# ---- block 1 ----
block_1/layer_met1.png
Supply wires on this layer in grey.
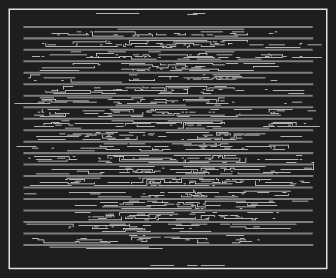
$ cat config.mk
export PLATFORM = sky130hd
export DESIGN_NAME = pc_field_unit
export DESIGN_NICKNAME = d
export VERILOG_FILES = /design/src/rtl/pc_field_unit.sv
export SDC_FILE = /design/constraint.sdc
export NUM_CORES = 1
export LEC_CHECK = 0
export CAP_MARGIN = 10
export CORE_ASPECT_RATIO = 0.8
export CORE_MARGIN = 3
export CORE_UTILIZATION = 56
export CTS_CLUSTER_SIZE = 28
export DETAILED_ROUTE_END_ITERATION = 8
export DONT_BUFFER_PORTS = 1
export MAX_ROUTING_LAYER = met4
export PLACE_DENSITY = 0.74
export SLEW_MARGIN = 25
export SYNTH_ARGS = -nofsm -noshare
export SYNTH_HDL_FRONTEND = slang
export SYNTH_SLANG_ARGS = --single-unit
$ cat constraint.sdc
create_clock -name SYSCLK -period 1.4 [get_ports SYSCLK]
set_input_delay 0.14 -clock SYSCLK [delete_from_list [all_inputs] [get_ports SYSCLK]]
set_output_delay 0.14 -clock SYSCLK [all_outputs]
set_load 0.05 [all_outputs]
$ cat src/rtl/pc_field_unit.sv
// pc_field_unit: parametrised program counter with PDP-8-style instruction-field (IF/IB/SF) handling.
// Latency: every strobe edge sampled on SYSCLK edge n is visible on the outputs after edge n; ADDR is {IF,PC} combinationally.
// Backpressure: none; edges that lose priority arbitration in a cycle are dropped, never queued.
//
// Ports:
//   SYSCLK, RESET_N         clock (rising edge) and asynchronous active-low reset
//   IN, FIELD_IN            PC load value and new instruction field for CIF
//   LD, JUMP                load strobe; JUMP qualifies it as JMP/JMS and commits IB->IF
//   FETCH, CK, LATCH, SKIP  fetch (+1 with latch), count (+1, latch if LATCH level), skip (+2)
//   CIF, RTF, INTR          change field, restore field from SF, interrupt entry
//   PC, PCLAT, IF, IB, SF   architectural state
//   ADDR, INH               {IF,PC} memory address and interrupt-inhibit / CIF-pending flag
module pc_field_unit #(
  parameter int          WIDTH      = 12,
  parameter int          FIELD_BITS = 3,
  parameter int unsigned RESET_PC   = 'o200,
  parameter int unsigned INT_VECTOR = 1
) (
  input  logic                        SYSCLK,
  input  logic                        RESET_N,
  input  logic [WIDTH-1:0]            IN,
  input  logic [FIELD_BITS-1:0]       FIELD_IN,
  input  logic                        LD,
  input  logic                        JUMP,
  input  logic                        FETCH,
  input  logic                        CK,
  input  logic                        LATCH,
  input  logic                        SKIP,
  input  logic                        CIF,
  input  logic                        RTF,
  input  logic                        INTR,
  output logic [WIDTH-1:0]            PC,
  output logic [WIDTH-1:0]            PCLAT,
  output logic [FIELD_BITS-1:0]       IF,
  output logic [FIELD_BITS-1:0]       IB,
  output logic [FIELD_BITS-1:0]       SF,
  output logic [FIELD_BITS+WIDTH-1:0] ADDR,
  output logic                        INH
);

  // Parameter values are truncated / zero-extended to the PC width.
  localparam logic [WIDTH-1:0]      PC_RST   = WIDTH'(RESET_PC);
  localparam logic [WIDTH-1:0]      PC_VEC   = WIDTH'(INT_VECTOR);
  localparam logic [WIDTH-1:0]      PC_ONE   = {{(WIDTH-1){1'b0}}, 1'b1};
  localparam logic [WIDTH-1:0]      PC_TWO   = {{(WIDTH-2){1'b0}}, 2'b10};
  localparam logic [FIELD_BITS-1:0] FIELD_ZERO = '0;

  // ------------------------------------------------------------------
  // State
  // ------------------------------------------------------------------
  logic [WIDTH-1:0]      pc_q,    pc_d;
  logic [WIDTH-1:0]      pclat_q, pclat_d;
  logic [FIELD_BITS-1:0] if_q,    if_d;
  logic [FIELD_BITS-1:0] ib_q,    ib_d;
  logic [FIELD_BITS-1:0] sf_q,    sf_d;
  logic                  inh_q,   inh_d;

  // Previous-cycle strobe levels for rising-edge detection.
  logic prev_ld, prev_fetch, prev_ck, prev_skip, prev_cif, prev_rtf, prev_intr;

  // ------------------------------------------------------------------
  // Edge detection
  // ------------------------------------------------------------------
  logic edge_ld, edge_fetch, edge_ck, edge_skip, edge_cif, edge_rtf, edge_intr;

  assign edge_ld    = LD    & ~prev_ld;
  assign edge_fetch = FETCH & ~prev_fetch;
  assign edge_ck    = CK    & ~prev_ck;
  assign edge_skip  = SKIP  & ~prev_skip;
  assign edge_cif   = CIF   & ~prev_cif;
  assign edge_rtf   = RTF   & ~prev_rtf;
  assign edge_intr  = INTR  & ~prev_intr;

  // Prev regs follow their strobe every clock, even when the edge is
  // suppressed by a higher-priority event, so a losing edge is lost.
  always_ff @(posedge SYSCLK or negedge RESET_N) begin
    if (!RESET_N) begin
      prev_ld    <= 1'b0;
      prev_fetch <= 1'b0;
      prev_ck    <= 1'b0;
      prev_skip  <= 1'b0;
      prev_cif   <= 1'b0;
      prev_rtf   <= 1'b0;
      prev_intr  <= 1'b0;
    end else begin
      prev_ld    <= LD;
      prev_fetch <= FETCH;
      prev_ck    <= CK;
      prev_skip  <= SKIP;
      prev_cif   <= CIF;
      prev_rtf   <= RTF;
      prev_intr  <= INTR;
    end
  end

  // ------------------------------------------------------------------
  // Field request: CIF beats RTF when both edges land together.
  // ------------------------------------------------------------------
  logic                  field_req;
  logic [FIELD_BITS-1:0] field_new;
  logic                  jump_ld;

  assign field_req = edge_cif | edge_rtf;
  assign field_new = edge_cif ? FIELD_IN : sf_q;
  assign jump_ld   = edge_ld & JUMP;

  // ------------------------------------------------------------------
  // Next-state logic
  // ------------------------------------------------------------------
  always_comb begin
    pc_d    = pc_q;
    pclat_d = pclat_q;
    if_d    = if_q;
    ib_d    = ib_q;
    sf_d    = sf_q;
    inh_d   = inh_q;

    if (edge_intr) begin
      // Interrupt entry overrides every other PC and field event.
      pclat_d = pc_q;
      pc_d    = PC_VEC;
      sf_d    = if_q;
      if_d    = FIELD_ZERO;
      ib_d    = FIELD_ZERO;
      inh_d   = 1'b0;
    end else begin
      // PC events: one per clock, strict priority.
      if (edge_ld) begin
        pc_d = IN;
      end else if (edge_fetch) begin
        pclat_d = pc_q;
        pc_d    = pc_q + PC_ONE;
      end else if (edge_skip) begin
        pc_d = pc_q + PC_TWO;
      end else if (edge_ck) begin
        pc_d = pc_q + PC_ONE;
        if (LATCH) begin
          pclat_d = pc_q;
        end
      end

      // Field events. A jump commits IB to IF; a field change arriving in
      // the same cycle bypasses straight through so it is not left pending.
      if (jump_ld) begin
        if (field_req) begin
          ib_d = field_new;
          if_d = field_new;
        end else begin
          if_d = ib_q;
        end
        inh_d = 1'b0;
      end else if (field_req) begin
        ib_d  = field_new;
        inh_d = 1'b1;
      end
    end
  end

  // ------------------------------------------------------------------
  // Registers
  // ------------------------------------------------------------------
  always_ff @(posedge SYSCLK or negedge RESET_N) begin
    if (!RESET_N) begin
      pc_q    <= PC_RST;
      pclat_q <= '0;
      if_q    <= '0;
      ib_q    <= '0;
      sf_q    <= '0;
      inh_q   <= 1'b0;
    end else begin
      pc_q    <= pc_d;
      pclat_q <= pclat_d;
      if_q    <= if_d;
      ib_q    <= ib_d;
      sf_q    <= sf_d;
      inh_q   <= inh_d;
    end
  end

  // ------------------------------------------------------------------
  // Outputs
  // ------------------------------------------------------------------
  assign PC    = pc_q;
  assign PCLAT = pclat_q;
  assign IF    = if_q;
  assign IB    = ib_q;
  assign SF    = sf_q;
  assign INH   = inh_q;
  assign ADDR  = {if_q, pc_q};

endmodule

==> flow_summary.json <==
{
  "status": "complete, but fails checks",
  "violations": "negative setup slack",
  "reg2reg_to": "PC[11]",
  "syn_nets": 213,
  "first_pass_iters": 4,
  "ff2ff_path_depth": 5,
  "p_int_mw": 2.61,
  "numSynthFlops": 41,
  "arrival_ns": 1.92,
  "finalInstanceArea_mm2": 0.00287,
  "grt_max_degree": 42,
  "worst-setup-path-type": "reg -> reg",
  "rsz0062_at_grt": "true",
  "grt_pass1_vias": 1679,
  "worst_slack_ns": -0.308,
  "placed_area_mm2": 0.00243,
  "setup_violations": 24,
  "wl_met3_um": 568,
  "die_x_um": 74.9,
  "finalCritPeriodShare_pct": 122,
  "crit_start": "prev_fetch",
  "cp-start-kind": "flop",
  "yosys-top-cells-count": "40 x dfrtp_1, 16 x buf_4, 15 x nand2_1",
  "core_area_mm2": 0.00354,
  "p_leak_nw": 1.31,
  "rows": 19,
  "rrSetupSlack_ns": -0.31,
  "lay_top_cells": "49 x buf_4, 33 x dfrtp_1, 15 x nand2_1, 12 x mux2_4, 12 x o21ai_0",
  "track_usage_pct": 26.7,
  "worstPathRequired_ns": 1.62,
  "async_reset_ff_share_pct": 100,
  "tns_ns": -5.52,
  "top_layer_used": "met4"
}
Notes on block_1/layer_met1.png above:
share of all routed wire: 39%
nets with wire on the layer: 239
longest straight run: 29.9 µm
main direction: horizontal
wire length on this layer: 2370 µm
M1 GR Usage: 33.9%
Post-Route WL: 6020 µm
DR vias: 1744

final cells by class:
type	count	area, µm²
Timing Repair Buffer	66	574
Clock inverter	1	30.0
Clock buffer	7	86.3
Multi-Input combinational cell	119	1090
Sequential cell	41	1040
Inverter	1	3.75
Tap cell	42	52.6
Fill cell	194	669
cells by family (layout without fill, tap and decap cells):
family	after synthesis	count (layout)	synth area share, %
AOI/OAI and AO/OA	44	44	16.3
DFF	41	41	48.3
xor gates and xnor gates	8	8	3.29
buffers and inverters	25	75	7.94
adders and majority gates	2	2	1.18
and+or+nand+nor	50	50	15.2
muxes	15	15	7.76
power by group through the flow:
| stage | Clock [mW] | Sequential, mW | Combinational, mW |
|---|---|---|---|
| floorplan | 0 | 2.16 | 0.730 |
| global placement | 0 | 1.53 | 1.68 |
| detailed placement | 0 | 1.55 | 1.72 |
| CTS | 0.991 | 1.54 | 1.88 |
| global route | 1.05 | 1.57 | 2.07 |
| finish | 0.993 | 1.55 | 1.98 |
worst max-delay path: cells and delay by family, from the launching register on:
family	cells	cell delay (ns)
simple gates	4	1.06
flops	1	0.41
compound gates	1	0.16

# ---- block 2 ----
block_2/layer_met1.png
Supply wires on this layer in grey.
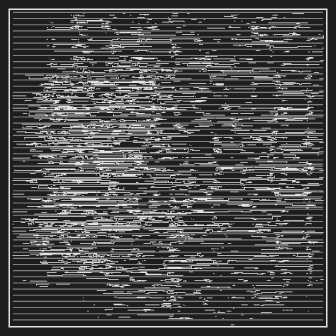
block_2/layer_met2.png
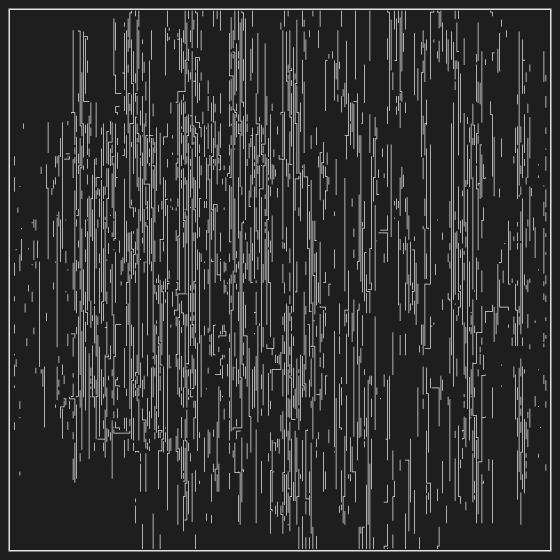
block_2/layer_met3.png
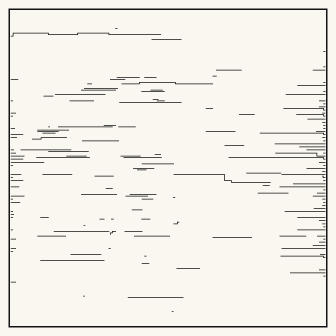
===== src/rtl/riscv_fetch_pkg.sv =====
// riscv_fetch_pkg: shared types and constants for the instruction fetch stage.
//   RESET_PC_DEFAULT : default byte PC loaded on reset
//   INST_NOP         : canonical RISC-V NOP (addi x0, x0, 0)
//   fetch_entry_t    : one prefetch FIFO entry {inst, pc, fault}
package riscv_fetch_pkg;

  localparam logic [31:0] RESET_PC_DEFAULT = 32'h0000_0000;
  localparam logic [31:0] INST_NOP         = 32'h0000_0013;

  typedef struct packed {
    logic [31:0] inst;   // instruction word returned by the RAM
    logic [31:0] pc;     // byte PC the word was fetched from
    logic        fault;  // misaligned-fetch marker, inst is 0 when set
  } fetch_entry_t;

endpackage


===== src/rtl/riscv_fetch_fifo.sv =====
// fetch_fifo: synchronous prefetch FIFO of DEPTH fetch_entry_t entries.
//   clk, rst   : clock, asynchronous active-high reset
//   flush      : drop every buffered entry (wins over push/pop)
//   push       : write push_entry at the tail (accepted when not full or
//                when a pop frees a slot in the same cycle)
//   pop        : retire the head (ignored when empty)
//   count      : number of buffered entries, 0..DEPTH
//   empty      : count == 0
//   head       : entry at the head; don't-care while empty
module fetch_fifo
  import riscv_fetch_pkg::*;
#(
  parameter int DEPTH = 2,
  localparam int PW = $clog2(DEPTH),
  localparam int CW = $clog2(DEPTH + 1)
) (
  input  logic          clk,
  input  logic          rst,
  input  logic          flush,
  input  logic          push,
  input  fetch_entry_t  push_entry,
  input  logic          pop,
  output logic [CW-1:0] count,
  output logic          empty,
  output fetch_entry_t  head
);

  fetch_entry_t   mem [DEPTH];
  logic [PW-1:0]  rd_ptr;
  logic [PW-1:0]  wr_ptr;
  logic           full;
  logic           do_push;
  logic           do_pop;

  assign empty   = (count == '0);
  assign full    = (count == CW'(DEPTH));
  assign do_pop  = pop & !empty;
  assign do_push = push & (!full | do_pop);
  assign head    = mem[rd_ptr];

  // DEPTH is a power of two, so the pointers wrap by natural overflow.
  always_ff @(posedge clk or posedge rst) begin
    if (rst) begin
      rd_ptr <= '0;
      wr_ptr <= '0;
      count  <= '0;
    end else if (flush) begin
      rd_ptr <= '0;
      wr_ptr <= '0;
      count  <= '0;
    end else begin
      if (do_push) wr_ptr <= wr_ptr + 1'b1;
      if (do_pop)  rd_ptr <= rd_ptr + 1'b1;
      case ({do_push, do_pop})
        2'b10:   count <= count + 1'b1;
        2'b01:   count <= count - 1'b1;
        default: count <= count;
      endcase
    end
  end

  // Storage carries no reset; validity is tracked by count alone.
  always_ff @(posedge clk) begin
    if (do_push) mem[wr_ptr] <= push_entry;
  end

endmodule


===== src/rtl/riscv_fetch.sv =====
// riscv_fetch: instruction fetch stage feeding the riscv execute core.
// Owns the byte PC, issues one word read per cycle to a synchronous
// instruction RAM and buffers returned words, tagged with their PC, in a
// prefetch FIFO (fetch_fifo).
//   clk, rst                    : clock, asynchronous active-high reset
//   redirect_valid, redirect_pc : one-cycle pulse, flush and restart fetch
//   mem_req, mem_addr           : RAM read strobe and word index
//   mem_rdata                   : RAM data, valid the cycle after mem_req
//   inst_valid, inst, inst_pc   : FIFO head towards the core
//   inst_ready                  : core accepts the head this cycle
//   inst_fault                  : head is a misaligned-fetch marker
// Optional feature: define FETCH_MISALIGN_CHECK_EN to turn a misaligned
// redirect into a single fault entry followed by a fetch stall; without it
// redirect_pc[1:0] is forced to zero and inst_fault never asserts.
module riscv_fetch
  import riscv_fetch_pkg::*;
#(
  parameter int          DEPTH    = 2,
  parameter int          ADDR_W   = 12,
  parameter logic [31:0] RESET_PC = RESET_PC_DEFAULT
) (
  input  logic              clk,
  input  logic              rst,
  input  logic              redirect_valid,
  input  logic [31:0]       redirect_pc,
  output logic              mem_req,
  output logic [ADDR_W-3:0] mem_addr,
  input  logic [31:0]       mem_rdata,
  output logic              inst_valid,
  output logic [31:0]       inst,
  output logic [31:0]       inst_pc,
  input  logic              inst_ready,
  output logic              inst_fault
);

  localparam int CW = $clog2(DEPTH + 1);

  logic [31:0]   fetch_pc;
  logic          inflight;
  logic [31:0]   inflight_pc;
  logic          stalled;        // fetch halted after a misaligned redirect
  logic          fault_pending;  // push the fault marker this cycle
  logic          misaligned;
  logic [31:0]   redirect_target;
  logic [CW-1:0] count;
  logic          empty;
  logic          pop;
  logic          push;
  logic [CW:0]   slots_used;
  fetch_entry_t  push_entry;
  fetch_entry_t  head;

  // Handshake: the head transfers to the core in every cycle where
  // inst_valid & inst_ready are both high, including a redirect cycle.
  // While inst_valid & !inst_ready the head entry is held unchanged.
  assign pop = inst_valid & inst_ready;

  // Credit: a request is only issued if its word is guaranteed a slot,
  // counting the word already in flight and any slot freed by this pop.
  // pop implies count >= 1, so the subtraction cannot underflow.
  assign slots_used = {1'b0, count} + (CW+1)'(inflight) - (CW+1)'(pop);
  assign mem_req    = !rst & !redirect_valid & !stalled &
                      (slots_used < (CW+1)'(DEPTH));
  assign mem_addr   = fetch_pc[ADDR_W-1:2];

`ifdef FETCH_MISALIGN_CHECK_EN
  assign misaligned      = (redirect_pc[1:0] != 2'b00);
  assign redirect_target = redirect_pc;

  always_ff @(posedge clk or posedge rst) begin
    if (rst) begin
      stalled       <= 1'b0;
      fault_pending <= 1'b0;
    end else if (redirect_valid) begin
      stalled       <= misaligned;
      fault_pending <= misaligned;
    end else begin
      fault_pending <= 1'b0;
    end
  end
`else
  assign misaligned      = 1'b0;
  assign redirect_target = redirect_pc & 32'hFFFF_FFFC;
  assign stalled         = 1'b0;
  assign fault_pending   = 1'b0;
`endif

  always_ff @(posedge clk or posedge rst) begin
    if (rst) begin
      fetch_pc    <= RESET_PC;
      inflight    <= 1'b0;
      inflight_pc <= '0;
    end else if (redirect_valid) begin
      // The pending RAM word belongs to the old stream and is discarded.
      // inflight_pc carries the faulting PC to the marker push.
      fetch_pc    <= redirect_target;
      inflight    <= 1'b0;
      inflight_pc <= redirect_target;
    end else begin
      inflight <= mem_req;
      if (mem_req) begin
        inflight_pc <= fetch_pc;
        fetch_pc    <= fetch_pc + 32'd4;
      end
    end
  end

  always_comb begin
    push_entry = '0;
    push       = (inflight | fault_pending) & !redirect_valid;
    if (fault_pending) begin
      push_entry.inst  = 32'h0;
      push_entry.pc    = inflight_pc;
      push_entry.fault = 1'b1;
    end else begin
      push_entry.inst  = mem_rdata;
      push_entry.pc    = inflight_pc;
      push_entry.fault = misaligned & 1'b0;
    end
  end

  fetch_fifo #(
    .DEPTH (DEPTH)
  ) u_fifo (
    .clk        (clk),
    .rst        (rst),
    .flush      (redirect_valid),
    .push       (push),
    .push_entry (push_entry),
    .pop        (pop),
    .count      (count),
    .empty      (empty),
    .head       (head)
  );

  assign inst_valid = !empty;
  assign inst       = inst_valid ? head.inst : 32'h0;
  assign inst_pc    = inst_valid ? head.pc   : 32'h0;
  assign inst_fault = inst_valid & head.fault;

endmodule


===== config.mk =====
export PLATFORM = sky130hd
export DESIGN_NAME = riscv_fetch
export DESIGN_NICKNAME = d
export VERILOG_FILES = /design/src/rtl/riscv_fetch_pkg.sv /design/src/rtl/riscv_fetch_fifo.sv /design/src/rtl/riscv_fetch.sv
export SDC_FILE = /design/constraint.sdc
export NUM_CORES = 1
export LEC_CHECK = 0
export ABC_AREA = 1
export ABC_CLOCK_PERIOD_IN_PS = 4970
export CAP_MARGIN = 30
export CORE_UTILIZATION = 45
export DETAILED_ROUTE_END_ITERATION = 10
export GPL_TIMING_DRIVEN = 0
export PLACE_DENSITY = 0.7
export RECOVER_POWER = 100
export SKIP_CTS_REPAIR_TIMING = 1
export SYNTH_ARGS = -nofsm -noshare
export SYNTH_HDL_FRONTEND = slang
export SYNTH_SLANG_ARGS = --single-unit

===== constraint.sdc =====
create_clock -name clk -period 4.97 [get_ports clk]
set_input_delay 1.2425 -clock clk [delete_from_list [all_inputs] [get_ports clk]]
set_output_delay 1.2425 -clock clk [all_outputs]
set_load 0.1 [all_outputs]

==> flow_summary.json <==
{
  "htree_levels": 4,
  "yosys_warnings": 0,
  "lay_top_cells": "305 x nand2_1, 126 x edfxtp_1, 109 x dlygate4sd3_1, 75 x a21oi_1, 66 x dfrtp_1",
  "placed_area_mm2": 0.0104,
  "worst-setup-path-type": "in -> out",
  "cp_slowest_cell": "clkdlybuf4s50_1",
  "cts.clk_slew.worst_paths_ns": 0.07,
  "cp-start-kind": "primary input",
  "path_cells": "clkdlybuf4s50_1 -> inv_1 -> nor2_4 -> ha_1 -> inv_1 -> nand2_1 -> fa_1 -> nand2_1 -> nor2_1 -> nand2_4 -> inv_1 -> buf_12",
  "fillers": 1630,
  "grt_pass1_vias": 6419,
  "tightest_slew_ns": 1.90,
  "cp.depth": 12,
  "maxSlewViolCount": 23,
  "rows": 50,
  "grt_max_degree": 68,
  "violations": "max-capacitance violations, max-slew violations",
  "clkbuf_count": 17,
  "reg_top3": "u_fifo.mem: 126 flops, inflight_pc: 31 flops, fetch_pc: 30 flops",
  "status": "complete, but fails checks",
  "track_usage_pct": 23.0,
  "ys_seq_share_pct": 63.6,
  "nFlopsAndLatches": 192,
  "tritoncts": "built",
  "finalCritPeriodShare_pct": 95.4,
  "top_area_share_pct": 44.3,
  "drv_cap": 1,
  "clock-sinks": 192
}
About block_2/layer_met1.png:
nets with wire on the layer: 990
wire length on this layer: 9580 µm
longest straight run: 37.7 µm
Post-Route WL: 21800 µm
M1 GR Usage: 30.6%

About block_2/layer_met2.png:
main direction: vertical
wire length on this layer: 10500 µm
DR vias: 6705
GRT met2 Usage: 37.1%

About block_2/layer_met3.png:
share of all routed wire: 6.3%
nets with wire on the layer: 140
main direction: horizontal
GRT met3 Usage: 5.44%

cells by family after synthesis:
group                      share of synthesized area [%]
AOI/OAI and AO/OA                                   8.69
adders and majority gates                          0.527
DFF                                                 63.6
xor gates and xnor gates                           0.410
other                                             0.0439
and+or+nand+nor                                     21.0
buffers and inverters                               5.73
per-layer routing:
metal | track usage (%) | vias up | share of wire (%)
met5 | 0 | - | 0.12
met4 | 7.63 | 4 | 1.5
met3 | 5.44 | 29 | 6.3
met2 | 37.1 | 228 | 48
met1 | 30.6 | 3207 | 44
li1 | - | 3237 | -
report_power, final:
group | switching (mW) | internal [mW]
registers | 0.219 | 2.00
logic | 2.62 | 0.692
clock network | 0.633 | 0.707
final timing paths:
| kind | endpoint | slack [ns] | startpoint |
|---|---|---|---|
| setup / recovery | mem_req | 0.23 | inst_ready |
| hold / removal | u_fifo.mem[1][9] | 0.47 | inflight_pc[9] |
| setup reg to reg | u_fifo.mem[0][21] | 1.18 | u_fifo.count[1] |
| hold reg to reg | u_fifo.mem[1][9] | 0.47 | inflight_pc[9] |
| max in group asynchronous | fetch_pc[9] | 2.94 | rst |
| min in group asynchronous | fetch_pc[25] | 1.45 | rst |

# ---- block 3 ----
block_3/layer_met1.png
Supply wires on this layer in grey.
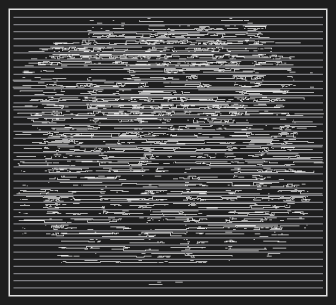
block_3/layer_met2.png
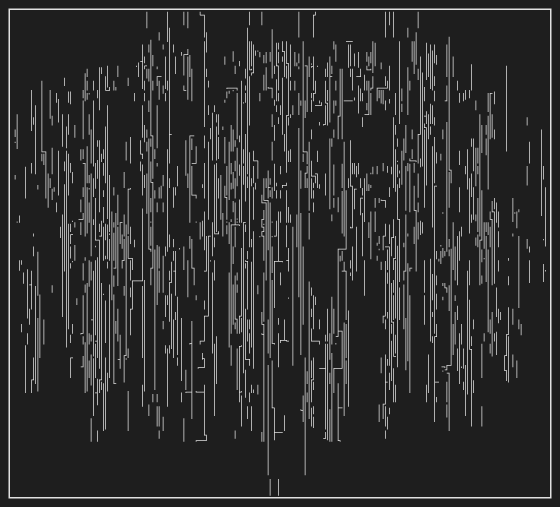
block_3/layer_met3.png
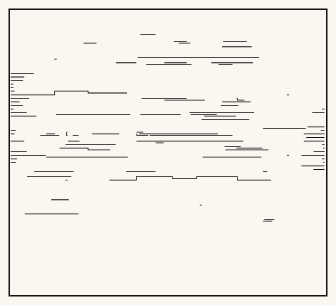
**src/rtl/pc_pkg.sv**
```systemverilog
// ---------------------------------------------------------------------------
// pc_pkg -- shared definitions for the program counter with return-address
// stack (pc_ras) and its stack sub-module (ras_stack).
//   next_sel_e : which source feeds the next PC value
//   ptr_width  : pointer width for a stack of a given (power-of-two) depth
// ---------------------------------------------------------------------------
package pc_pkg;

    typedef enum logic [2:0] {
        SEL_HOLD   = 3'd0,
        SEL_RET    = 3'd1,
        SEL_CALL   = 3'd2,
        SEL_JUMP   = 3'd3,
        SEL_BRANCH = 3'd4,
        SEL_INC    = 3'd5
    } next_sel_e;

    // A two-entry stack still needs one pointer bit, so clamp at 1.
    function automatic int ptr_width(input int depth);
        return (depth <= 2) ? 1 : $clog2(depth);
    endfunction

endpackage

```
**src/rtl/pc_ras_stack.sv**
```systemverilog
// ---------------------------------------------------------------------------
// ras_stack -- circular-buffer return-address stack.
// Optional build macro: PC_RAS_OVF_TRAP_EN
//   defined   : push on a full stack is dropped and err_o pulses
//   undefined : push on a full stack overwrites the oldest entry silently
// Ports:
//   clk_i, rst_ni  clock, synchronous active-low reset
//   push_i         push push_data_i
//   pop_i          pop the top entry (ignored and flagged when empty)
//   push_data_i    return address to store
//   top_data_o     current top entry (valid when not empty)
//   empty_o/full_o decoded from the registered count
//   err_o          registered one-cycle pulse on underflow / trapped overflow
// ---------------------------------------------------------------------------
module ras_stack
    import pc_pkg::*;
#(
    parameter int ADDR_W    = 16,
    parameter int RAS_DEPTH = 4
) (
    input  logic              clk_i,
    input  logic              rst_ni,
    input  logic              push_i,
    input  logic              pop_i,
    input  logic [ADDR_W-1:0] push_data_i,
    output logic [ADDR_W-1:0] top_data_o,
    output logic              empty_o,
    output logic              full_o,
    output logic              err_o
);

    localparam int PTR_W = ptr_width(RAS_DEPTH);
    localparam int CNT_W = PTR_W + 1;

    logic [ADDR_W-1:0] r_mem [RAS_DEPTH];
    logic [PTR_W-1:0]  r_ptr;   // next slot to write; top entry is r_ptr-1
    logic [CNT_W-1:0]  r_cnt;
    logic              r_err;

    logic [PTR_W-1:0]  w_ptr_prev;
    logic              w_do_push;
    logic              w_do_pop;
    logic              w_err;

    assign w_ptr_prev = r_ptr - PTR_W'(1);
    assign empty_o    = (r_cnt == CNT_W'(0));
    assign full_o     = (r_cnt == CNT_W'(RAS_DEPTH));
    assign top_data_o = r_mem[w_ptr_prev];
    assign err_o      = r_err;
    assign w_do_pop   = pop_i && !empty_o;

`ifdef PC_RAS_OVF_TRAP_EN
    assign w_do_push = push_i && !full_o;
    assign w_err     = (pop_i && empty_o) || (push_i && full_o);
`else
    // When full, r_ptr already points at the oldest entry, so a plain push
    // overwrites it and the buffer keeps the newest RAS_DEPTH addresses.
    assign w_do_push = push_i;
    assign w_err     = pop_i && empty_o;
`endif

    // Entry storage; contents are don't-care after reset so no reset here.
    always_ff @(posedge clk_i) begin
        if (w_do_push) begin
            r_mem[r_ptr] <= push_data_i;
        end
    end

    // Pointer, saturating count and error pulse.
    always_ff @(posedge clk_i) begin
        if (!rst_ni) begin
            r_ptr <= PTR_W'(0);
            r_cnt <= CNT_W'(0);
            r_err <= 1'b0;
        end else begin
            if (w_do_push) begin
                r_ptr <= r_ptr + PTR_W'(1);
                if (!full_o) begin
                    r_cnt <= r_cnt + CNT_W'(1);
                end
            end else if (w_do_pop) begin
                r_ptr <= w_ptr_prev;
                r_cnt <= r_cnt - CNT_W'(1);
            end
            r_err <= w_err;
        end
    end

endmodule

```
**src/rtl/pc_ras.sv**
```systemverilog
// ---------------------------------------------------------------------------
// pc_ras -- instruction-fetch program counter with return-address stack.
// Optional build macro: PC_RAS_OVF_TRAP_EN (overflow policy, see ras_stack).
// Request priority: stall > ret > call > jump > branch > increment.
// Ports:
//   clk_i, rst_ni     clock, synchronous active-low reset
//   stall_i           hold PC and stack
//   jump_i/jump_tgt_i absolute jump
//   branch_i          PC-relative branch by sign-extended displacement_i
//   call_i            push PC+1 then jump to jump_tgt_i
//   ret_i             pop return address into PC (PC+1 if stack empty)
//   addr_imem_o       registered PC
//   ras_empty_o/full  stack occupancy flags
//   ras_err_o         one-cycle error pulse
// ---------------------------------------------------------------------------
module pc_ras
    import pc_pkg::*;
#(
    parameter int                ADDR_W     = 16,
    parameter int                DISP_W     = 8,
    parameter int                RAS_DEPTH  = 4,
    parameter logic [ADDR_W-1:0] RESET_ADDR = '0
) (
    input  logic              clk_i,
    input  logic              rst_ni,
    input  logic              stall_i,
    input  logic              jump_i,
    input  logic              branch_i,
    input  logic              call_i,
    input  logic              ret_i,
    input  logic [DISP_W-1:0] displacement_i,
    input  logic [ADDR_W-1:0] jump_tgt_i,
    output logic [ADDR_W-1:0] addr_imem_o,
    output logic              ras_empty_o,
    output logic              ras_full_o,
    output logic              ras_err_o
);

    logic [ADDR_W-1:0] r_pc;
    next_sel_e         w_sel;
    logic [ADDR_W-1:0] w_pc_inc;
    logic [ADDR_W-1:0] w_disp_ext;
    logic [ADDR_W-1:0] w_pc_next;
    logic [ADDR_W-1:0] w_ras_top;

    assign w_pc_inc    = r_pc + ADDR_W'(1);
    assign w_disp_ext  = ADDR_W'($signed(displacement_i));
    assign addr_imem_o = r_pc;

    // Priority encode the control requests into a single source select.
    always_comb begin
        w_sel = SEL_INC;
        if (stall_i) begin
            w_sel = SEL_HOLD;
        end else if (ret_i) begin
            w_sel = SEL_RET;
        end else if (call_i) begin
            w_sel = SEL_CALL;
        end else if (jump_i) begin
            w_sel = SEL_JUMP;
        end else if (branch_i) begin
            w_sel = SEL_BRANCH;
        end else begin
            w_sel = SEL_INC;
        end
    end

    // Next-PC mux; a return on an empty stack just falls through to PC+1.
    always_comb begin
        w_pc_next = w_pc_inc;
        case (w_sel)
            SEL_HOLD:   w_pc_next = r_pc;
            SEL_RET:    w_pc_next = ras_empty_o ? w_pc_inc : w_ras_top;
            SEL_CALL:   w_pc_next = jump_tgt_i;
            SEL_JUMP:   w_pc_next = jump_tgt_i;
            SEL_BRANCH: w_pc_next = r_pc + w_disp_ext;
            SEL_INC:    w_pc_next = w_pc_inc;
            default:    w_pc_next = w_pc_inc;
        endcase
    end

    // PC register.
    always_ff @(posedge clk_i) begin
        if (!rst_ni) begin
            r_pc <= RESET_ADDR;
        end else begin
            r_pc <= w_pc_next;
        end
    end

    ras_stack #(
        .ADDR_W    (ADDR_W),
        .RAS_DEPTH (RAS_DEPTH)
    ) u_ras (
        .clk_i       (clk_i),
        .rst_ni      (rst_ni),
        .push_i      (w_sel == SEL_CALL),
        .pop_i       (w_sel == SEL_RET),
        .push_data_i (w_pc_inc),
        .top_data_o  (w_ras_top),
        .empty_o     (ras_empty_o),
        .full_o      (ras_full_o),
        .err_o       (ras_err_o)
    );

endmodule

```
**config.mk**
```make
export PLATFORM = sky130hd
export DESIGN_NAME = pc_ras
export DESIGN_NICKNAME = d
export VERILOG_FILES = /design/src/rtl/pc_pkg.sv /design/src/rtl/pc_ras_stack.sv /design/src/rtl/pc_ras.sv
export SDC_FILE = /design/constraint.sdc
export NUM_CORES = 1
export LEC_CHECK = 0
export ABC_AREA = 1
export CAP_MARGIN = 15
export CORE_ASPECT_RATIO = 0.9
export CORE_UTILIZATION = 40
export DETAILED_ROUTE_END_ITERATION = 8
export GPL_ROUTABILITY_DRIVEN = 0
export HOLD_SLACK_MARGIN = 0.1
export SYNTH_ARGS = -nofsm -noshare
export SYNTH_HDL_FRONTEND = slang
export SYNTH_SLANG_ARGS = --single-unit
```
**constraint.sdc**
```tcl
create_clock -name clk_i -period 2.93 [get_ports clk_i]
set_input_delay 0.7325 -clock clk_i [delete_from_list [all_inputs] [get_ports clk_i]]
set_output_delay 0.7325 -clock clk_i [all_outputs]
set_load 0.02 [all_outputs]
```
==> flow_summary.json <==
{
  "status": "finished clean",
  "logic_gates": 451,
  "cts_hold_buf": 0,
  "wl_met1_um": 6580,
  "fmax_mhz": 394,
  "edf_count": 64,
  "dieHeight_um": 109,
  "comb-cell-share_pct": 37.7,
  "grt_pass1_wl_um": 21500,
  "wl_met3_um": 908,
  "clock-sinks": 86,
  "antenna_left": 0,
  "rows": 38,
  "htree_levels": 3,
  "initCoreUtil_pct": 41.6,
  "cp_common_cell": "nand2_1",
  "met2_wirelength_um": 5900,
  "hold_slack_ns": 0.508,
  "synthDistinctLibCells": 39,
  "finalCritPeriodShare_pct": 86.7,
  "synth_area_mm2": 0.00508,
  "dp.final_hpwl_um": 9770,
  "worstPathRequired_ns": 3.17,
  "diodes": 0,
  "cts_buffers": 9,
  "largest_class": "flip-flops and latches",
  "io_buffer_count": 49,
  "cts.clk_slew.worst_paths_ns": 0.06
}
About block_3/layer_met1.png:
main direction: horizontal
wire length on this layer: 6580 µm
share of all routed wire: 49%
M1 GR Usage: 31.3%
Post-Route WL: 13500 µm
DR vias: 4446

About block_3/layer_met2.png:
main direction: vertical
share of all routed wire: 44%
GRT met2 Usage: 34.1%

About block_3/layer_met3.png:
main direction: horizontal
longest straight run: 46.0 µm
GRT met3 Usage: 4.18%

==> power by group <==
group	leakage [nW]	switching, mW	total [mW]	internal, mW
Clock	0.136	0.493	1.08	0.585
Sequential	0.769	0.0492	1.41	1.36
Combinational	1.75	0.438	0.703	0.265
Total	2.65	0.980	3.19	2.21
==> cell usage after synthesis, types with 6 or more instances <==
cell,n
nor2_1,85
buf_2,11
o21ai_0,38
nand3_1,55
nand2_1,150
a21oi_1,29
edfxtp_1,64
dfxtp_1,22
ha_1,20
inv_2,6
nor3_1,8
inv_1,78
==> worst paths after layout <==
kind / startpoint / endpoint / slack, ns / cells after the start
hold reg to reg: u_ras.r_cnt[2] / u_ras.r_cnt[2] / 0.51 / 2
hold / removal: u_ras.r_cnt[2] / u_ras.r_cnt[2] / 0.51 / 2
setup reg to reg: u_ras.r_ptr[1] / addr_imem_o[12] / 0.71 / 10
setup / recovery: displacement_i[7] / addr_imem_o[13] / 0.39 / 13
==> tightest hold or removal path: stages, from the launching register on <==
cell and delay (ns):
dfxtp_1 0.32, inv_1 0.08, a21oi_1 0.06

# ---- block 4 ----
`config.mk`:
```
export PLATFORM = sky130hd
export DESIGN_NAME = slave_spi_prog
export DESIGN_NICKNAME = d
export VERILOG_FILES = /design/src/rtl/slave_spi_prog.sv
export SDC_FILE = /design/constraint.sdc
export NUM_CORES = 1
export LEC_CHECK = 0
export CORE_MARGIN = 5
export CORE_UTILIZATION = 35
export DETAILED_ROUTE_END_ITERATION = 6
export PLACE_DENSITY = 0.57
export REMOVE_ABC_BUFFERS = 1
export SLEW_MARGIN = 20
export SYNTH_ARGS = -nofsm -noshare
export SYNTH_HDL_FRONTEND = slang
export SYNTH_SLANG_ARGS = --single-unit
```
`constraint.sdc`:
```
create_clock -name CLK -period 3.1 [get_ports CLK]
set_input_delay 0.31 -clock CLK [delete_from_list [all_inputs] [get_ports CLK]]
set_output_delay 0.31 -clock CLK [all_outputs]
set_load 0.02 [all_outputs]
```
`src/rtl/slave_spi_prog.sv`:
```
// ---------------------------------------------------------------------------
// slave_spi_prog
//
// Mode-0 SPI slave that lets an external host read and write the program
// (code) memory and the data memory of the core through one shared
// programming clock pulse.  All SPI pins are synchronised into CLK; every
// decision is taken on the synchronised copies.
//
// Frame (MSB first, FW = 4 + ADDR_W + W bits):
//   [FW-1] R/nW   [FW-2] space (1 = data)   [FW-3] burst   [FW-4] reserved
//   [FW-5 -: ADDR_W] address                [W-1:0] data
// The CS window after a command shifts the response frame out on MISO.
//
// Ports:
//   CLK       system clock (only clock of the block)
//   RST_N     synchronous active-low reset
//   CS        SPI chip select, active low, asynchronous
//   SCK       SPI clock, idle low, asynchronous
//   MOSI      SPI data in, sampled on SCK rise
//   MISO      SPI data out, updated after SCK fall
//   cin_prg   code memory read data      cout_prg  code memory write data
//   cadd_prg  code memory address        cwe_prg   code memory write enable
//   din_prg   data memory read data      dout_prg  data memory write data
//   dadd_prg  data memory address        dwe_prg   data memory write enable
//   prog_clk  programming clock pulse to both memories
//   busy      high whenever the FSM is outside IDLE_I / IDLE_O
//   err       one-cycle pulse when a frame or burst word is aborted
// ---------------------------------------------------------------------------
module slave_spi_prog #(
    parameter int ADDR_W  = 8,
    parameter int CDATA_W = 4,
    parameter int DDATA_W = 1
) (
    input  logic               CLK,
    input  logic               RST_N,
    input  logic               CS,
    input  logic               SCK,
    input  logic               MOSI,
    output logic               MISO,
    input  logic [CDATA_W-1:0] cin_prg,
    output logic [CDATA_W-1:0] cout_prg,
    output logic [ADDR_W-1:0]  cadd_prg,
    output logic               cwe_prg,
    input  logic [DDATA_W-1:0] din_prg,
    output logic [DDATA_W-1:0] dout_prg,
    output logic [ADDR_W-1:0]  dadd_prg,
    output logic               dwe_prg,
    output logic               prog_clk,
    output logic               busy,
    output logic               err
);

    localparam int W  = (CDATA_W > DDATA_W) ? CDATA_W : DDATA_W;
    localparam int FW = 4 + ADDR_W + W;
    localparam int CW = $clog2(FW + 1);

    typedef enum logic [3:0] {
        IDLE_I,
        SHIFT_I,
        DECODE,
        WR_SETUP,
        WR_CLK,
        WR_HOLD,
        SHIFT_B,
        RD_SETUP,
        RD_CLK,
        RD_CAP,
        WAIT_CS1,
        IDLE_O,
        SHIFT_O,
        WAIT_CS2
    } state_t;

    state_t state;
    state_t nstate;

    // Synchroniser stages.  CS is stored inverted ("selected") so that the
    // all-zero reset value means "not selected" and no phantom frame starts
    // right after reset while the host still holds CS high.
    logic cs_act_s1;
    logic cs_act_s2;
    logic sck_s1;
    logic sck_s2;
    logic sck_d;
    logic mosi_s1;
    logic mosi_s2;

    logic cs_act;
    logic sck_rise;
    logic sck_fall;

    logic [FW-1:0]     sh;
    logic [FW-1:0]     sh_nx;
    logic [CW-1:0]     cnt;
    logic [3:0]        hdr_r;
    logic [3:0]        hdr_nx;
    logic [ADDR_W-1:0] addr_r;
    logic [ADDR_W-1:0] addr_nx;
    logic [W-1:0]      data_r;
    logic [W-1:0]      data_nx;
    logic [W-1:0]      rd_ext;
    logic [FW-1:0]     resp_r;
    logic [FW-1:0]     out_sh;
    logic              err_nx;
    logic              wr_nx;

    // Two-flop synchronisers plus the previous-SCK register used for edge
    // detection.
    always_ff @(posedge CLK) begin
        if (!RST_N) begin
            cs_act_s1 <= 1'b0;
            cs_act_s2 <= 1'b0;
            sck_s1    <= 1'b0;
            sck_s2    <= 1'b0;
            sck_d     <= 1'b0;
            mosi_s1   <= 1'b0;
            mosi_s2   <= 1'b0;
        end else begin
            cs_act_s1 <= ~CS;
            cs_act_s2 <= cs_act_s1;
            sck_s1    <= SCK;
            sck_s2    <= sck_s1;
            sck_d     <= sck_s2;
            mosi_s1   <= MOSI;
            mosi_s2   <= mosi_s1;
        end
    end

    assign cs_act   = cs_act_s2;
    assign sck_rise = sck_s2 & ~sck_d;
    assign sck_fall = ~sck_s2 & sck_d;

    // Next-state decode.  CS deassertion is checked before any SCK edge so
    // an abort always wins over a coincident shift.
    always_comb begin
        nstate = state;
        err_nx = 1'b0;
        case (state)
            IDLE_I: begin
                if (cs_act) nstate = SHIFT_I;
            end
            SHIFT_I: begin
                if (!cs_act) begin
                    nstate = IDLE_I;
                    err_nx = 1'b1;
                end else if (sck_rise && cnt == CW'(FW - 1)) begin
                    nstate = DECODE;
                end
            end
            DECODE: begin
                nstate = sh[FW-1] ? RD_SETUP : WR_SETUP;
            end
            WR_SETUP: nstate = WR_CLK;
            WR_CLK:   nstate = WR_HOLD;
            WR_HOLD: begin
                nstate = hdr_r[1] ? SHIFT_B : WAIT_CS1;
            end
            SHIFT_B: begin
                if (!cs_act) begin
                    nstate = IDLE_O;
                    err_nx = (cnt != '0);
                end else if (sck_rise && cnt == CW'(W - 1)) begin
                    nstate = WR_SETUP;
                end
            end
            RD_SETUP: nstate = RD_CLK;
            RD_CLK:   nstate = RD_CAP;
            RD_CAP:   nstate = WAIT_CS1;
            WAIT_CS1: begin
                if (!cs_act) nstate = IDLE_O;
            end
            IDLE_O: begin
                if (cs_act) nstate = SHIFT_O;
            end
            SHIFT_O: begin
                if (!cs_act) begin
                    nstate = IDLE_I;
                    err_nx = 1'b1;
                end else if (sck_rise && cnt == CW'(FW - 1)) begin
                    nstate = WAIT_CS2;
                end
            end
            WAIT_CS2: begin
                if (!cs_act) nstate = IDLE_I;
            end
            default: nstate = IDLE_I;
        endcase
    end

    // Next values of the command registers.  The full frame is unpacked in
    // DECODE; a completed burst word bumps the address (wrapping) and takes
    // the last W shifted bits as the new data.
    always_comb begin
        sh_nx   = {sh[FW-2:0], mosi_s2};
        hdr_nx  = hdr_r;
        addr_nx = addr_r;
        data_nx = data_r;
        if (state == DECODE) begin
            hdr_nx  = sh[FW-1 -: 4];
            addr_nx = sh[FW-5 -: ADDR_W];
            data_nx = sh[W-1:0];
        end else if (state == SHIFT_B && nstate == WR_SETUP) begin
            addr_nx = addr_r + ADDR_W'(1);
            data_nx = sh_nx[W-1:0];
        end
    end

    // Read data from the selected memory, zero-extended to the data field.
    always_comb begin
        rd_ext = '0;
        if (hdr_r[2]) begin
            rd_ext[DDATA_W-1:0] = din_prg;
        end else begin
            rd_ext[CDATA_W-1:0] = cin_prg;
        end
    end

    assign wr_nx = (nstate == WR_SETUP) || (nstate == WR_CLK) || (nstate == WR_HOLD);

    // State register.
    always_ff @(posedge CLK) begin
        if (!RST_N) begin
            state <= IDLE_I;
        end else begin
            state <= nstate;
        end
    end

    // Datapath and registered outputs.  Enables, prog_clk and busy are
    // decoded from the next state so they come straight out of flops.
    always_ff @(posedge CLK) begin
        if (!RST_N) begin
            sh       <= '0;
            cnt      <= '0;
            hdr_r    <= '0;
            addr_r   <= '0;
            data_r   <= '0;
            resp_r   <= '0;
            out_sh   <= '0;
            MISO     <= 1'b0;
            cout_prg <= '0;
            cadd_prg <= '0;
            cwe_prg  <= 1'b0;
            dout_prg <= '0;
            dadd_prg <= '0;
            dwe_prg  <= 1'b0;
            prog_clk <= 1'b0;
            busy     <= 1'b0;
            err      <= 1'b0;
        end else begin
            err      <= err_nx;
            busy     <= !((nstate == IDLE_I) || (nstate == IDLE_O));
            prog_clk <= (nstate == WR_CLK) || (nstate == RD_CLK);
            cwe_prg  <= wr_nx && !hdr_nx[2];
            dwe_prg  <= wr_nx && hdr_nx[2];
            hdr_r    <= hdr_nx;
            addr_r   <= addr_nx;
            data_r   <= data_nx;

            case (state)
                IDLE_I: begin
                    if (nstate == SHIFT_I) begin
                        sh  <= '0;
                        cnt <= '0;
                    end
                end
                SHIFT_I, SHIFT_B: begin
                    if (sck_rise) begin
                        sh  <= sh_nx;
                        cnt <= cnt + CW'(1);
                    end
                end
                WR_HOLD: begin
                    // Each completed write refreshes the echo, so a burst
                    // reports its final address and data.
                    resp_r <= {hdr_r, addr_r, data_r};
                    cnt    <= '0;
                end
                RD_CLK: begin
                    resp_r <= {hdr_r, addr_r, rd_ext};
                end
                IDLE_O: begin
                    if (nstate == SHIFT_O) begin
                        MISO   <= resp_r[FW-1];
                        out_sh <= {resp_r[FW-2:0], 1'b0};
                        cnt    <= '0;
                    end
                end
                SHIFT_O: begin
                    if (sck_rise) begin
                        cnt <= cnt + CW'(1);
                    end
                    if (sck_fall) begin
                        MISO   <= out_sh[FW-1];
                        out_sh <= {out_sh[FW-2:0], 1'b0};
                    end
                end
                default: ;
            endcase

            if (nstate == IDLE_I) begin
                MISO <= 1'b0;
            end

            // Memory address/data only move when an access starts, so they
            // hold their last value between operations and the previous
            // burst word stays on the bus until the next write begins.
            if (nstate == WR_SETUP || nstate == RD_SETUP) begin
                if (hdr_nx[2]) begin
                    dadd_prg <= addr_nx;
                    if (nstate == WR_SETUP) begin
                        dout_prg <= data_nx[DDATA_W-1:0];
                    end
                end else begin
                    cadd_prg <= addr_nx;
                    if (nstate == WR_SETUP) begin
                        cout_prg <= data_nx[CDATA_W-1:0];
                    end
                end
            end
        end
    end

endmodule

```
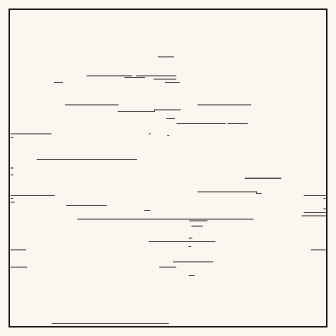
block_4/layer_met3.png
longest straight run: 69.9 µm
share of all routed wire: 4.4%
nets with wire on the layer: 38
wire length on this layer: 523 µm
main direction: horizontal
GRT met3 Usage: 4.11%
Post-Route WL: 11900 µm

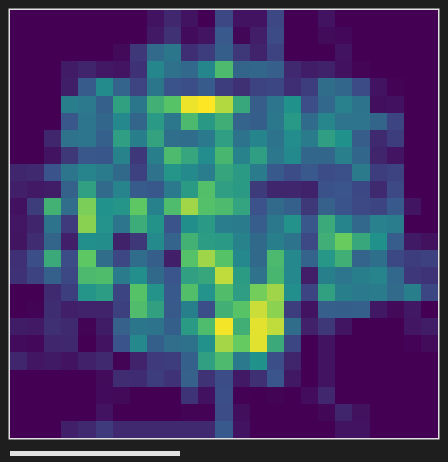
block_4/metal_density.png
Scale bar: 50 µm. 25 x 25 tiles, from dark purple (low) to yellow (high), scaled to the fullest tile. Values are wire area over tile area, all layers added.
tiles over half the peak: 16%
mean over tiles: 0.12
fullest tile: 0.49
emptiest ninth of the die: lower right
nearly empty tiles: 28%
GR Util All Layers: 15.3%
WL/cell: 15.6 µm
DR vias: 3966

==> flow_summary.json <==
{
  "tns_ns": 0,
  "switching_share_pct": 23.0,
  "seq-power_mw": 1.40,
  "ff2ff_path_depth": 8,
  "powerComb_mw": 0.167,
  "crit_end": "dadd_prg[7]",
  "max_slew_margin_pct": 41.9,
  "grt-ovfl-total": 0,
  "ys_sh_xor_pct": 0.560,
  "fin_util_pct": 41.6,
  "inv_count": 12,
  "p_int_mw": 1.97,
  "drv_cap": 0,
  "status": "finished clean",
  "powerDensity_mw_per_mm2": 467,
  "setup_violations": 0,
  "antenna_left": 0,
  "ys_seq_share_pct": 45.2,
  "grt_antenna_before_repair": 0,
  "gr-usage-met2_pct": 23.7,
  "comb-cell-share_pct": 43.5,
  "async_reset_ff_share_pct": 0,
  "edf_count": 0,
  "arrival_ns": 2.84,
  "worstPathRequired_ns": 3.34,
  "crit_path_end_kind": "flop",
  "cp_slowest_cell": "nor4b_1",
  "clkPwrFrac_pct": 38.7,
  "ys_area_mm2": 0.00469,
  "clkbuf_count": 12,
  "maxSlewViolCount": 0,
  "numSynthFlops": 106,
  "ff_type": "dfxtp_1",
  "fillers": 1360,
  "n_all_buffers": 51,
  "tritoncts": "built",
  "initCoreUtil_pct": 35.6
}
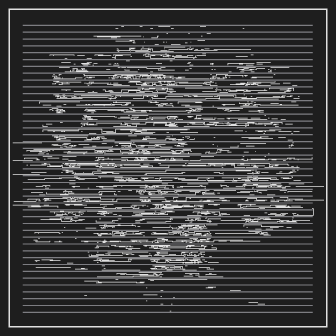
block_4/layer_met1.png
Supply wires on this layer in grey.
longest straight run: 35.2 µm
nets with wire on the layer: 566
share of all routed wire: 48%
main direction: horizontal
M1 GR Usage: 21.0%

-- per-stage QoR --
step	power (mW)	cell area [µm²]	hold slack, ns	worst slack, ns
2_1_floorplan	1.52	4550	0.377	0.389
3_3_place_gp	1.60	5250	0.416	0.618
3_5_place_dp	1.60	5250	0.421	0.519
4_1_cts	2.60	5490	0.437	0.495
5_1_grt	2.68	5490	0.454	0.260
6_report	2.56	5490	0.432	0.504
-- flip-flops by register name, indices dropped and copies added, names as in the netlist, 4 cells and up --
| signal | flops |
|---|---|
| addr_r | 8 |
| hdr_r | 4 |
| cout_prg | 4 |
| out_sh | 15 |
| state | 4 |
| resp_r | 16 |
| data_r | 4 |
| cnt | 5 |
| sh | 16 |
| cadd_prg | 8 |
| dadd_prg | 8 |
-- per-layer routing --
| layer | share of wire [%] | vias up |
|---|---|---|
| li1 | - | 2029 |
| met1 | 48 | 1857 |
| met2 | 46 | 72 |
| met3 | 4.4 | 8 |
| met4 | 1.3 | 0 |
| met5 | 0 | - |
-- cells by family after synthesis --
logic type | count (synthesis)
compound gates | 136
buf+inv | 46
fa+ha+maj | 4
xor+xnor | 3
simple gates | 237
mux | 24
flops | 106

# ---- block 5 ----
block_5/layer_met1.png
Supply wires on this layer in grey.
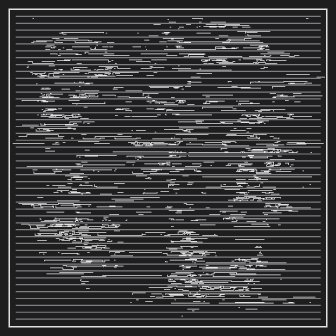
block_5/layer_met2.png
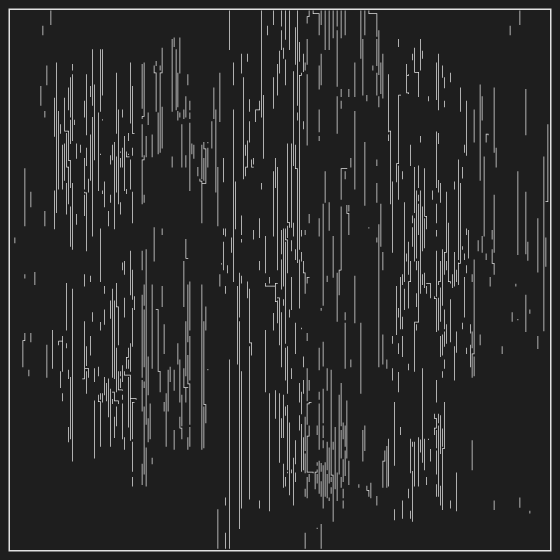
## src/rtl/gpio_pkg.sv

```systemverilog
// Shared constants for the GPIO bank: register map, edge-mode encodings and
// the data-bus width, plus a helper that sizes the debounce counter.
package gpio_pkg;

    localparam int DATA_W = 16;

    typedef enum logic [1:0] {
        REG_IN   = 2'd0,
        REG_OUT  = 2'd1,
        REG_PEND = 2'd2,
        REG_MASK = 2'd3
    } reg_addr_e;

    typedef enum int {
        EDGE_RISE = 0,
        EDGE_FALL = 1,
        EDGE_BOTH = 2
    } edge_mode_e;

    // The counter only has to reach DEBOUNCE_CYCLES-1 before the accept fires.
    function automatic int cnt_width(input int cycles);
        return (cycles < 2) ? 1 : $clog2(cycles);
    endfunction

endpackage

```

## src/rtl/gpio_debounce.sv

```systemverilog
// One input channel: 2-flop synchroniser, saturating debounce counter,
// accepted stable level and a one-cycle pulse on the selected edge.
module gpio_debounce
    import gpio_pkg::*;
#(
    parameter int DEBOUNCE_CYCLES = 12000,
    parameter int EDGE_MODE       = EDGE_RISE
) (
    input  logic CLK,
    input  logic RESETN,
    input  logic pin,
    output logic stable,
    output logic edge_pulse
);

    localparam int              CNT_W    = cnt_width(DEBOUNCE_CYCLES);
    localparam logic [CNT_W-1:0] CNT_LAST = CNT_W'(DEBOUNCE_CYCLES - 1);

    logic             sync1;
    logic             sync2;
    logic             stable_q;
    logic             stable_d;
    logic [CNT_W-1:0] count;

    // NOTE: non-blocking assignments so every flop samples pre-edge values and the chain shifts one stage per clock.
    always_ff @(posedge CLK or negedge RESETN) begin
        if (!RESETN) begin
            sync1    <= 1'b0;
            sync2    <= 1'b0;
            stable_q <= 1'b0;
            stable_d <= 1'b0;
            count    <= '0;
        end else begin
            sync1    <= pin;
            sync2    <= sync1;
            stable_d <= stable_q;
            if (sync2 == stable_q) begin
                count <= '0;
            end else if (count == CNT_LAST) begin
                // Accepting on the last count means the counter can never wrap.
                stable_q <= sync2;
                count    <= '0;
            end else begin
                count <= count + 1'b1;
            end
        end
    end

    assign stable = stable_q;

    always_comb begin
        // NOTE: assign a default first so no path leaves edge_pulse unassigned and infers a latch.
        edge_pulse = 1'b0;
        case (EDGE_MODE)
            EDGE_FALL: edge_pulse = ~stable_q & stable_d;
            EDGE_BOTH: edge_pulse = stable_q ^ stable_d;
            default:   edge_pulse = stable_q & ~stable_d;
        endcase
    end

endmodule

```

## src/rtl/gpio_bank.sv

```systemverilog
// Register-mapped GPIO bank: debounced inputs with edge-pending capture,
// latched outputs, a maskable registered interrupt and a registered read port.
module gpio_bank
    import gpio_pkg::*;
#(
    parameter int IN_WIDTH        = 4,
    parameter int OUT_WIDTH       = 8,
    parameter int DEBOUNCE_CYCLES = 12000,
    parameter int EDGE_MODE       = EDGE_RISE
) (
    input  logic                 CLK,
    input  logic                 RESETN,
    input  logic [IN_WIDTH-1:0]  PIN_IN,
    output logic [OUT_WIDTH-1:0] PIN_OUT,
    input  logic [1:0]           ADDR,
    input  logic [DATA_W-1:0]    DIN,
    output logic [DATA_W-1:0]    DOUT,
    input  logic                 RD,
    input  logic                 WR,
    output logic                 IRQ
);

    reg_addr_e            addr;
    logic [IN_WIDTH-1:0]  stable;
    logic [IN_WIDTH-1:0]  edge_hit;
    logic [IN_WIDTH-1:0]  pend_q;
    logic [IN_WIDTH-1:0]  mask_q;
    logic [IN_WIDTH-1:0]  w1c;
    logic [OUT_WIDTH-1:0] out_q;
    logic [DATA_W-1:0]    rd_data;
    logic                 irq_q;

    assign addr = reg_addr_e'(ADDR);

    for (genvar i = 0; i < IN_WIDTH; i++) begin : g_ch
        gpio_debounce #(
            .DEBOUNCE_CYCLES(DEBOUNCE_CYCLES),
            .EDGE_MODE      (EDGE_MODE)
        ) u_debounce (
            .CLK       (CLK),
            .RESETN    (RESETN),
            .pin       (PIN_IN[i]),
            .stable    (stable[i]),
            .edge_pulse(edge_hit[i])
        );
    end

    assign w1c = (WR && addr == REG_PEND) ? DIN[IN_WIDTH-1:0] : '0;

    always_ff @(posedge CLK or negedge RESETN) begin
        if (!RESETN) begin
            out_q  <= '0;
            mask_q <= '0;
            pend_q <= '0;
            irq_q  <= 1'b0;
            DOUT   <= '0;
        end else begin
            if (WR && addr == REG_OUT)  out_q  <= DIN[OUT_WIDTH-1:0];
            if (WR && addr == REG_MASK) mask_q <= DIN[IN_WIDTH-1:0];
            // A new edge in the same cycle as a clear keeps the bit set.
            pend_q <= (pend_q & ~w1c) | edge_hit;
            irq_q  <= |(pend_q & mask_q);
            if (RD) DOUT <= rd_data;
        end
    end

    always_comb begin
        rd_data = '0;
        case (addr)
            REG_IN:   rd_data[IN_WIDTH-1:0]  = stable;
            REG_OUT:  rd_data[OUT_WIDTH-1:0] = out_q;
            REG_PEND: rd_data[IN_WIDTH-1:0]  = pend_q;
            REG_MASK: rd_data[IN_WIDTH-1:0]  = mask_q;
            default:  rd_data = '0;
        endcase
    end

    assign PIN_OUT = out_q;
    assign IRQ     = irq_q;

    // DIN bits above the widest register are ignored by design.
    logic unused_din;
    assign unused_din = ^DIN;

endmodule

```

## config.mk

```make
export PLATFORM = sky130hd
export DESIGN_NAME = gpio_bank
export DESIGN_NICKNAME = d
export VERILOG_FILES = /design/src/rtl/gpio_pkg.sv /design/src/rtl/gpio_debounce.sv /design/src/rtl/gpio_bank.sv
export SDC_FILE = /design/constraint.sdc
export NUM_CORES = 1
export LEC_CHECK = 0
export ABC_CLOCK_PERIOD_IN_PS = 1960
export CORE_MARGIN = 2
export CORE_UTILIZATION = 30
export CTS_CLUSTER_DIAMETER = 60
export DETAILED_ROUTE_END_ITERATION = 8
export GPL_TIMING_DRIVEN = 0
export PLACE_DENSITY_LB_ADDON = 0.05
export SETUP_SLACK_MARGIN = 0.2
export SLEW_MARGIN = 20
export SYNTH_ARGS = -nofsm -noshare
export SYNTH_HDL_FRONTEND = slang
export SYNTH_SLANG_ARGS = --single-unit
```

## constraint.sdc

```tcl
create_clock -name CLK -period 1.96 [get_ports CLK]
set_clock_uncertainty 0.1 [all_clocks]
set_input_delay 0.196 -clock CLK [delete_from_list [all_inputs] [get_ports CLK]]
set_output_delay 0.196 -clock CLK [all_outputs]
set_load 0.05 [all_outputs]
```

==> flow_summary.json <==
{
  "inv_count": 14,
  "share_seq_of_total_power_pct": 47.5,
  "status": "finished clean",
  "hold_slack_ns": 0.186,
  "yosysCellCount": 401,
  "grt_max_degree": 64,
  "reg2reg_to": "g_ch[1].u_debounce.count[8]",
  "critPathMaxStageDelay_ns": 0.52,
  "tns_ns": 0,
  "postCtsSetupBuffers": 12,
  "p_int_mw": 3.37,
  "cp_max_fo": 5,
  "clockNetworkAreaShare_pct": 5.19,
  "tightest_slew_ns": 0.531,
  "core_area_mm2": 0.0144,
  "setup_violations": 0,
  "rr_startpoint": "g_ch[1].u_debounce.count[8]",
  "synthAdderAreaFrac_pct": 2.28,
  "crit_end": "g_ch[1].u_debounce.count[8]",
  "ys_top_logic_family": "simple AND/OR/NAND/NOR gates",
  "finalCritPeriodShare_pct": 99.4,
  "tool_warnings": 41,
  "initCoreUtil_pct": 30.4,
  "drive_above_1_share_pct": 23.7,
  "async_reset_ff_share_pct": 100
}
Notes on block_5/layer_met1.png above:
wire length on this layer: 4500 µm
nets with wire on the layer: 453
longest straight run: 43.2 µm
main direction: horizontal
DR vias: 3069
M1 GR Usage: 17.1%
Post-Route WL: 9820 µm

Notes on block_5/layer_met2.png above:
main direction: vertical
nets with wire on the layer: 401
GRT met2 Usage: 21.3%

## cell usage in the layout, fill, tap and decap left out, drive strengths merged, types with 3 or more instances in the layout
cell,synthesis,final
mux2,12,12
nand4,23,23
inv,14,14
dfrtp,97,97
dlygate4sd2,0,17
nand3b,3,3
o21ai,17,17
clkdlybuf4s50,0,14
nor3,5,5
and3,11,11
o22ai,4,4
nor4,8,8
ha,8,8
and4,5,5
nor2,54,54
mux4,4,4
xor2,33,33
nand2,32,32
buf,12,29
clkbuf,6,19
or4,3,3
xnor2,18,18
conb,1,8
nand3,19,19
## synthesized netlist by cell type, types with 3 or more instances
library cell	count	area [µm²]
nand2_1	30	113
nor2_1	54	203
xnor2_1	18	158
ha_1	8	100
mux2_2	10	113
and4_1	5	43.8
nand3b_1	3	22.5
and3_1	11	68.8
dfrtp_1	97	2430
nand3_1	19	95.1
buf_4	8	60.1
nor3_1	5	25.0
nand4_1	23	144
nor4_1	8	50.1
o21ai_0	17	85.1
o22ai_1	4	25.0
xor2_1	33	289
mux4_2	4	90.1
inv_1	14	52.6
clkbuf_1	6	22.5

# ---- block 6 ----
block_6/layer_met1.png
Supply wires on this layer in grey.
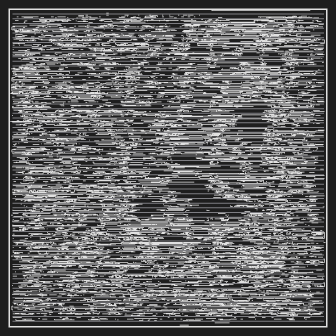
===== src/rtl/booth_mul_sat_if.sv =====
// Operand/result bundle for booth_mul_sat: level arm/fin handshake plus data.
// sat_flag exists only when BOOTH_MUL_SAT_FLAG_EN is defined.
interface booth_mul_sat_if #(
    parameter int A1_LEN  = 64,
    parameter int A2_LEN  = 64,
    parameter int OUT_LEN = 64
);
    logic                       arm;
    logic [A1_LEN-1:0]          a1;
    logic [A2_LEN-1:0]          a2;
    logic [A1_LEN+A2_LEN-1:0]   outn;
    logic [OUT_LEN-1:0]         outsat;
    logic                       fin;
`ifdef BOOTH_MUL_SAT_FLAG_EN
    logic                       sat_flag;
`endif

    modport master (
        output arm, a1, a2,
        input  outn, outsat, fin
`ifdef BOOTH_MUL_SAT_FLAG_EN
        , input sat_flag
`endif
    );

    modport slave (
        input  arm, a1, a2,
        output outn, outsat, fin
`ifdef BOOTH_MUL_SAT_FLAG_EN
        , output sat_flag
`endif
    );
endinterface


===== src/rtl/booth_mul_sat.sv =====
// Sequential radix-2 Booth signed multiplier with floor-truncate and saturate.
// Optional sat_flag output is enabled by defining BOOTH_MUL_SAT_FLAG_EN.
module booth_mul_sat #(
    parameter int A1_LEN    = 64,
    parameter int A2_LEN    = 64,
    parameter int A2LEN_SIZ = 7,
    parameter int FRAC      = 43,
    parameter int OUT_LEN   = 64
) (
    input  logic               clk,
    input  logic               rst_n,
    booth_mul_sat_if.slave     bus
);
    localparam int PROD_W = A1_LEN + A2_LEN;
    localparam int ACC_W  = A1_LEN + 1;
    localparam int PW     = PROD_W + 2;
    localparam int W      = PROD_W - FRAC;
    localparam int L      = W - OUT_LEN;

    typedef enum logic [1:0] {IDLE, RUN, DONE} state_t;

    state_t                 state_reg, state_next;
    logic [A2LEN_SIZ-1:0]   cnt_reg;
    logic [PW-1:0]          prod_reg, prod_next;
    logic [A1_LEN-1:0]      mcand_reg;
    logic [PROD_W-1:0]      outn_reg;
    logic [ACC_W-1:0]       acc, acc_sum, mcand_ext;
    logic                   last_step;
    logic                   fin;

    assign last_step = (cnt_reg == A2LEN_SIZ'(A2_LEN - 1));

    // State register
    always_ff @(posedge clk) begin
        if (!rst_n) state_reg <= IDLE;
        else        state_reg <= state_next;
    end

    // Next-state logic; dropping arm in RUN aborts without touching outn
    always_comb begin
        state_next = state_reg;
        case (state_reg)
            IDLE:    if (bus.arm) state_next = RUN;
            RUN:     if (!bus.arm) state_next = IDLE;
                     else if (last_step) state_next = DONE;
            DONE:    if (!bus.arm) state_next = IDLE;
            default: state_next = IDLE;
        endcase
    end

    // Output logic
    always_comb begin
        fin = 1'b0;
        if (state_reg == DONE) fin = 1'b1;
    end

    // One Booth step; the extra accumulator bit keeps a1 = min exact
    always_comb begin
        acc       = prod_reg[PW-1 -: ACC_W];
        mcand_ext = {mcand_reg[A1_LEN-1], mcand_reg};
        case (prod_reg[1:0])
            2'b01:   acc_sum = acc + mcand_ext;
            2'b10:   acc_sum = acc - mcand_ext;
            default: acc_sum = acc;
        endcase
        prod_next = {acc_sum[ACC_W-1], acc_sum, prod_reg[A2_LEN:1]};
    end

    always_ff @(posedge clk) begin
        if (!rst_n) begin
            cnt_reg   <= '0;
            prod_reg  <= '0;
            mcand_reg <= '0;
            outn_reg  <= '0;
        end else begin
            case (state_reg)
                IDLE: if (bus.arm) begin
                    mcand_reg <= bus.a1;
                    prod_reg  <= {{ACC_W{1'b0}}, bus.a2, 1'b0};
                    cnt_reg   <= '0;
                end
                RUN: if (bus.arm) begin
                    prod_reg <= prod_next;
                    cnt_reg  <= cnt_reg + 1'b1;
                    if (last_step) outn_reg <= prod_next[PROD_W:1];
                end
                default: ;
            endcase
        end
    end

    assign bus.outn = outn_reg;
    assign bus.fin  = fin;

    // Floor truncation is just dropping the FRAC LSBs of the two's-complement product
    logic [W-1:0] trunc;
    logic         clamp;
    assign trunc = outn_reg[PROD_W-1:FRAC];

    generate
        if (L == 0) begin : g_nosat
            assign clamp      = 1'b0;
            assign bus.outsat = trunc;
        end else begin : g_sat
            logic [L:0] top;
            assign top        = trunc[W-1:OUT_LEN-1];
            assign clamp      = !((&top) || !(|top));
            assign bus.outsat = !clamp    ? trunc[OUT_LEN-1:0] :
                                trunc[W-1] ? {1'b1, {(OUT_LEN-1){1'b0}}} :
                                             {1'b0, {(OUT_LEN-1){1'b1}}};
        end
    endgenerate

`ifdef BOOTH_MUL_SAT_FLAG_EN
    assign bus.sat_flag = clamp;
`endif
endmodule


===== src/flat_wrapper.sv =====
// flat-port wrapper written by rule: the top's interface ports become plain ports
module booth_mul_sat_flat 
#(
    parameter int A1_LEN    = 64,
    parameter int A2_LEN    = 64,
    parameter int A2LEN_SIZ = 7,
    parameter int FRAC      = 43,
    parameter int OUT_LEN   = 64
)
  (clk, rst_n, bus_arm, bus_a1, bus_a2, bus_outn, bus_outsat, bus_fin);
  booth_mul_sat_if #(.A1_LEN(A1_LEN), .A2_LEN(A2_LEN), .OUT_LEN(OUT_LEN)) bus_i ();
  input  logic clk;
  input  logic rst_n;
  input wire logic [$bits(bus_i.arm)-1:0] bus_arm;
  input wire logic [$bits(bus_i.a1)-1:0] bus_a1;
  input wire logic [$bits(bus_i.a2)-1:0] bus_a2;
  output wire logic [$bits(bus_i.outn)-1:0] bus_outn;
  output wire logic [$bits(bus_i.outsat)-1:0] bus_outsat;
  output wire logic [$bits(bus_i.fin)-1:0] bus_fin;
  assign bus_i.arm = bus_arm;
  assign bus_i.a1 = bus_a1;
  assign bus_i.a2 = bus_a2;
  assign bus_outn = bus_i.outn;
  assign bus_outsat = bus_i.outsat;
  assign bus_fin = bus_i.fin;
  booth_mul_sat #(.A1_LEN(A1_LEN), .A2_LEN(A2_LEN), .A2LEN_SIZ(A2LEN_SIZ), .FRAC(FRAC), .OUT_LEN(OUT_LEN)) u_core (.clk(clk), .rst_n(rst_n), .bus(bus_i));
endmodule

===== config.mk =====
export PLATFORM = sky130hd
export DESIGN_NAME = booth_mul_sat_flat
export DESIGN_NICKNAME = d
export VERILOG_FILES = /design/src/rtl/booth_mul_sat_if.sv /design/src/rtl/booth_mul_sat.sv /design/src/flat_wrapper.sv
export SDC_FILE = /design/constraint.sdc
export NUM_CORES = 1
export LEC_CHECK = 0
export CAP_MARGIN = 30
export CORE_UTILIZATION = 56
export CTS_BUF_LIST = sky130_fd_sc_hd__clkbuf_4 sky130_fd_sc_hd__clkbuf_8
export CTS_CLUSTER_DIAMETER = 150
export DETAILED_ROUTE_END_ITERATION = 16
export PLACE_DENSITY = 0.84
export SYNTH_ARGS = -nofsm -noshare
export SYNTH_HDL_FRONTEND = slang
export SYNTH_SLANG_ARGS = --single-unit

===== constraint.sdc =====
create_clock -name clk -period 8.76 [get_ports clk]
set_input_delay 0.876 -clock clk [delete_from_list [all_inputs] [get_ports clk]]
set_output_delay 0.876 -clock clk [all_outputs]
set_load 0.01 [all_outputs]

==> flow_summary.json <==
{
  "post-place-ws_ns": 3.21,
  "rr_startpoint": "u_core.mcand_reg[2]",
  "async_reset_ff_share_pct": 0,
  "fillers": 2460,
  "hold_end": "u_core.prod_reg[0]",
  "synth.avg_cell_area_um2": 7.72,
  "power.group.top": "sequential cells",
  "comb-cell-share_pct": 47.8,
  "p_int_mw": 2.58,
  "path_cells": "or3_4 -> nor4_1 -> and2_1 -> nand2_1 -> nor3_2 -> and3_1 -> and3_1 -> nor2_1 -> xnor2_1 -> ha_1 -> a21o_1 -> nor2_1 -> nand2_1 -> o31ai_1 -> o31ai_2 -> a2111oi_0 -> nor3_1 -> xnor2_1 -> or4_1 -> o21ai_1",
  "clkPwrFrac_pct": 39.4,
  "initCoreUtil_pct": 57.1,
  "drcViolationCount": 0,
  "wire_per_inst_um": 19.6,
  "drt_iter0_drc": 1372,
  "core_area_mm2": 0.0317,
  "totalPowerFinal_mw": 3.62,
  "critical_path.top_delay_family": "simple AND/OR/NAND/NOR gates",
  "finalCritPeriodShare_pct": 64.4,
  "tightest_slew_ns": 1.04,
  "flop_area_mm2": 0.00661,
  "dieHeight_um": 182,
  "drive_above_1_share_pct": 5.50,
  "worst_slack_ns": 3.11,
  "status": "finished clean"
}
Notes on block_6/layer_met1.png above:
share of all routed wire: 41%
main direction: horizontal
nets with wire on the layer: 2574
longest straight run: 79.1 µm
wire length on this layer: 24.2 mm
Post-Route WL: 59300 µm
M1 GR Usage: 42.9%
DR vias: 18300

## cell usage after synthesis (19+ instances only)
| cell | count |
|---|---|
| nand3_1 | 19 |
| nor3_1 | 37 |
| inv_1 | 38 |
| ha_1 | 67 |
| nor2_1 | 251 |
| a21oi_1 | 277 |
| a31oi_1 | 21 |
| mux2i_1 | 72 |
| dfxtp_1 | 330 |
| clkbuf_1 | 143 |
| a22oi_1 | 27 |
| xor2_1 | 43 |
| a211oi_1 | 78 |
| xnor2_1 | 83 |
| nand4_1 | 30 |
| a21o_1 | 97 |
| nand2_1 | 411 |
| o21ai_0 | 89 |
## layer usage
metal	vias to the layer above	wire length, µm
met2	797	27400
li1	8689	-
met5	-	0
met4	0	2820
met1	8623	24200
met3	176	4850
## kinds of logic after synthesis
logic type / count (synthesis) / share of synthesized area [%]
multiplexers: 73 / 4.04
buffers and inverters: 204 / 4.27
adder cells (fa/ha/maj): 68 / 4.74
flip-flops: 330 / 36.5
AND/OR/NAND/NOR: 838 / 20.0
AND-OR/OR-AND: 707 / 24.4
XOR/XNOR: 126 / 6.09
## tightest hold or removal path, stage by stage, from the launching register on
cell and delay (ns):
dfxtp_1 0.31, nand2_1 0.05, a21oi_1 0.05

# ---- block 7 ----
### src/rtl/mux4_reg.sv
// 4-to-1 steering mux with a combinational output and an enable-gated registered copy.
// Define MUX4_REG_PARITY_EN to add z_par, the registered XOR-reduction of z_q.
module mux4_reg #(
    parameter int WIDTH = 1
) (
    input  logic             clk,
    input  logic             rst,
    input  logic [WIDTH-1:0] d0,
    input  logic [WIDTH-1:0] d1,
    input  logic [WIDTH-1:0] d2,
    input  logic [WIDTH-1:0] d3,
    input  logic [1:0]       sel,
    input  logic             en,
    output logic [WIDTH-1:0] z,
    output logic [WIDTH-1:0] z_q,
    output logic [1:0]       sel_q
`ifdef MUX4_REG_PARITY_EN
    ,
    output logic             z_par
`endif
);

    logic [WIDTH-1:0] z_q_reg;
    logic [WIDTH-1:0] z_q_next;
    logic [1:0]       sel_q_reg;
    logic [1:0]       sel_q_next;

    // An unknown select must show up as X on z rather than quietly picking d0.
    always_comb begin
        z = 'x;
        case (sel)
            2'b00:   z = d0;
            2'b01:   z = d1;
            2'b10:   z = d2;
            2'b11:   z = d3;
            default: z = 'x;
        endcase
    end

    always_comb begin
        z_q_next   = z_q_reg;
        sel_q_next = sel_q_reg;
        if (en) begin
            z_q_next   = z;
            sel_q_next = sel;
        end
    end

    always_ff @(posedge clk or posedge rst) begin
        if (rst) begin
            z_q_reg   <= '0;
            sel_q_reg <= 2'b00;
        end else begin
            z_q_reg   <= z_q_next;
            sel_q_reg <= sel_q_next;
        end
    end

    assign z_q   = z_q_reg;
    assign sel_q = sel_q_reg;

`ifdef MUX4_REG_PARITY_EN
    logic z_par_reg;
    logic z_par_next;

    // Parity is computed from the captured data so it is aligned with z_q on every cycle.
    always_comb begin
        z_par_next = z_par_reg;
        if (en) begin
            z_par_next = ^z;
        end
    end

    always_ff @(posedge clk or posedge rst) begin
        if (rst) begin
            z_par_reg <= 1'b0;
        end else begin
            z_par_reg <= z_par_next;
        end
    end

    assign z_par = z_par_reg;
`endif

endmodule

### config.mk
export PLATFORM = sky130hd
export DESIGN_NAME = mux4_reg
export DESIGN_NICKNAME = d
export VERILOG_FILES = /design/src/rtl/mux4_reg.sv
export SDC_FILE = /design/constraint.sdc
export NUM_CORES = 1
export LEC_CHECK = 0
export CAP_MARGIN = 20
export CELL_PAD_IN_SITES_DETAIL_PLACEMENT = 0
export CELL_PAD_IN_SITES_GLOBAL_PLACEMENT = 1
export CORE_AREA = 2 2 39 41
export CTS_BUF_LIST = sky130_fd_sc_hd__clkbuf_4 sky130_fd_sc_hd__clkbuf_8
export DETAILED_ROUTE_END_ITERATION = 8
export DIE_AREA = 0 0 41 43
export PLACE_DENSITY = 0.6
export SYNTH_ARGS = -nofsm -noshare
export SYNTH_HDL_FRONTEND = slang
export SYNTH_SLANG_ARGS = --single-unit
### constraint.sdc
create_clock -name clk -period 0.8 [get_ports clk]
set_input_delay 0.12 -clock clk [delete_from_list [all_inputs] [get_ports clk]]
set_output_delay 0.12 -clock clk [all_outputs]
set_load 0.005 [all_outputs]
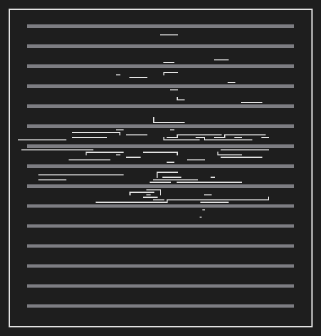
block_7/layer_met1.png
Supply wires on this layer in grey.
wire length on this layer: 197 µm
longest straight run: 13.8 µm
Post-Route WL: 557 µm
DR vias: 204

how the worst max path moves through the flow:
stage          endpoint  slack [ns]
6_report            z_q       -0.05
4_1_cts        sel_q[0]       -0.05
3_5_place_dp          z       -0.80
5_1_grt             z_q       -0.08
2_1_floorplan  sel_q[0]        0.06
3_3_place_gp          z       -0.77
timing repair:
| action | in CTS | in global routing |
|---|---|---|
| endpoints found under the hold margin | 0 | 0 |
| buffers inserted | 3 | 2 |
| resized | 31 | 11 |
| endpoints found under the setup margin | 6 | 5 |
synthesized netlist by cell type, drive strengths merged:
library cell,count
dfrtp,3
mux2i,3
inv,2
nand2b,2
mux2,1
nand2,1
o21ai,1
o221ai,1
cells in the final DEF, fill, tap and decap left out, drive strengths merged:
cell	instances
nand2	1
dfrtp	3
o221ai	1
o21ai	1
clkdlybuf4s50	1
mux2	1
nand2b	2
dlygate4sd2	1
buf	13
inv	2
mux2i	3
clkbuf	9
metal layers:
layer,part of all wire [%],up-vias
met2,42,15
li1,-,96
met4,4.1,0
met3,18,4
met5,0,-
met1,35,89
cell families after synthesis:
group / after synthesis
simple gates: 3
buf+inv: 2
flops: 3
mux: 4
compound gates: 2
==> flow_summary.json <==
{
  "power.switching_mw": 0.148,
  "nFlopsAndLatches": 3,
  "cts_hold_buf": 0,
  "ys_seq_share_pct": 46.9,
  "critPathMaxStageDelay_ns": 0.37,
  "tool_warnings": 28,
  "cp.depth": 1,
  "insertion_delay_ns": 0.23,
  "violations": "negative setup slack",
  "chipArea_mm2": 0.00176,
  "status": "complete, but fails checks",
  "clock-sinks": 3,
  "clkbuf_count": 4,
  "die_x_um": 41,
  "inv_count": 2,
  "tightest_slew_ns": 0.168,
  "arrival_ns": 0.73,
  "ys_area_um2": 160,
  "worst_slack_ns": -0.0520,
  "logic_gates": 9,
  "yosysTopAreaCell": "dfrtp_1",
  "combPwrFrac_pct": 25.4,
  "setup_violations": 3
}

# ---- block 8 ----
## src/rtl/udp_hdr_insert.sv

```systemverilog
`default_nettype none
// ============================================================================
// Module   : udp_hdr_insert
// Brief    : Prepends an 8-byte UDP header to a 32-bit AXI-Stream payload.
// Revision : 1.0 - initial release
// ============================================================================
module udp_hdr_insert #(
  parameter int          MAX_LEN    = 1472,
  parameter logic [15:0] CSUM_VALUE = 16'h0000
) (
  input  logic        sclk,
  input  logic        reset_n,
  input  logic        s_axis_tvalid,
  output logic        s_axis_tready,
  input  logic [31:0] s_axis_tdata,
  input  logic [3:0]  s_axis_tkeep,
  input  logic        s_axis_tlast,
  input  logic [63:0] s_axis_tuser,
  output logic        m_axis_tvalid,
  input  logic        m_axis_tready,
  output logic [31:0] m_axis_tdata,
  output logic [3:0]  m_axis_tkeep,
  output logic        m_axis_tlast,
  output logic [15:0] m_axis_tuser,
  output logic        len_err,
  input  logic        len_err_clear,
  output logic [15:0] pkt_cnt
);

  localparam logic [2:0]  S_IDLE  = 3'd0;
  localparam logic [2:0]  S_HDR0  = 3'd1;
  localparam logic [2:0]  S_HDR1  = 3'd2;
  localparam logic [2:0]  S_PAY   = 3'd3;
  localparam logic [2:0]  S_DRAIN = 3'd4;
  localparam logic [15:0] c_max_len = 16'(MAX_LEN);

  logic [2:0]  r_state, w_next_state;
  logic [15:0] r_len, r_src, r_dst;
  logic [11:0] r_beat_cnt;
  logic        r_m_tvalid, r_m_tlast, r_len_err;
  logic [31:0] r_m_tdata;
  logic [3:0]  r_m_tkeep;
  logic [15:0] r_m_tuser, r_pkt_cnt;

  logic        w_m_free, w_m_hs, w_s_hs, w_s_ready;
  logic        w_ld_hdr0, w_ld_hdr1, w_done, w_start;
  logic [15:0] w_len_p8, w_new_len;
  logic [14:0] w_exp_beats, w_beat_num;
  logic        w_len_bad, w_cnt_bad, w_err_set;
  logic [3:0]  w_last_keep;
  logic        w_unused_ok;

  assign w_m_free = ~r_m_tvalid | m_axis_tready;
  assign w_m_hs   = r_m_tvalid & m_axis_tready;
  assign w_s_hs   = s_axis_tvalid & w_s_ready;
  assign w_start  = (r_state == S_IDLE) & s_axis_tvalid;
  assign w_len_p8 = r_len + 16'd8;

  // Length checks: bad sideband length is caught at latch time, beat-count
  // mismatch when the last payload beat is accepted.
  assign w_new_len   = s_axis_tuser[63:48];
  assign w_len_bad   = (w_new_len > c_max_len) | (w_new_len == 16'd0) | (w_new_len > 16'hFFF7);
  assign w_exp_beats = {1'b0, r_len[15:2]} + {14'd0, |r_len[1:0]};
  assign w_beat_num  = {3'd0, r_beat_cnt + 12'd1};
  assign w_cnt_bad   = w_s_hs & s_axis_tlast & (w_beat_num != w_exp_beats);
  assign w_err_set   = (w_start & w_len_bad) | w_cnt_bad;

  assign w_unused_ok = ^{s_axis_tkeep[3:2], s_axis_tuser[47:32]};

  always_comb begin
    w_last_keep = 4'hF;
    case (s_axis_tkeep[1:0])
      2'd1:    w_last_keep = 4'h8;
      2'd2:    w_last_keep = 4'hC;
      2'd3:    w_last_keep = 4'hE;
      default: w_last_keep = 4'hF;
    endcase
  end

  always_ff @(posedge sclk or negedge reset_n) begin
    if (!reset_n) r_state <= S_IDLE;
    else          r_state <= w_next_state;
  end

  always_comb begin
    w_next_state = r_state;
    case (r_state)
      S_IDLE:  if (s_axis_tvalid)               w_next_state = S_HDR0;
      S_HDR0:  if (w_m_free)                    w_next_state = S_HDR1;
      S_HDR1:  if (w_m_free)                    w_next_state = S_PAY;
      S_PAY:   if (w_s_hs && s_axis_tlast)      w_next_state = S_DRAIN;
      S_DRAIN: if (w_m_hs && r_m_tlast)         w_next_state = S_IDLE;
      default:                                  w_next_state = S_IDLE;
    endcase
  end

  always_comb begin
    w_s_ready = 1'b0;
    w_ld_hdr0 = 1'b0;
    w_ld_hdr1 = 1'b0;
    w_done    = 1'b0;
    case (r_state)
      S_HDR0:  w_ld_hdr0 = w_m_free;
      S_HDR1:  w_ld_hdr1 = w_m_free;
      S_PAY:   w_s_ready = w_m_free;
      S_DRAIN: w_done    = w_m_hs & r_m_tlast;
      default: ;
    endcase
  end

  always_ff @(posedge sclk or negedge reset_n) begin
    if (!reset_n) begin
      r_len      <= 16'd0;
      r_src      <= 16'd0;
      r_dst      <= 16'd0;
      r_beat_cnt <= 12'd0;
    end else if (w_start) begin
      r_len      <= w_new_len;
      r_src      <= s_axis_tuser[31:16];
      r_dst      <= s_axis_tuser[15:0];
      r_beat_cnt <= 12'd0;
    end else if (w_s_hs) begin
      r_beat_cnt <= r_beat_cnt + 12'd1;
    end
  end

  // Single output register stage; holds its beat until the downstream takes it.
  always_ff @(posedge sclk or negedge reset_n) begin
    if (!reset_n) begin
      r_m_tvalid <= 1'b0;
      r_m_tdata  <= 32'd0;
      r_m_tkeep  <= 4'd0;
      r_m_tlast  <= 1'b0;
      r_m_tuser  <= 16'd0;
    end else if (w_ld_hdr0) begin
      r_m_tvalid <= 1'b1;
      r_m_tdata  <= {r_src, r_dst};
      r_m_tkeep  <= 4'hF;
      r_m_tlast  <= 1'b0;
      r_m_tuser  <= w_len_p8;
    end else if (w_ld_hdr1) begin
      r_m_tvalid <= 1'b1;
      r_m_tdata  <= {w_len_p8, CSUM_VALUE};
      r_m_tkeep  <= 4'hF;
      r_m_tlast  <= 1'b0;
    end else if (w_s_hs) begin
      r_m_tvalid <= 1'b1;
      r_m_tdata  <= s_axis_tdata;
      r_m_tkeep  <= s_axis_tlast ? w_last_keep : 4'hF;
      r_m_tlast  <= s_axis_tlast;
    end else if (w_m_hs) begin
      r_m_tvalid <= 1'b0;
    end
  end

  always_ff @(posedge sclk or negedge reset_n) begin
    if (!reset_n) begin
      r_len_err <= 1'b0;
      r_pkt_cnt <= 16'd0;
    end else begin
      if (w_err_set)          r_len_err <= 1'b1;
      else if (len_err_clear) r_len_err <= 1'b0;
      if (w_done)             r_pkt_cnt <= r_pkt_cnt + 16'd1;
    end
  end

  assign s_axis_tready = w_s_ready;
  assign m_axis_tvalid = r_m_tvalid;
  assign m_axis_tdata  = r_m_tdata;
  assign m_axis_tkeep  = r_m_tkeep;
  assign m_axis_tlast  = r_m_tlast;
  assign m_axis_tuser  = r_m_tuser;
  assign len_err       = r_len_err;
  assign pkt_cnt       = r_pkt_cnt;

endmodule
`default_nettype wire
```

## config.mk

```make
export PLATFORM = sky130hd
export DESIGN_NAME = udp_hdr_insert
export DESIGN_NICKNAME = d
export VERILOG_FILES = /design/src/rtl/udp_hdr_insert.sv
export SDC_FILE = /design/constraint.sdc
export NUM_CORES = 1
export LEC_CHECK = 0
export CORE_MARGIN = 3
export CORE_UTILIZATION = 42
export DETAILED_ROUTE_END_ITERATION = 8
export PLACE_DENSITY = 0.83
export RECOVER_POWER = 50
export SLEW_MARGIN = 20
export SYNTH_ARGS = -nofsm -noshare
export SYNTH_HDL_FRONTEND = slang
export SYNTH_SLANG_ARGS = --single-unit
```

## constraint.sdc

```tcl
create_clock -name sclk -period 2.5 [get_ports sclk]
set_input_delay 0.25 -clock sclk [delete_from_list [all_inputs] [get_ports sclk]]
set_output_delay 0.25 -clock sclk [all_outputs]
set_load 0.01 [all_outputs]
```

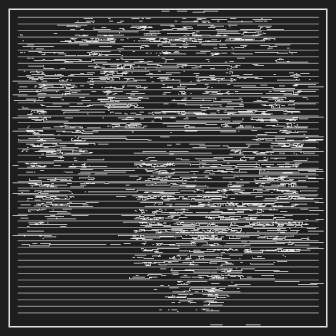
block_8/layer_met1.png
Supply wires on this layer in grey.
nets with wire on the layer: 795
wire length on this layer: 7160 µm
main direction: horizontal
share of all routed wire: 44%
longest straight run: 59.3 µm
Post-Route WL: 16400 µm
M1 GR Usage: 24.6%
DR vias: 5282

==> flow_summary.json <==
{
  "clkPwrFrac_pct": 21.6,
  "die_x_um": 131,
  "worstPathRequired_ns": 2.78,
  "grt_pass1_wl_um": 26200,
  "finalCritPeriodShare_pct": 91.9,
  "p_leak_nw": 3.70,
  "syn_inst": 642,
  "fmax_mhz": 435,
  "diodes": 0,
  "syn_nets": 755,
  "arrival_ns": 2.58,
  "worst-setup-path-type": "reg -> reg",
  "initCoreUtil_pct": 42.9,
  "async_reset_ff_share_pct": 100,
  "totalPowerFinal_mw": 10.5,
  "first_pass_iters": 5,
  "share_seq_of_total_power_pct": 36.0,
  "clock_power_mw": 2.26,
  "syn2layout_area_growth_pct": 36.6,
  "synthDistinctLibCells": 54,
  "grt_pass1_vias": 5404,
  "simple_gate_share_pct": 16.2,
  "tightest_slew_ns": 1.50,
  "finalNonFillerCells": 1025,
  "drv_cap": 1,
  "track_usage_pct": 19.4,
  "met2_wirelength_um": 8080,
  "setup_violations": 0,
  "grt-ovfl-total": 0,
  "ff_type": "dfrtp_1",
  "status": "complete, but fails checks",
  "clock-sinks": 134,
  "layout.nets": 917,
  "hold_slack_ns": 0.443,
  "violations": "max-capacitance violations",
  "crit_path_end_kind": "flop",
  "fillers": 1262
}
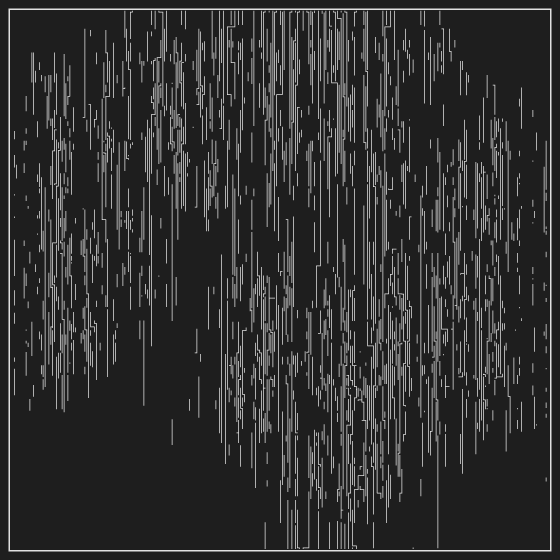
block_8/layer_met2.png
main direction: vertical
longest straight run: 53.7 µm
nets with wire on the layer: 758
GRT met2 Usage: 31.9%

synth_stat cells (8+ instances only):
library cell / n / area, µm²
nor4_1: 8 / 50.1
nand3_1: 13 / 65.1
o21ai_0: 50 / 250
o31ai_1: 8 / 60.1
nor2_1: 67 / 251
clkbuf_1: 12 / 45.0
inv_1: 8 / 30.0
nor3_1: 10 / 50.1
buf_2: 15 / 75.1
mux2_2: 48 / 541
a211oi_1: 11 / 82.6
nand2_1: 77 / 289
a21oi_1: 49 / 245
xor2_1: 12 / 105
dfrtp_1: 134 / 3350
xnor2_1: 44 / 385
final timing paths:
check,startpoint,end,slack [ns],depth (start not counted)
hold reg to reg,m_axis_tuser[10],m_axis_tuser[10],0.47,2
max in group asynchronous,reset_n,m_axis_tuser[1],0.36,3
setup reg to reg,r_len[0],len_err,0.20,9
hold / removal,s_axis_tuser[9],r_dst[9],0.44,2
setup / recovery,r_len[0],len_err,0.20,9
min in group asynchronous,reset_n,m_axis_tuser[6],0.74,2
cell type report:
cell class | count | area share (%)
flip-flops and latches | 134 | 37.5
well taps | 211 | 2.95
repair buffers | 179 | 19.9
multi-input cells | 464 | 33.4
inverters | 8 | 0.336
clock buffers | 20 | 4.99
clock inverters | 9 | 0.923

# ---- block 9 ----
block_9/layer_met1.png
Supply wires on this layer in grey.
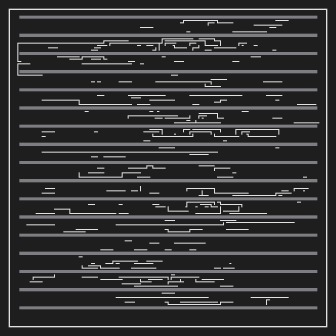
block_9/layer_met2.png
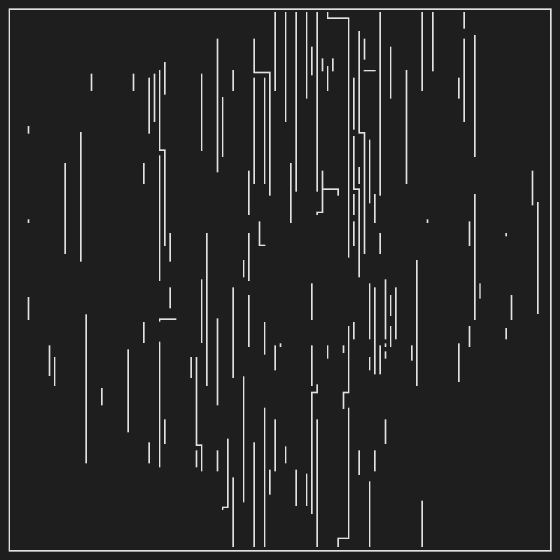
$ cat src/rtl/edge_pulse_pkg.sv
// edge_pulse_pkg: per-channel edge-select encodings shared by the edge pulse blocks
package edge_pulse_pkg;
  typedef logic [1:0] edge_mode_t;
  localparam edge_mode_t EDGE_OFF  = 2'b00;
  localparam edge_mode_t EDGE_RISE = 2'b01;
  localparam edge_mode_t EDGE_FALL = 2'b10;
  localparam edge_mode_t EDGE_BOTH = 2'b11;
endpackage

$ cat src/rtl/edge_pulse_channel.sv
// edge_pulse_channel: sync, debounce, edge-detect, pulse-stretch and sticky flag for one input
module edge_pulse_channel
  import edge_pulse_pkg::*;
#(
  parameter int SYNC_STAGES     = 2,
  parameter int DEBOUNCE_CYCLES = 1,
  parameter int PULSE_WIDTH     = 1
) (
  input  logic       clk,
  input  logic       rst_n,
  input  logic       sig,
  input  edge_mode_t mode,
  input  logic       clr,
  output logic       pulse,
  output logic       level,
  output logic       flag
);
  localparam int DW = $clog2(DEBOUNCE_CYCLES + 1);
  localparam int PW = $clog2(PULSE_WIDTH + 1);
  localparam logic [DW-1:0] DB_LAST = DW'(DEBOUNCE_CYCLES - 1);
  localparam logic [PW-1:0] P_LOAD  = PW'(PULSE_WIDTH);
  logic [SYNC_STAGES-1:0] sync;
  logic [DW-1:0] dcnt;
  logic [PW-1:0] pcnt;
  logic s, prev, qual;
  assign s     = sync[SYNC_STAGES-1];
  assign qual  = (mode[0] & level & ~prev) | (mode[1] & ~level & prev);
  assign pulse = pcnt != '0;
  // a new level is accepted only after DEBOUNCE_CYCLES consecutive mismatching samples
  always_ff @(posedge clk or negedge rst_n)
    if (!rst_n) begin
      sync  <= '0;
      level <= 1'b0;
      dcnt  <= '0;
      prev  <= 1'b0;
      pcnt  <= '0;
      flag  <= 1'b0;
    end else begin
      sync  <= SYNC_STAGES'({sync, sig});
      level <= (s != level && dcnt == DB_LAST) ? s : level;
      dcnt  <= (s == level || dcnt == DB_LAST) ? '0 : dcnt + 1'b1;
      prev  <= level;
      pcnt  <= qual ? P_LOAD : pcnt - PW'(pulse);
      flag  <= qual | (flag & ~clr);
    end
endmodule

$ cat src/rtl/edge_pulse_multi.sv
// edge_pulse_multi: N_CH independent level-to-pulse channels with selectable edge and sticky flag
module edge_pulse_multi
  import edge_pulse_pkg::*;
#(
  parameter int N_CH            = 4,
  parameter int SYNC_STAGES     = 2,
  parameter int DEBOUNCE_CYCLES = 1,
  parameter int PULSE_WIDTH     = 1
) (
  input  logic              CLK,
  input  logic              Reset_N,
  input  logic [N_CH-1:0]   Signal_In,
  input  logic [2*N_CH-1:0] Edge_Mode,
  input  logic [N_CH-1:0]   Event_Clear,
  output logic [N_CH-1:0]   Pulse_Signal,
  output logic [N_CH-1:0]   Level_Out,
  output logic [N_CH-1:0]   Event_Flag
);
  for (genvar i = 0; i < N_CH; i++) begin : g_ch
    edge_pulse_channel #(
      .SYNC_STAGES(SYNC_STAGES),
      .DEBOUNCE_CYCLES(DEBOUNCE_CYCLES),
      .PULSE_WIDTH(PULSE_WIDTH)
    ) u_ch (
      .clk(CLK),
      .rst_n(Reset_N),
      .sig(Signal_In[i]),
      .mode(edge_mode_t'(Edge_Mode[2*i+:2])),
      .clr(Event_Clear[i]),
      .pulse(Pulse_Signal[i]),
      .level(Level_Out[i]),
      .flag(Event_Flag[i])
    );
  end
endmodule

$ cat config.mk
export PLATFORM = sky130hd
export DESIGN_NAME = edge_pulse_multi
export DESIGN_NICKNAME = d
export VERILOG_FILES = /design/src/rtl/edge_pulse_pkg.sv /design/src/rtl/edge_pulse_channel.sv /design/src/rtl/edge_pulse_multi.sv
export SDC_FILE = /design/constraint.sdc
export NUM_CORES = 1
export LEC_CHECK = 0
export ABC_AREA = 1
export CAP_MARGIN = 20
export CORE_UTILIZATION = 47
export DETAILED_ROUTE_END_ITERATION = 8
export HOLD_SLACK_MARGIN = 0.06
export PLACE_DENSITY_LB_ADDON = 0.2
export SYNTH_ARGS = -nofsm -noshare
export SYNTH_HDL_FRONTEND = slang
export SYNTH_SLANG_ARGS = --single-unit
export TNS_END_PERCENT = 20
$ cat constraint.sdc
create_clock -name CLK -period 1.4 [get_ports CLK]
set_input_delay 0.35 -clock CLK [delete_from_list [all_inputs] [get_ports CLK]]
set_output_delay 0.35 -clock CLK [all_outputs]
set_load 0.01 [all_outputs]
==> flow_summary.json <==
{
  "placed_area_mm2": 0.00123,
  "ff2ff_path_depth": 4,
  "p_int_mw": 1.16,
  "rr_startpoint": "g_ch[1].u_ch.level",
  "ios": 30,
  "powerComb_mw": 0.217,
  "worstPathRequired_ns": 1.05,
  "post-route-min-period_ns": 1.34,
  "finalInstanceArea_mm2": 0.00129,
  "synthAdderAreaFrac_pct": 0,
  "crit_end": "Level_Out[2]",
  "p_leak_nw": 0.667,
  "cp.depth": 1,
  "finalWeightedCongestion": 0.693,
  "antenna_left": 0,
  "clock_power_mw": 0.376,
  "yosysCellCount": 81,
  "synthDistinctLibCells": 8,
  "lay_top_count": "dfrtp_1",
  "synth_area_um2": 965,
  "power.switching_mw": 0.338,
  "rrSetupSlack_ns": 0.56,
  "hold_slack_ns": 0.361,
  "cts-root-buf": "clkbuf_4",
  "chipArea_mm2": 0.00224,
  "flop_area_um2": 701,
  "status": "finished clean",
  "die_x_um": 47.3,
  "grt_max_degree": 29,
  "reg2reg_to": "g_ch[1].u_ch.flag",
  "drv_cap": 0,
  "setup_violations": 0,
  "grt_pass1_wl_um": 1980
}
## Picture notes: block_9/layer_met1.png
main direction: horizontal
nets with wire on the layer: 113
wire length on this layer: 589 µm
Post-Route WL: 1360 µm
M1 GR Usage: 17.4%
DR vias: 565

## Picture notes: block_9/layer_met2.png
share of all routed wire: 48%
longest straight run: 20.9 µm
GRT met2 Usage: 20.0%

[metal layers]
metal | vias to the layer above | global-route usage [%] | part of all wire, %
met2 | 19 | 20.0 | 48
met1 | 252 | 17.4 | 43
met3 | 4 | 2.31 | 5.7
met5 | - | 0 | 0
li1 | 290 | - | -
met4 | 0 | 12.0 | 2.5
[synthesized netlist by cell type, drive strengths merged]
master | instances | share of area (%)
a21oi | 4 | 2.1
buf | 12 | 9.3
conb | 1 | 0.39
dfrtp | 28 | 73
inv | 12 | 4.7
nand2 | 8 | 3.1
nand3 | 12 | 6.2
nor2 | 4 | 1.6
[cell type report]
| cell class | instances | share of cell area, % |
|---|---|---|
| Sequential cell | 28 | 54.4 |
| Timing Repair Buffer | 34 | 25.8 |
| Multi-Input combinational cell | 32 | 10.9 |
| Inverter | 12 | 3.50 |
| Clock buffer | 4 | 2.82 |
| Tap cell | 27 | 2.62 |
[cell families (layout without fill, tap and decap cells)]
logic type      Yosys count  after routing
simple gates             24             24
compound gates            4              4
other cells               1              4
flops                    28             28
buf+inv                  24             50
[repair_timing]
item	CTS	global route
setup endpoints to repair	12	6
resized	12	6
buffers inserted	4	0

# ---- block 10 ----
--- src/rtl/branch_resolve_unit.sv ---
// Branch resolve unit: in-order queue of fetch-time predictions, 2-bit BHT,
// mispredict redirect and BTB write port, all resolved against EX outcomes.
module branch_resolve_unit #(
    parameter int PC_WIDTH  = 32,
    parameter int IDX_WIDTH = 5,
    parameter int DEPTH     = 4,
    parameter int CNT_WIDTH = 16
) (
    input  logic                 clk,
    input  logic                 rst_n,
    input  logic                 if_valid,
    input  logic [IDX_WIDTH-1:0] if_idx,
    input  logic                 if_pred_taken,
    input  logic [PC_WIDTH-1:0]  if_pred_target,
    output logic                 pred_taken,
    output logic                 q_full,
    input  logic                 ex_valid,
    input  logic                 ex_taken,
    input  logic [PC_WIDTH-1:0]  ex_target,
    input  logic [PC_WIDTH-1:0]  ex_fallthru,
    output logic                 redirect,
    output logic [PC_WIDTH-1:0]  redirect_pc,
    output logic                 btb_wr_en,
    output logic [IDX_WIDTH-1:0] btb_wr_idx,
    output logic [PC_WIDTH-1:0]  btb_wr_target,
    output logic [CNT_WIDTH-1:0] mispredict_cnt,
    output logic                 err_underflow
);
    localparam int PW   = $clog2(DEPTH);
    localparam int NENT = 1 << IDX_WIDTH;

    logic [PW-1:0]        wr_ptr_q, rd_ptr_q, rd_ptr_d;
    logic [PW:0]          count_q, count_d;
    logic [IDX_WIDTH-1:0] idx_mem_q [DEPTH];
    logic                 tk_mem_q  [DEPTH];
    logic [PC_WIDTH-1:0]  tgt_mem_q [DEPTH];
    logic [1:0]           bht_q     [NENT];

    logic                 redirect_q, btb_wr_en_q, err_q;
    logic [PC_WIDTH-1:0]  redirect_pc_q, btb_wr_target_q;
    logic [IDX_WIDTH-1:0] btb_wr_idx_q;
    logic [CNT_WIDTH-1:0] cnt_q;

    logic                 pop, push, mispredict;
    logic [IDX_WIDTH-1:0] head_idx;
    logic                 head_tk;
    logic [PC_WIDTH-1:0]  head_tgt, correct_pc;

    assign q_full     = (count_q == (PW+1)'(DEPTH));
    assign pred_taken = bht_q[if_idx][1];

    assign head_idx   = idx_mem_q[rd_ptr_q];
    assign head_tk    = tk_mem_q[rd_ptr_q];
    assign head_tgt   = tgt_mem_q[rd_ptr_q];
    assign pop        = ex_valid & (count_q != '0);
    assign mispredict = pop & ((ex_taken != head_tk) |
                               (ex_taken & head_tk & (ex_target != head_tgt)));
    // Anything fetched on the resolving edge or during the redirect cycle is wrong-path.
    assign push       = if_valid & ~q_full & ~(mispredict | redirect_q);
    assign correct_pc = ex_taken ? ex_target : ex_fallthru;

    always_comb begin
        count_d  = count_q + (PW+1)'(push) - (PW+1)'(pop);
        rd_ptr_d = rd_ptr_q + PW'(pop);
        if (mispredict) begin
            count_d  = '0;
            rd_ptr_d = wr_ptr_q;
        end
    end

    always_ff @(posedge clk or negedge rst_n) begin
        if (!rst_n) begin
            wr_ptr_q <= '0;
            rd_ptr_q <= '0;
            count_q  <= '0;
        end else begin
            wr_ptr_q <= wr_ptr_q + PW'(push);
            rd_ptr_q <= rd_ptr_d;
            count_q  <= count_d;
        end
    end

    always_ff @(posedge clk) begin
        if (push) begin
            idx_mem_q[wr_ptr_q] <= if_idx;
            tk_mem_q[wr_ptr_q]  <= if_pred_taken;
            tgt_mem_q[wr_ptr_q] <= if_pred_target;
        end
    end

    always_ff @(posedge clk or negedge rst_n) begin
        if (!rst_n) begin
            for (int i = 0; i < NENT; i++) bht_q[i] <= 2'b01;
        end else if (pop) begin
            if (ex_taken && bht_q[head_idx] != 2'b11)
                bht_q[head_idx] <= bht_q[head_idx] + 2'b01;
            else if (!ex_taken && bht_q[head_idx] != 2'b00)
                bht_q[head_idx] <= bht_q[head_idx] - 2'b01;
        end
    end

    always_ff @(posedge clk or negedge rst_n) begin
        if (!rst_n) begin
            redirect_q      <= 1'b0;
            redirect_pc_q   <= '0;
            btb_wr_en_q     <= 1'b0;
            btb_wr_idx_q    <= '0;
            btb_wr_target_q <= '0;
            cnt_q           <= '0;
            err_q           <= 1'b0;
        end else begin
            redirect_q  <= mispredict;
            btb_wr_en_q <= pop & ex_taken;
            if (mispredict) begin
                redirect_pc_q <= correct_pc;
                if (cnt_q != '1) cnt_q <= cnt_q + 1'b1;
            end
            if (pop & ex_taken) begin
                btb_wr_idx_q    <= head_idx;
                btb_wr_target_q <= ex_target;
            end
            if (ex_valid && count_q == '0) err_q <= 1'b1;
        end
    end

    assign redirect       = redirect_q;
    assign redirect_pc    = redirect_pc_q;
    assign btb_wr_en      = btb_wr_en_q;
    assign btb_wr_idx     = btb_wr_idx_q;
    assign btb_wr_target  = btb_wr_target_q;
    assign mispredict_cnt = cnt_q;
    assign err_underflow  = err_q;
endmodule

--- config.mk ---
export PLATFORM = sky130hd
export DESIGN_NAME = branch_resolve_unit
export DESIGN_NICKNAME = d
export VERILOG_FILES = /design/src/rtl/branch_resolve_unit.sv
export SDC_FILE = /design/constraint.sdc
export NUM_CORES = 1
export LEC_CHECK = 0
export CORE_ASPECT_RATIO = 0.6
export CORE_UTILIZATION = 50
export CTS_BUF_LIST = sky130_fd_sc_hd__clkbuf_8
export CTS_CLUSTER_SIZE = 12
export DETAILED_ROUTE_END_ITERATION = 10
export PLACE_DENSITY = 0.73
export SLEW_MARGIN = 20
export SYNTH_ARGS = -nofsm -noshare
export SYNTH_HDL_FRONTEND = slang
export SYNTH_SLANG_ARGS = --single-unit
--- constraint.sdc ---
create_clock -name clk -period 9.9 [get_ports clk]
set_input_delay 2.97 -clock clk [delete_from_list [all_inputs] [get_ports clk]]
set_output_delay 2.97 -clock clk [all_outputs]
set_load 0.02 [all_outputs]
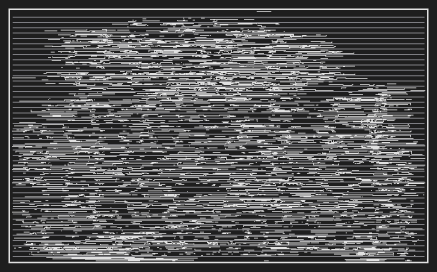
block_10/layer_met1.png
Supply wires on this layer in grey.
share of all routed wire: 50%
nets with wire on the layer: 1085
M1 GR Usage: 39.4%
DR vias: 8071
Post-Route WL: 32200 µm

==> flow_summary.json <==
{
  "status": "finished clean",
  "nFlopsAndLatches": 311,
  "seq-power_mw": 2.02,
  "layout.nets": 1178,
  "whs_path_depth": 1,
  "met2_wirelength_um": 13100,
  "seq_area_share_pct": 51.6,
  "grt_antenna_before_repair": 5,
  "edf_count": 152,
  "layout.nonclk_buf_share_pct": 12.5,
  "crit_path_end_kind": "output port",
  "finalCritPeriodShare_pct": 88.8,
  "clkbuf_count": 50,
  "drv_cap": 0,
  "share_seq_of_total_power_pct": 39.4,
  "post-route-min-period_ns": 8.79,
  "rows": 45,
  "clkPwrFrac_pct": 19.5,
  "path_cells": "clkdlybuf4s50_1 -> mux4_2 -> mux4_2 -> mux2_2 -> clkdlybuf4s50_1",
  "antenna_left": 0,
  "wire_per_inst_um": 22.1,
  "p_leak_nw": 6.44,
  "tool_warnings": 27,
  "n_all_buffers": 210,
  "fillers": 1929,
  "cts-root-buf": "clkbuf_8",
  "drt_iter0_drc": 535,
  "grt-ovfl-total": 0,
  "tritoncts": "built",
  "yosysTopAreaCell": "edfxtp_1",
  "logic_gates": 486,
  "chipArea_mm2": 0.0275,
  "ff2ff_path_depth": 10,
  "p_int_mw": 3.25,
  "powerComb_mw": 2.10
}
-- metal layers --
layer,up-vias,track usage (%)
met3,38,6.74
met2,281,32.0
met5,-,0
li1,3633,-
met1,4117,39.4
met4,2,6.22
-- cell families (layout without fill, tap and decap cells) --
family | after synthesis | in the layout | share of synthesized area [%]
other cells | 0 | 4 | 0
mux | 208 | 208 | 21.8
compound gates | 57 | 57 | 2.49
buf+inv | 50 | 301 | 1.56
simple gates | 161 | 161 | 5.84
flops | 311 | 311 | 64.1
xor+xnor | 51 | 51 | 3.33
fa+ha+maj | 9 | 9 | 0.897
-- through the flow --
stage / util [%] / area [µm²] / setup slack [ns] / std cells
2_1_floorplan: - / 13400 / 1.60 / 847
3_3_place_gp: 61.1 / 15800 / 1.12 / 1367
3_5_place_dp: 61.1 / 15800 / 1.11 / 1367
4_1_cts: 64.5 / 16600 / 1.07 / 1450
5_1_grt: 64.6 / 16600 / 0.961 / 1452
6_report: 64.6 / 16700 / 1.11 / 1454

# ---- block 11 ----
File: src/rtl/fp_mat_stream.sv
// Streaming load/capture/send wrapper around a combinational fixed-point matrix multiplier.
// A then B are loaded row-major, held on flat buses, and the product C is streamed back row-major.
module fp_mat_stream #(
  parameter int unsigned DATA_WIDTH   = 16,
  parameter int unsigned RESULT_WIDTH = 16,
  parameter int unsigned ROW_1        = 4,
  parameter int unsigned COL_1        = 4,
  parameter int unsigned COL_2        = 4,
  parameter int unsigned CALC_CYCLES  = 1
) (
  input  logic                                clk,
  input  logic                                rst,
  input  logic                                s_valid,
  output logic                                s_ready,
  input  logic [DATA_WIDTH-1:0]               s_data,
  output logic                                m_valid,
  input  logic                                m_ready,
  output logic [RESULT_WIDTH-1:0]             m_data,
  output logic                                m_last,
  output logic                                busy,
  output logic [DATA_WIDTH*ROW_1*COL_1-1:0]   mat_a,
  output logic [DATA_WIDTH*COL_1*COL_2-1:0]   mat_b,
  input  logic [RESULT_WIDTH*ROW_1*COL_2-1:0] mat_c
);

  localparam int unsigned A_N    = ROW_1 * COL_1;
  localparam int unsigned B_N    = COL_1 * COL_2;
  localparam int unsigned C_N    = ROW_1 * COL_2;
  localparam int unsigned AB_MAX = (A_N > B_N) ? A_N : B_N;
  localparam int unsigned MAX_N  = (AB_MAX > C_N) ? AB_MAX : C_N;
  localparam int unsigned IDX_W  = (MAX_N > 1) ? $clog2(MAX_N) : 1;
  localparam int unsigned WAIT_W = (CALC_CYCLES > 1) ? $clog2(CALC_CYCLES) : 1;

  typedef enum logic [1:0] {LOAD_A, LOAD_B, CALC, SEND} state_e;

  state_e                          state_q;
  logic [IDX_W-1:0]                idx_q;
  logic [WAIT_W-1:0]               wait_q;
  logic [DATA_WIDTH*A_N-1:0]       a_q;
  logic [DATA_WIDTH*B_N-1:0]       b_q;
  logic [RESULT_WIDTH*C_N-1:0]     c_q;
  logic                            s_hs;
  logic                            m_hs;

  // Every output is a decode of registered state; s_ready is additionally held low during rst.
  assign s_ready = !rst && ((state_q == LOAD_A) || (state_q == LOAD_B));
  assign m_valid = (state_q == SEND);
  assign busy    = (state_q != LOAD_A);
  assign m_last  = m_valid && (idx_q == IDX_W'(C_N - 1));
  assign m_data  = m_valid ? c_q[RESULT_WIDTH*idx_q +: RESULT_WIDTH] : '0;
  assign mat_a   = a_q;
  assign mat_b   = b_q;
  assign s_hs    = s_valid && s_ready;
  assign m_hs    = m_valid && m_ready;

  always_ff @(posedge clk) begin
    if (rst) begin
      state_q <= LOAD_A;
      idx_q   <= '0;
      wait_q  <= '0;
      a_q     <= '0;
      b_q     <= '0;
      c_q     <= '0;
    end else begin
      case (state_q)
        LOAD_A: begin
          if (s_hs) begin
            a_q[DATA_WIDTH*idx_q +: DATA_WIDTH] <= s_data;
            if (idx_q == IDX_W'(A_N - 1)) begin
              idx_q   <= '0;
              state_q <= LOAD_B;
            end else begin
              idx_q <= idx_q + IDX_W'(1);
            end
          end
        end
        LOAD_B: begin
          if (s_hs) begin
            b_q[DATA_WIDTH*idx_q +: DATA_WIDTH] <= s_data;
            if (idx_q == IDX_W'(B_N - 1)) begin
              idx_q   <= '0;
              wait_q  <= '0;
              state_q <= CALC;
            end else begin
              idx_q <= idx_q + IDX_W'(1);
            end
          end
        end
        CALC: begin
          // Multiplier is combinational on the A/B registers; sample once it has settled.
          if (wait_q == WAIT_W'(CALC_CYCLES - 1)) begin
            c_q     <= mat_c;
            state_q <= SEND;
          end else begin
            wait_q <= wait_q + WAIT_W'(1);
          end
        end
        SEND: begin
          if (m_hs) begin
            if (idx_q == IDX_W'(C_N - 1)) begin
              idx_q   <= '0;
              state_q <= LOAD_A;
            end else begin
              idx_q <= idx_q + IDX_W'(1);
            end
          end
        end
        default: state_q <= LOAD_A;
      endcase
    end
  end

endmodule

File: config.mk
export PLATFORM = sky130hd
export DESIGN_NAME = fp_mat_stream
export DESIGN_NICKNAME = d
export VERILOG_FILES = /design/src/rtl/fp_mat_stream.sv
export SDC_FILE = /design/constraint.sdc
export NUM_CORES = 2
export LEC_CHECK = 0
export ABC_AREA = 0
export CORE_ASPECT_RATIO = 1.5
export CORE_MARGIN = 8
export CORE_UTILIZATION = 30
export CTS_CLUSTER_SIZE = 30
export DETAILED_ROUTE_END_ITERATION = 10
export HOLD_SLACK_MARGIN = 0.03
export PLACE_DENSITY = 0.57
export RECOVER_POWER = 100
export SETUP_SLACK_MARGIN = 0.02
export SLEW_MARGIN = 10
export SYNTH_ARGS = -nofsm -noshare
export SYNTH_HDL_FRONTEND = slang
export SYNTH_SLANG_ARGS = --single-unit
File: constraint.sdc
create_clock -name clk -period 5.2 [get_ports clk]
set_input_delay 1.04 -clock clk [delete_from_list [all_inputs] [get_ports clk]]
set_output_delay 1.04 -clock clk [all_outputs]
set_load 0.05 [all_outputs]
==> flow_summary.json <==
{
  "maxSlewViolCount": 256,
  "drive_above_1_share_pct": 7.74,
  "drv_cap": 7,
  "top_layer_used": "met5",
  "rsz0062_at_grt": "false",
  "violations": "max-capacitance violations, max-slew violations",
  "min_path_type": "reg -> reg",
  "post_drt_via_cell_ratio": 4.77,
  "cp-start-kind": "flop",
  "initCoreUtil_pct": 30.2,
  "status": "complete, but fails checks",
  "p_leak_nw": 18.2,
  "worstPathRequired_ns": 4.16,
  "flop_area_mm2": 0.0155,
  "fillers": 10000,
  "reg2reg_to": "mat_a[143]",
  "grt_pass1_wl_um": 176000,
  "hold_slack_ns": 0.467,
  "edf_count": 0,
  "syn2layout_area_growth_pct": 38.8
}
[cells by family after synthesis]
| family | Yosys count |
|---|---|
| simple gates | 1015 |
| mux | 787 |
| flops | 774 |
| buf+inv | 214 |
| compound gates | 100 |
| fa+ha+maj | 10 |
| xor+xnor | 3 |
[layout by cell type, fill, tap and decap left out, types with 16 or more instances in the layout]
cell type | synthesis | routed
diode_2 | 0 | 16
clkbuf_16 | 0 | 81
mux2i_1 | 723 | 723
dfxtp_1 | 774 | 772
a22oi_1 | 33 | 33
and2_0 | 1 | 33
buf_4 | 13 | 43
clkbuf_1 | 134 | 19
nand3b_1 | 48 | 48
nor2_1 | 523 | 523
mux4_2 | 64 | 64
nand2_1 | 100 | 100
o21ai_0 | 48 | 49
and3_1 | 35 | 35
clkdlybuf4s50_1 | 0 | 274
dlygate4sd3_1 | 0 | 532
nand2b_1 | 210 | 210
[worst max-delay path, stage by stage (launching register included)]
cell and delay [ns]:
dfxtp_4 0.79, mux4_2 0.58, a22oi_1 0.79, nand2_1 0.12, dlygate4sd3_1 0.83
[registers in the layout (all words and copies together), names as in the netlist]
| name | cells |
|---|---|
| c_q | 256 |
| idx_q | 4 |
| mat_a | 256 |
| mat_b | 256 |
| state_q | 2 |
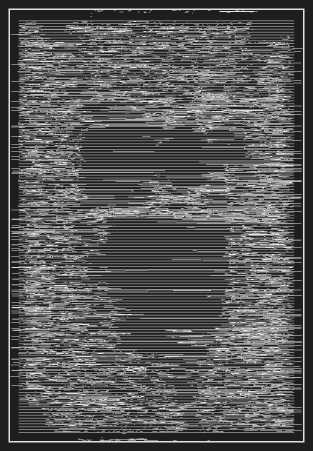
block_11/layer_met1.png
Supply wires on this layer in grey.
wire length on this layer: 47.7 mm
nets with wire on the layer: 3657
M1 GR Usage: 22.6%
Post-Route WL: 125000 µm
DR vias: 24000


# ---- block 12 ----
`src/rtl/spi_pixel_bridge_if.sv`:
```
// SPI byte-level link between the SPI shifter and spi_pixel_bridge.
// The master drives the transaction/byte strobes; the slave returns feed_dat.
interface spi_pixel_bridge_if;
  logic       css;
  logic       byte_rdy;
  logic [7:0] byte_dat;
  logic [7:0] feed_dat;

  modport master (
    output css, byte_rdy, byte_dat,
    input  feed_dat
  );

  modport slave (
    input  css, byte_rdy, byte_dat,
    output feed_dat
  );
endinterface

```
`src/rtl/spi_pixel_bridge.sv`:
```
// SPI command decoder with config registers and a byte-to-pixel stream packer.
// Optional XOR stream checksum (read at 0xFE) when SPI_PIXEL_BRIDGE_CSUM_EN is defined.
module spi_pixel_bridge #(
  parameter int NUM_REGS      = 8,
  parameter int NUM_CH        = 8,
  parameter int BYTES_PER_PIX = 6,
  parameter int FRAME_W       = 640,
  parameter int FRAME_H       = 480,
  localparam int PW = BYTES_PER_PIX * 8,
  localparam int XW = (FRAME_W > 1) ? $clog2(FRAME_W) : 1,
  localparam int YW = (FRAME_H > 1) ? $clog2(FRAME_H) : 1
) (
  input  logic                 clk_p,
  input  logic                 rst_p,
  spi_pixel_bridge_if.slave    spi,
  input  logic [NUM_CH*8-1:0]  ch_dat,
  output logic                 pix_valid,
  output logic [PW-1:0]        pix_dat,
  output logic [XW-1:0]        pix_x,
  output logic [YW-1:0]        pix_y,
  output logic                 frame_done,
  output logic                 screen_rst,
  output logic                 kgate,
  output logic [NUM_REGS*8-1:0] reg_q
);

  typedef enum logic [2:0] {
    IDLE, CMD1, CMD2, DONE, STREAM
  } state_t;

  state_t               r_state;
  logic [7:0]           r_op;
  logic [7:0]           r_a;
  logic [7:0]           r_feed;
  logic [NUM_REGS*8-1:0] r_regs;
  logic [PW-1:0]        r_sh;
  logic [3:0]           r_cnt;
  logic                 r_pv;
  logic [PW-1:0]        r_pd;
  logic [XW-1:0]        r_px;
  logic [YW-1:0]        r_py;
  logic [XW-1:0]        r_nx;
  logic [YW-1:0]        r_ny;
  logic                 r_fd;
  logic                 r_scr;
  logic                 r_kgate;
`ifdef SPI_PIXEL_BRIDGE_CSUM_EN
  logic [7:0]           r_csum;
`endif

  logic [7:0]    w_rd;
  logic [7:0]    w_ch;
  logic [PW-1:0] w_sh;
  logic          w_last_x;
  logic          w_last_y;
  logic          w_cnt_last;

  // Register readback addressed by the byte arriving in CMD1
  always_comb begin
    w_rd = 8'h00;
    for (int k = 0; k < NUM_REGS; k++)
      if (spi.byte_dat == 8'(k)) w_rd = r_regs[k*8 +: 8];
`ifdef SPI_PIXEL_BRIDGE_CSUM_EN
    if (spi.byte_dat == 8'hFE) w_rd = r_csum;
`endif
  end

  always_comb begin
    w_ch = 8'h00;
    for (int k = 0; k < NUM_CH; k++)
      if (r_regs[7:0] == 8'(k)) w_ch = ch_dat[k*8 +: 8];
  end

  assign w_sh       = (r_sh << 8) | PW'(spi.byte_dat);
  assign w_last_x   = (r_nx == XW'(FRAME_W - 1));
  assign w_last_y   = (r_ny == YW'(FRAME_H - 1));
  assign w_cnt_last = (r_cnt == 4'(BYTES_PER_PIX - 1));

  always_ff @(posedge clk_p or posedge rst_p) begin
    if (rst_p) begin
      r_state <= IDLE;
      r_op    <= 8'h00;
      r_a     <= 8'h00;
      r_feed  <= 8'hFF;
      r_regs  <= '0;
      r_sh    <= '0;
      r_cnt   <= 4'd0;
      r_pv    <= 1'b0;
      r_pd    <= '0;
      r_px    <= '0;
      r_py    <= '0;
      r_nx    <= '0;
      r_ny    <= '0;
      r_fd    <= 1'b0;
      r_scr   <= 1'b0;
      r_kgate <= 1'b0;
`ifdef SPI_PIXEL_BRIDGE_CSUM_EN
      r_csum  <= 8'h00;
`endif
    end else begin
      r_pv <= 1'b0;
      r_fd <= 1'b0;
      if (!spi.css) begin
        r_state <= IDLE;
        r_cnt   <= 4'd0;
        r_sh    <= '0;
        r_kgate <= 1'b0;
      end else if (spi.byte_rdy) begin
        unique case (r_state)
          IDLE: begin
            r_op    <= spi.byte_dat;
            r_feed  <= 8'hFF;
            r_state <= CMD1;
          end
          CMD1: begin
            r_a     <= spi.byte_dat;
            r_feed  <= (r_op == 8'h81) ? w_rd : 8'hFF;
            r_state <= CMD2;
          end
          CMD2: begin
            r_feed  <= 8'hFF;
            r_state <= DONE;
            case (r_op)
              8'h80: begin
                for (int k = 0; k < NUM_REGS; k++)
                  if (r_a == 8'(k)) r_regs[k*8 +: 8] <= spi.byte_dat;
              end
              8'h55: begin
                r_state <= STREAM;
                r_kgate <= 1'b1;
`ifdef SPI_PIXEL_BRIDGE_CSUM_EN
                r_csum  <= 8'h00;
`endif
              end
              8'h40: r_scr <= 1'b0;
              8'h41: begin
                r_scr <= 1'b1;
                r_px  <= '0;
                r_py  <= '0;
                r_nx  <= '0;
                r_ny  <= '0;
              end
              default: ;
            endcase
          end
          DONE: ;
          STREAM: begin
            r_feed <= w_ch;
`ifdef SPI_PIXEL_BRIDGE_CSUM_EN
            r_csum <= r_csum ^ spi.byte_dat;
`endif
            if (w_cnt_last) begin
              r_cnt <= 4'd0;
              r_sh  <= '0;
              r_pd  <= w_sh;
              r_pv  <= 1'b1;
              // Screen reset pins the raster at the origin
              if (r_scr) begin
                r_px <= '0;
                r_py <= '0;
              end else begin
                r_px <= r_nx;
                r_py <= r_ny;
                r_fd <= w_last_x && w_last_y;
                if (w_last_x) begin
                  r_nx <= '0;
                  r_ny <= w_last_y ? '0 : r_ny + 1'b1;
                end else begin
                  r_nx <= r_nx + 1'b1;
                end
              end
            end else begin
              r_cnt <= r_cnt + 4'd1;
              r_sh  <= w_sh;
            end
          end
          default: r_state <= IDLE;
        endcase
      end
    end
  end

  assign spi.feed_dat = r_feed;
  assign pix_valid    = r_pv;
  assign pix_dat      = r_pd;
  assign pix_x        = r_px;
  assign pix_y        = r_py;
  assign frame_done   = r_fd;
  assign screen_rst   = r_scr;
  assign kgate        = r_kgate;
  assign reg_q        = r_regs;

endmodule

```
`src/flat_wrapper.sv`:
```
// flat-port wrapper written by rule: the top's interface ports become plain ports
module spi_pixel_bridge_flat 
#(
  parameter int NUM_REGS      = 8,
  parameter int NUM_CH        = 8,
  parameter int BYTES_PER_PIX = 6,
  parameter int FRAME_W       = 640,
  parameter int FRAME_H       = 480,
  localparam int PW = BYTES_PER_PIX * 8,
  localparam int XW = (FRAME_W > 1) ? $clog2(FRAME_W) : 1,
  localparam int YW = (FRAME_H > 1) ? $clog2(FRAME_H) : 1
)
  (clk_p, rst_p, ch_dat, pix_valid, pix_dat, pix_x, pix_y, frame_done, screen_rst, kgate, reg_q, spi_css, spi_byte_rdy, spi_byte_dat, spi_feed_dat);
  spi_pixel_bridge_if spi_i ();
  input  logic clk_p;
  input  logic rst_p;
  input  logic [NUM_CH*8-1:0] ch_dat;
  output logic pix_valid;
  output logic [PW-1:0] pix_dat;
  output logic [XW-1:0] pix_x;
  output logic [YW-1:0] pix_y;
  output logic frame_done;
  output logic screen_rst;
  output logic kgate;
  output logic [NUM_REGS*8-1:0] reg_q;
  input wire logic [$bits(spi_i.css)-1:0] spi_css;
  input wire logic [$bits(spi_i.byte_rdy)-1:0] spi_byte_rdy;
  input wire logic [$bits(spi_i.byte_dat)-1:0] spi_byte_dat;
  output wire logic [$bits(spi_i.feed_dat)-1:0] spi_feed_dat;
  assign spi_i.css = spi_css;
  assign spi_i.byte_rdy = spi_byte_rdy;
  assign spi_i.byte_dat = spi_byte_dat;
  assign spi_feed_dat = spi_i.feed_dat;
  spi_pixel_bridge #(.NUM_REGS(NUM_REGS), .NUM_CH(NUM_CH), .BYTES_PER_PIX(BYTES_PER_PIX), .FRAME_W(FRAME_W), .FRAME_H(FRAME_H)) u_core (.clk_p(clk_p), .rst_p(rst_p), .spi(spi_i), .ch_dat(ch_dat), .pix_valid(pix_valid), .pix_dat(pix_dat), .pix_x(pix_x), .pix_y(pix_y), .frame_done(frame_done), .screen_rst(screen_rst), .kgate(kgate), .reg_q(reg_q));
endmodule
```
`config.mk`:
```
export PLATFORM = sky130hd
export DESIGN_NAME = spi_pixel_bridge_flat
export DESIGN_NICKNAME = d
export VERILOG_FILES = /design/src/rtl/spi_pixel_bridge_if.sv /design/src/rtl/spi_pixel_bridge.sv /design/src/flat_wrapper.sv
export SDC_FILE = /design/constraint.sdc
export NUM_CORES = 1
export LEC_CHECK = 0
export CAP_MARGIN = 20
export CORE_MARGIN = 2
export CORE_UTILIZATION = 35
export CTS_CLUSTER_DIAMETER = 200
export DETAILED_ROUTE_END_ITERATION = 16
export GPL_ROUTABILITY_DRIVEN = 0
export HOLD_SLACK_MARGIN = 0.03
export PLACE_DENSITY = 0.56
export RECOVER_POWER = 50
export SLEW_MARGIN = 10
export SYNTH_ARGS = -nofsm -noshare
export SYNTH_HDL_FRONTEND = slang
export SYNTH_SLANG_ARGS = --single-unit
```
`constraint.sdc`:
```
create_clock -name clk_p -period 9.5 [get_ports clk_p]
set_input_delay 2.85 -clock clk_p [delete_from_list [all_inputs] [get_ports clk_p]]
set_output_delay 2.85 -clock clk_p [all_outputs]
set_load 0.01 [all_outputs]
```
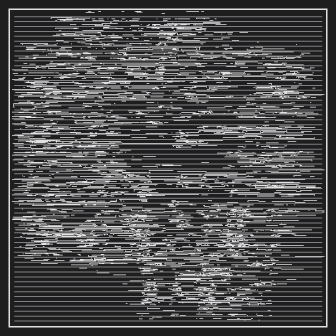
block_12/layer_met1.png
Supply wires on this layer in grey.
longest straight run: 54.3 µm
share of all routed wire: 46%
main direction: horizontal
M1 GR Usage: 25.5%
Post-Route WL: 27700 µm
DR vias: 7250

==> flow_summary.json <==
{
  "yosys.area_share.aoi_pct": 10.4,
  "maxSlewViolCount": 153,
  "violations": "max-capacitance violations, max-slew violations",
  "totalPowerFinal_mw": 2.13,
  "postCtsSetupBuffers": 0,
  "arrival_ns": 7.15,
  "powerComb_mw": 0.143,
  "status": "complete, but fails checks",
  "htree_levels": 1,
  "critical_path.top_delay_family": "buffers and inverters",
  "antenna_left": 0,
  "skew_ns": 0.00784,
  "clk_path_buf_depth": 3,
  "synthDistinctLibCells": 63,
  "drcViolationCount": 0,
  "clkPwrFrac_pct": 45.3,
  "rrSetupSlack_ns": 6.39,
  "largest_class": "flip-flops and latches",
  "diodes": 1,
  "grt_max_degree": 108,
  "syn_nets": 883,
  "worstPathRequired_ns": 10.01,
  "track_usage_pct": 18.2,
  "yosys-top-cells-count": "217 x dfrtp_1, 141 x mux2_2, 66 x o21ai_0",
  "finalCritPeriodShare_pct": 69.9,
  "first_pass_iters": 4,
  "min-delay-start": "u_core.pix_y[5]",
  "dp.final_hpwl_um": 18800,
  "yosysTopAreaCell": "dfrtp_1",
  "drv_cap": 2,
  "reg2reg_to": "u_core.r_cnt[3]",
  "cts-root-buf": "clkbuf_16",
  "finalHoldViolations": 0,
  "rr_startpoint": "u_core.r_state[2]",
  "crit_path_end_kind": "async pin"
}
[flip-flops by register name, summed over array words and instances, names as in the netlist, 3 cells and up]
signal               count
u_core.r_a               8
u_core.r_sh             40
u_core.reg_q            64
u_core.r_cnt             4
u_core.pix_y             9
u_core.spi.feed_dat      8
u_core.pix_x            10
u_core.r_op              8
u_core.pix_dat          48
u_core.r_ny              9
u_core.r_nx             10
u_core.r_state           3
[worst max-delay path by stage]
stage	from	end	slack [ns]	cells past startpoint
final	rst_p	u_core.r_a[4]	2.86	3
after global routing	rst_p	u_core.r_a[5]	1.96	3
after CTS	spi_byte_rdy	u_core.r_ny[7]	4.01	8
after detailed placement	spi_byte_rdy	u_core.r_ny[7]	3.46	8
after global placement	spi_byte_rdy	u_core.r_ny[5]	3.54	8
after floorplan	rst_p	u_core.frame_done	0.50	1
[per-layer routing]
layer | vias up | track usage (%) | routed length [µm] | share of wire (%)
li1 | 3419 | - | - | -
met1 | 3622 | 25.5 | 12700 | 46
met2 | 179 | 29.0 | 12900 | 46
met3 | 30 | 4.81 | 1820 | 6.6
met4 | 0 | 2.85 | 365 | 1.3
met5 | - | 0 | 0 | 0


==> layout pictures side by side <==
Metal 2.
panel A
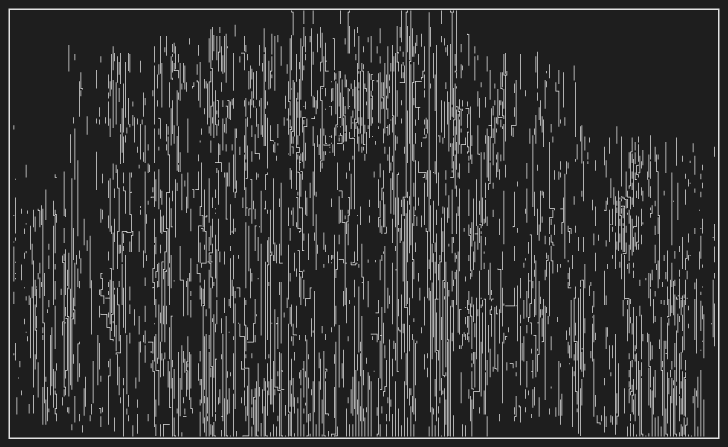
panel B
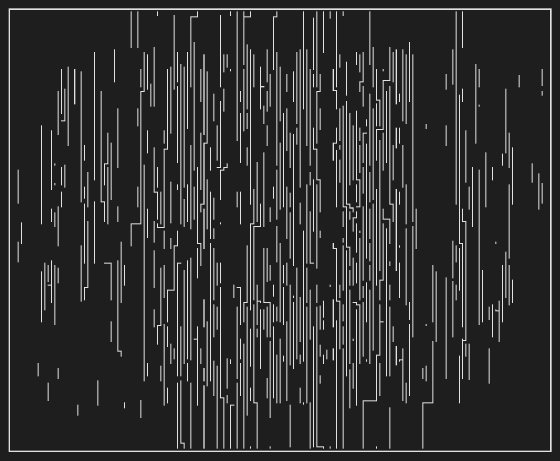
panel C
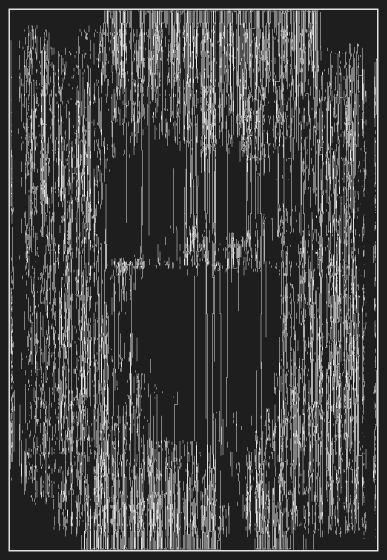
panel D
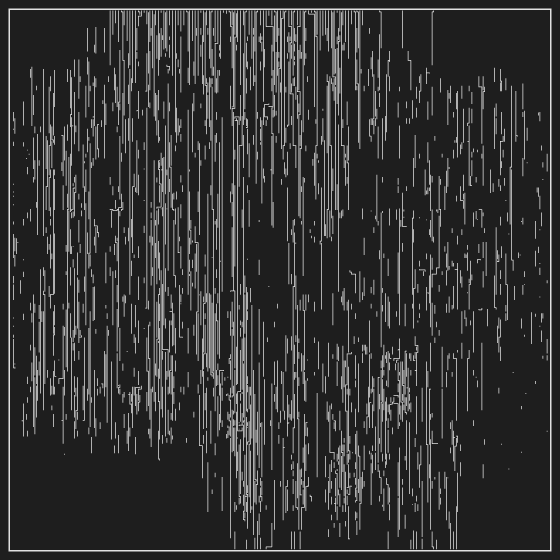
panel E
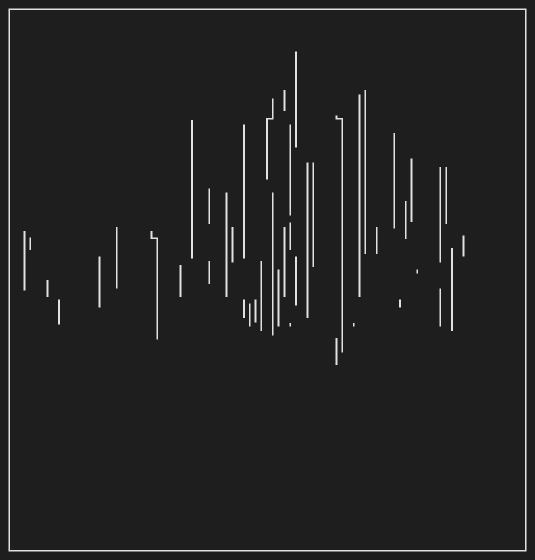
panel F
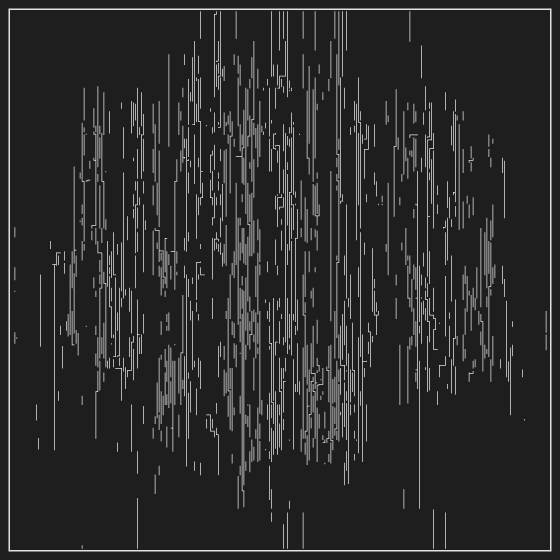
- panel A = block 10
- panel E = block 7
- panel D = block 12
- panel F = block 4
- panel B = block 1
- panel C = block 11


## Gallery

Clock routing.
image #1
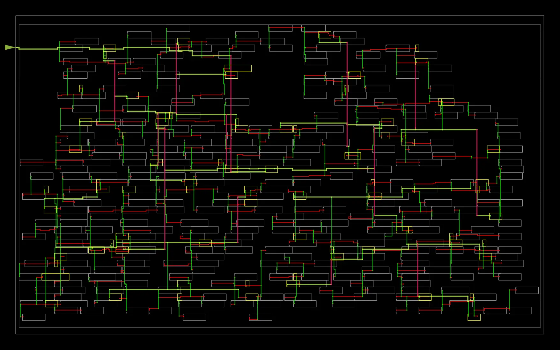
image #2
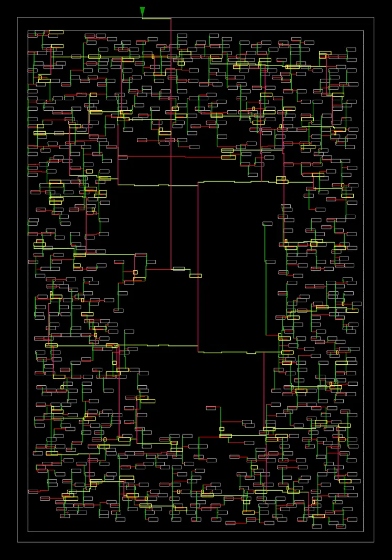
image #3
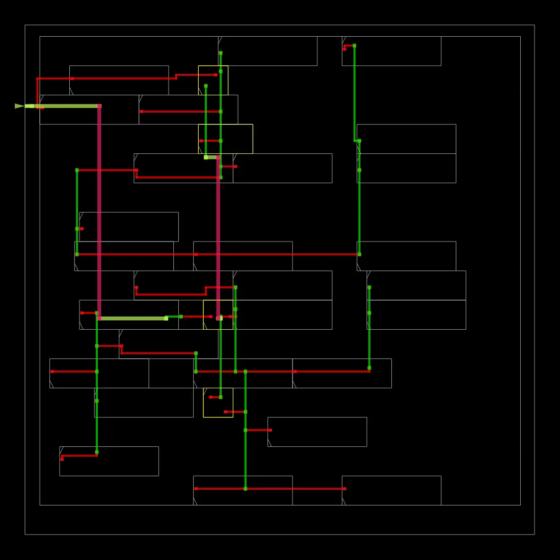
image #4
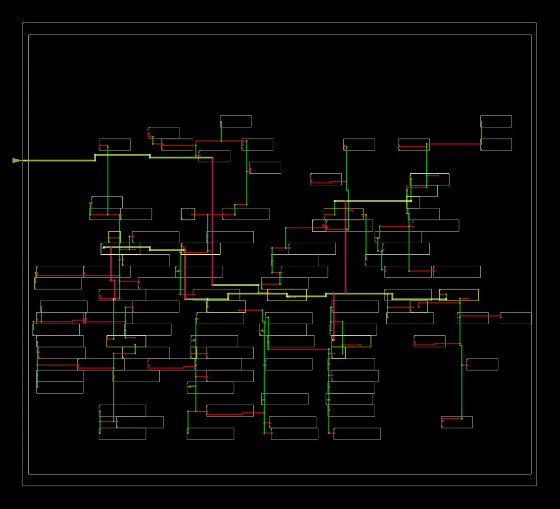
image #5
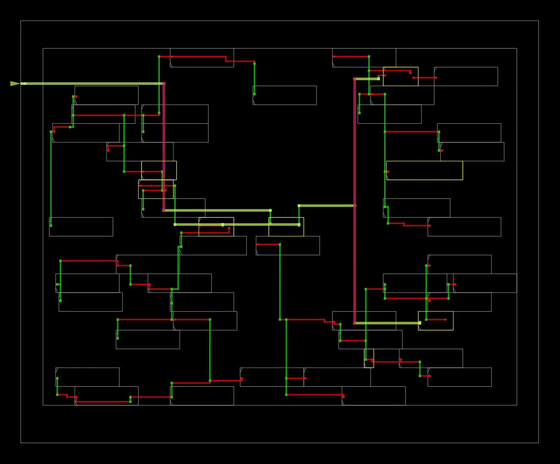
image #6
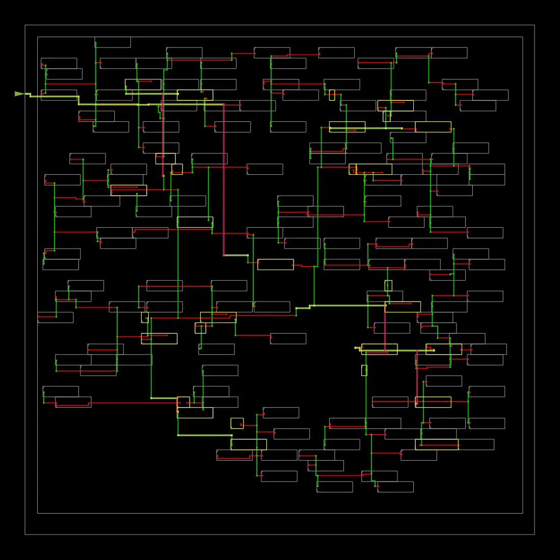
Image #4 comes from block 3.
Image #3 comes from block 9.
Image #2 comes from block 11.
Image #5 comes from block 1.
Image #1 comes from block 10.
Image #6 comes from block 8.
The one with the fewest sequential cells is image #3.

Power and IR drop assume default switching activity.
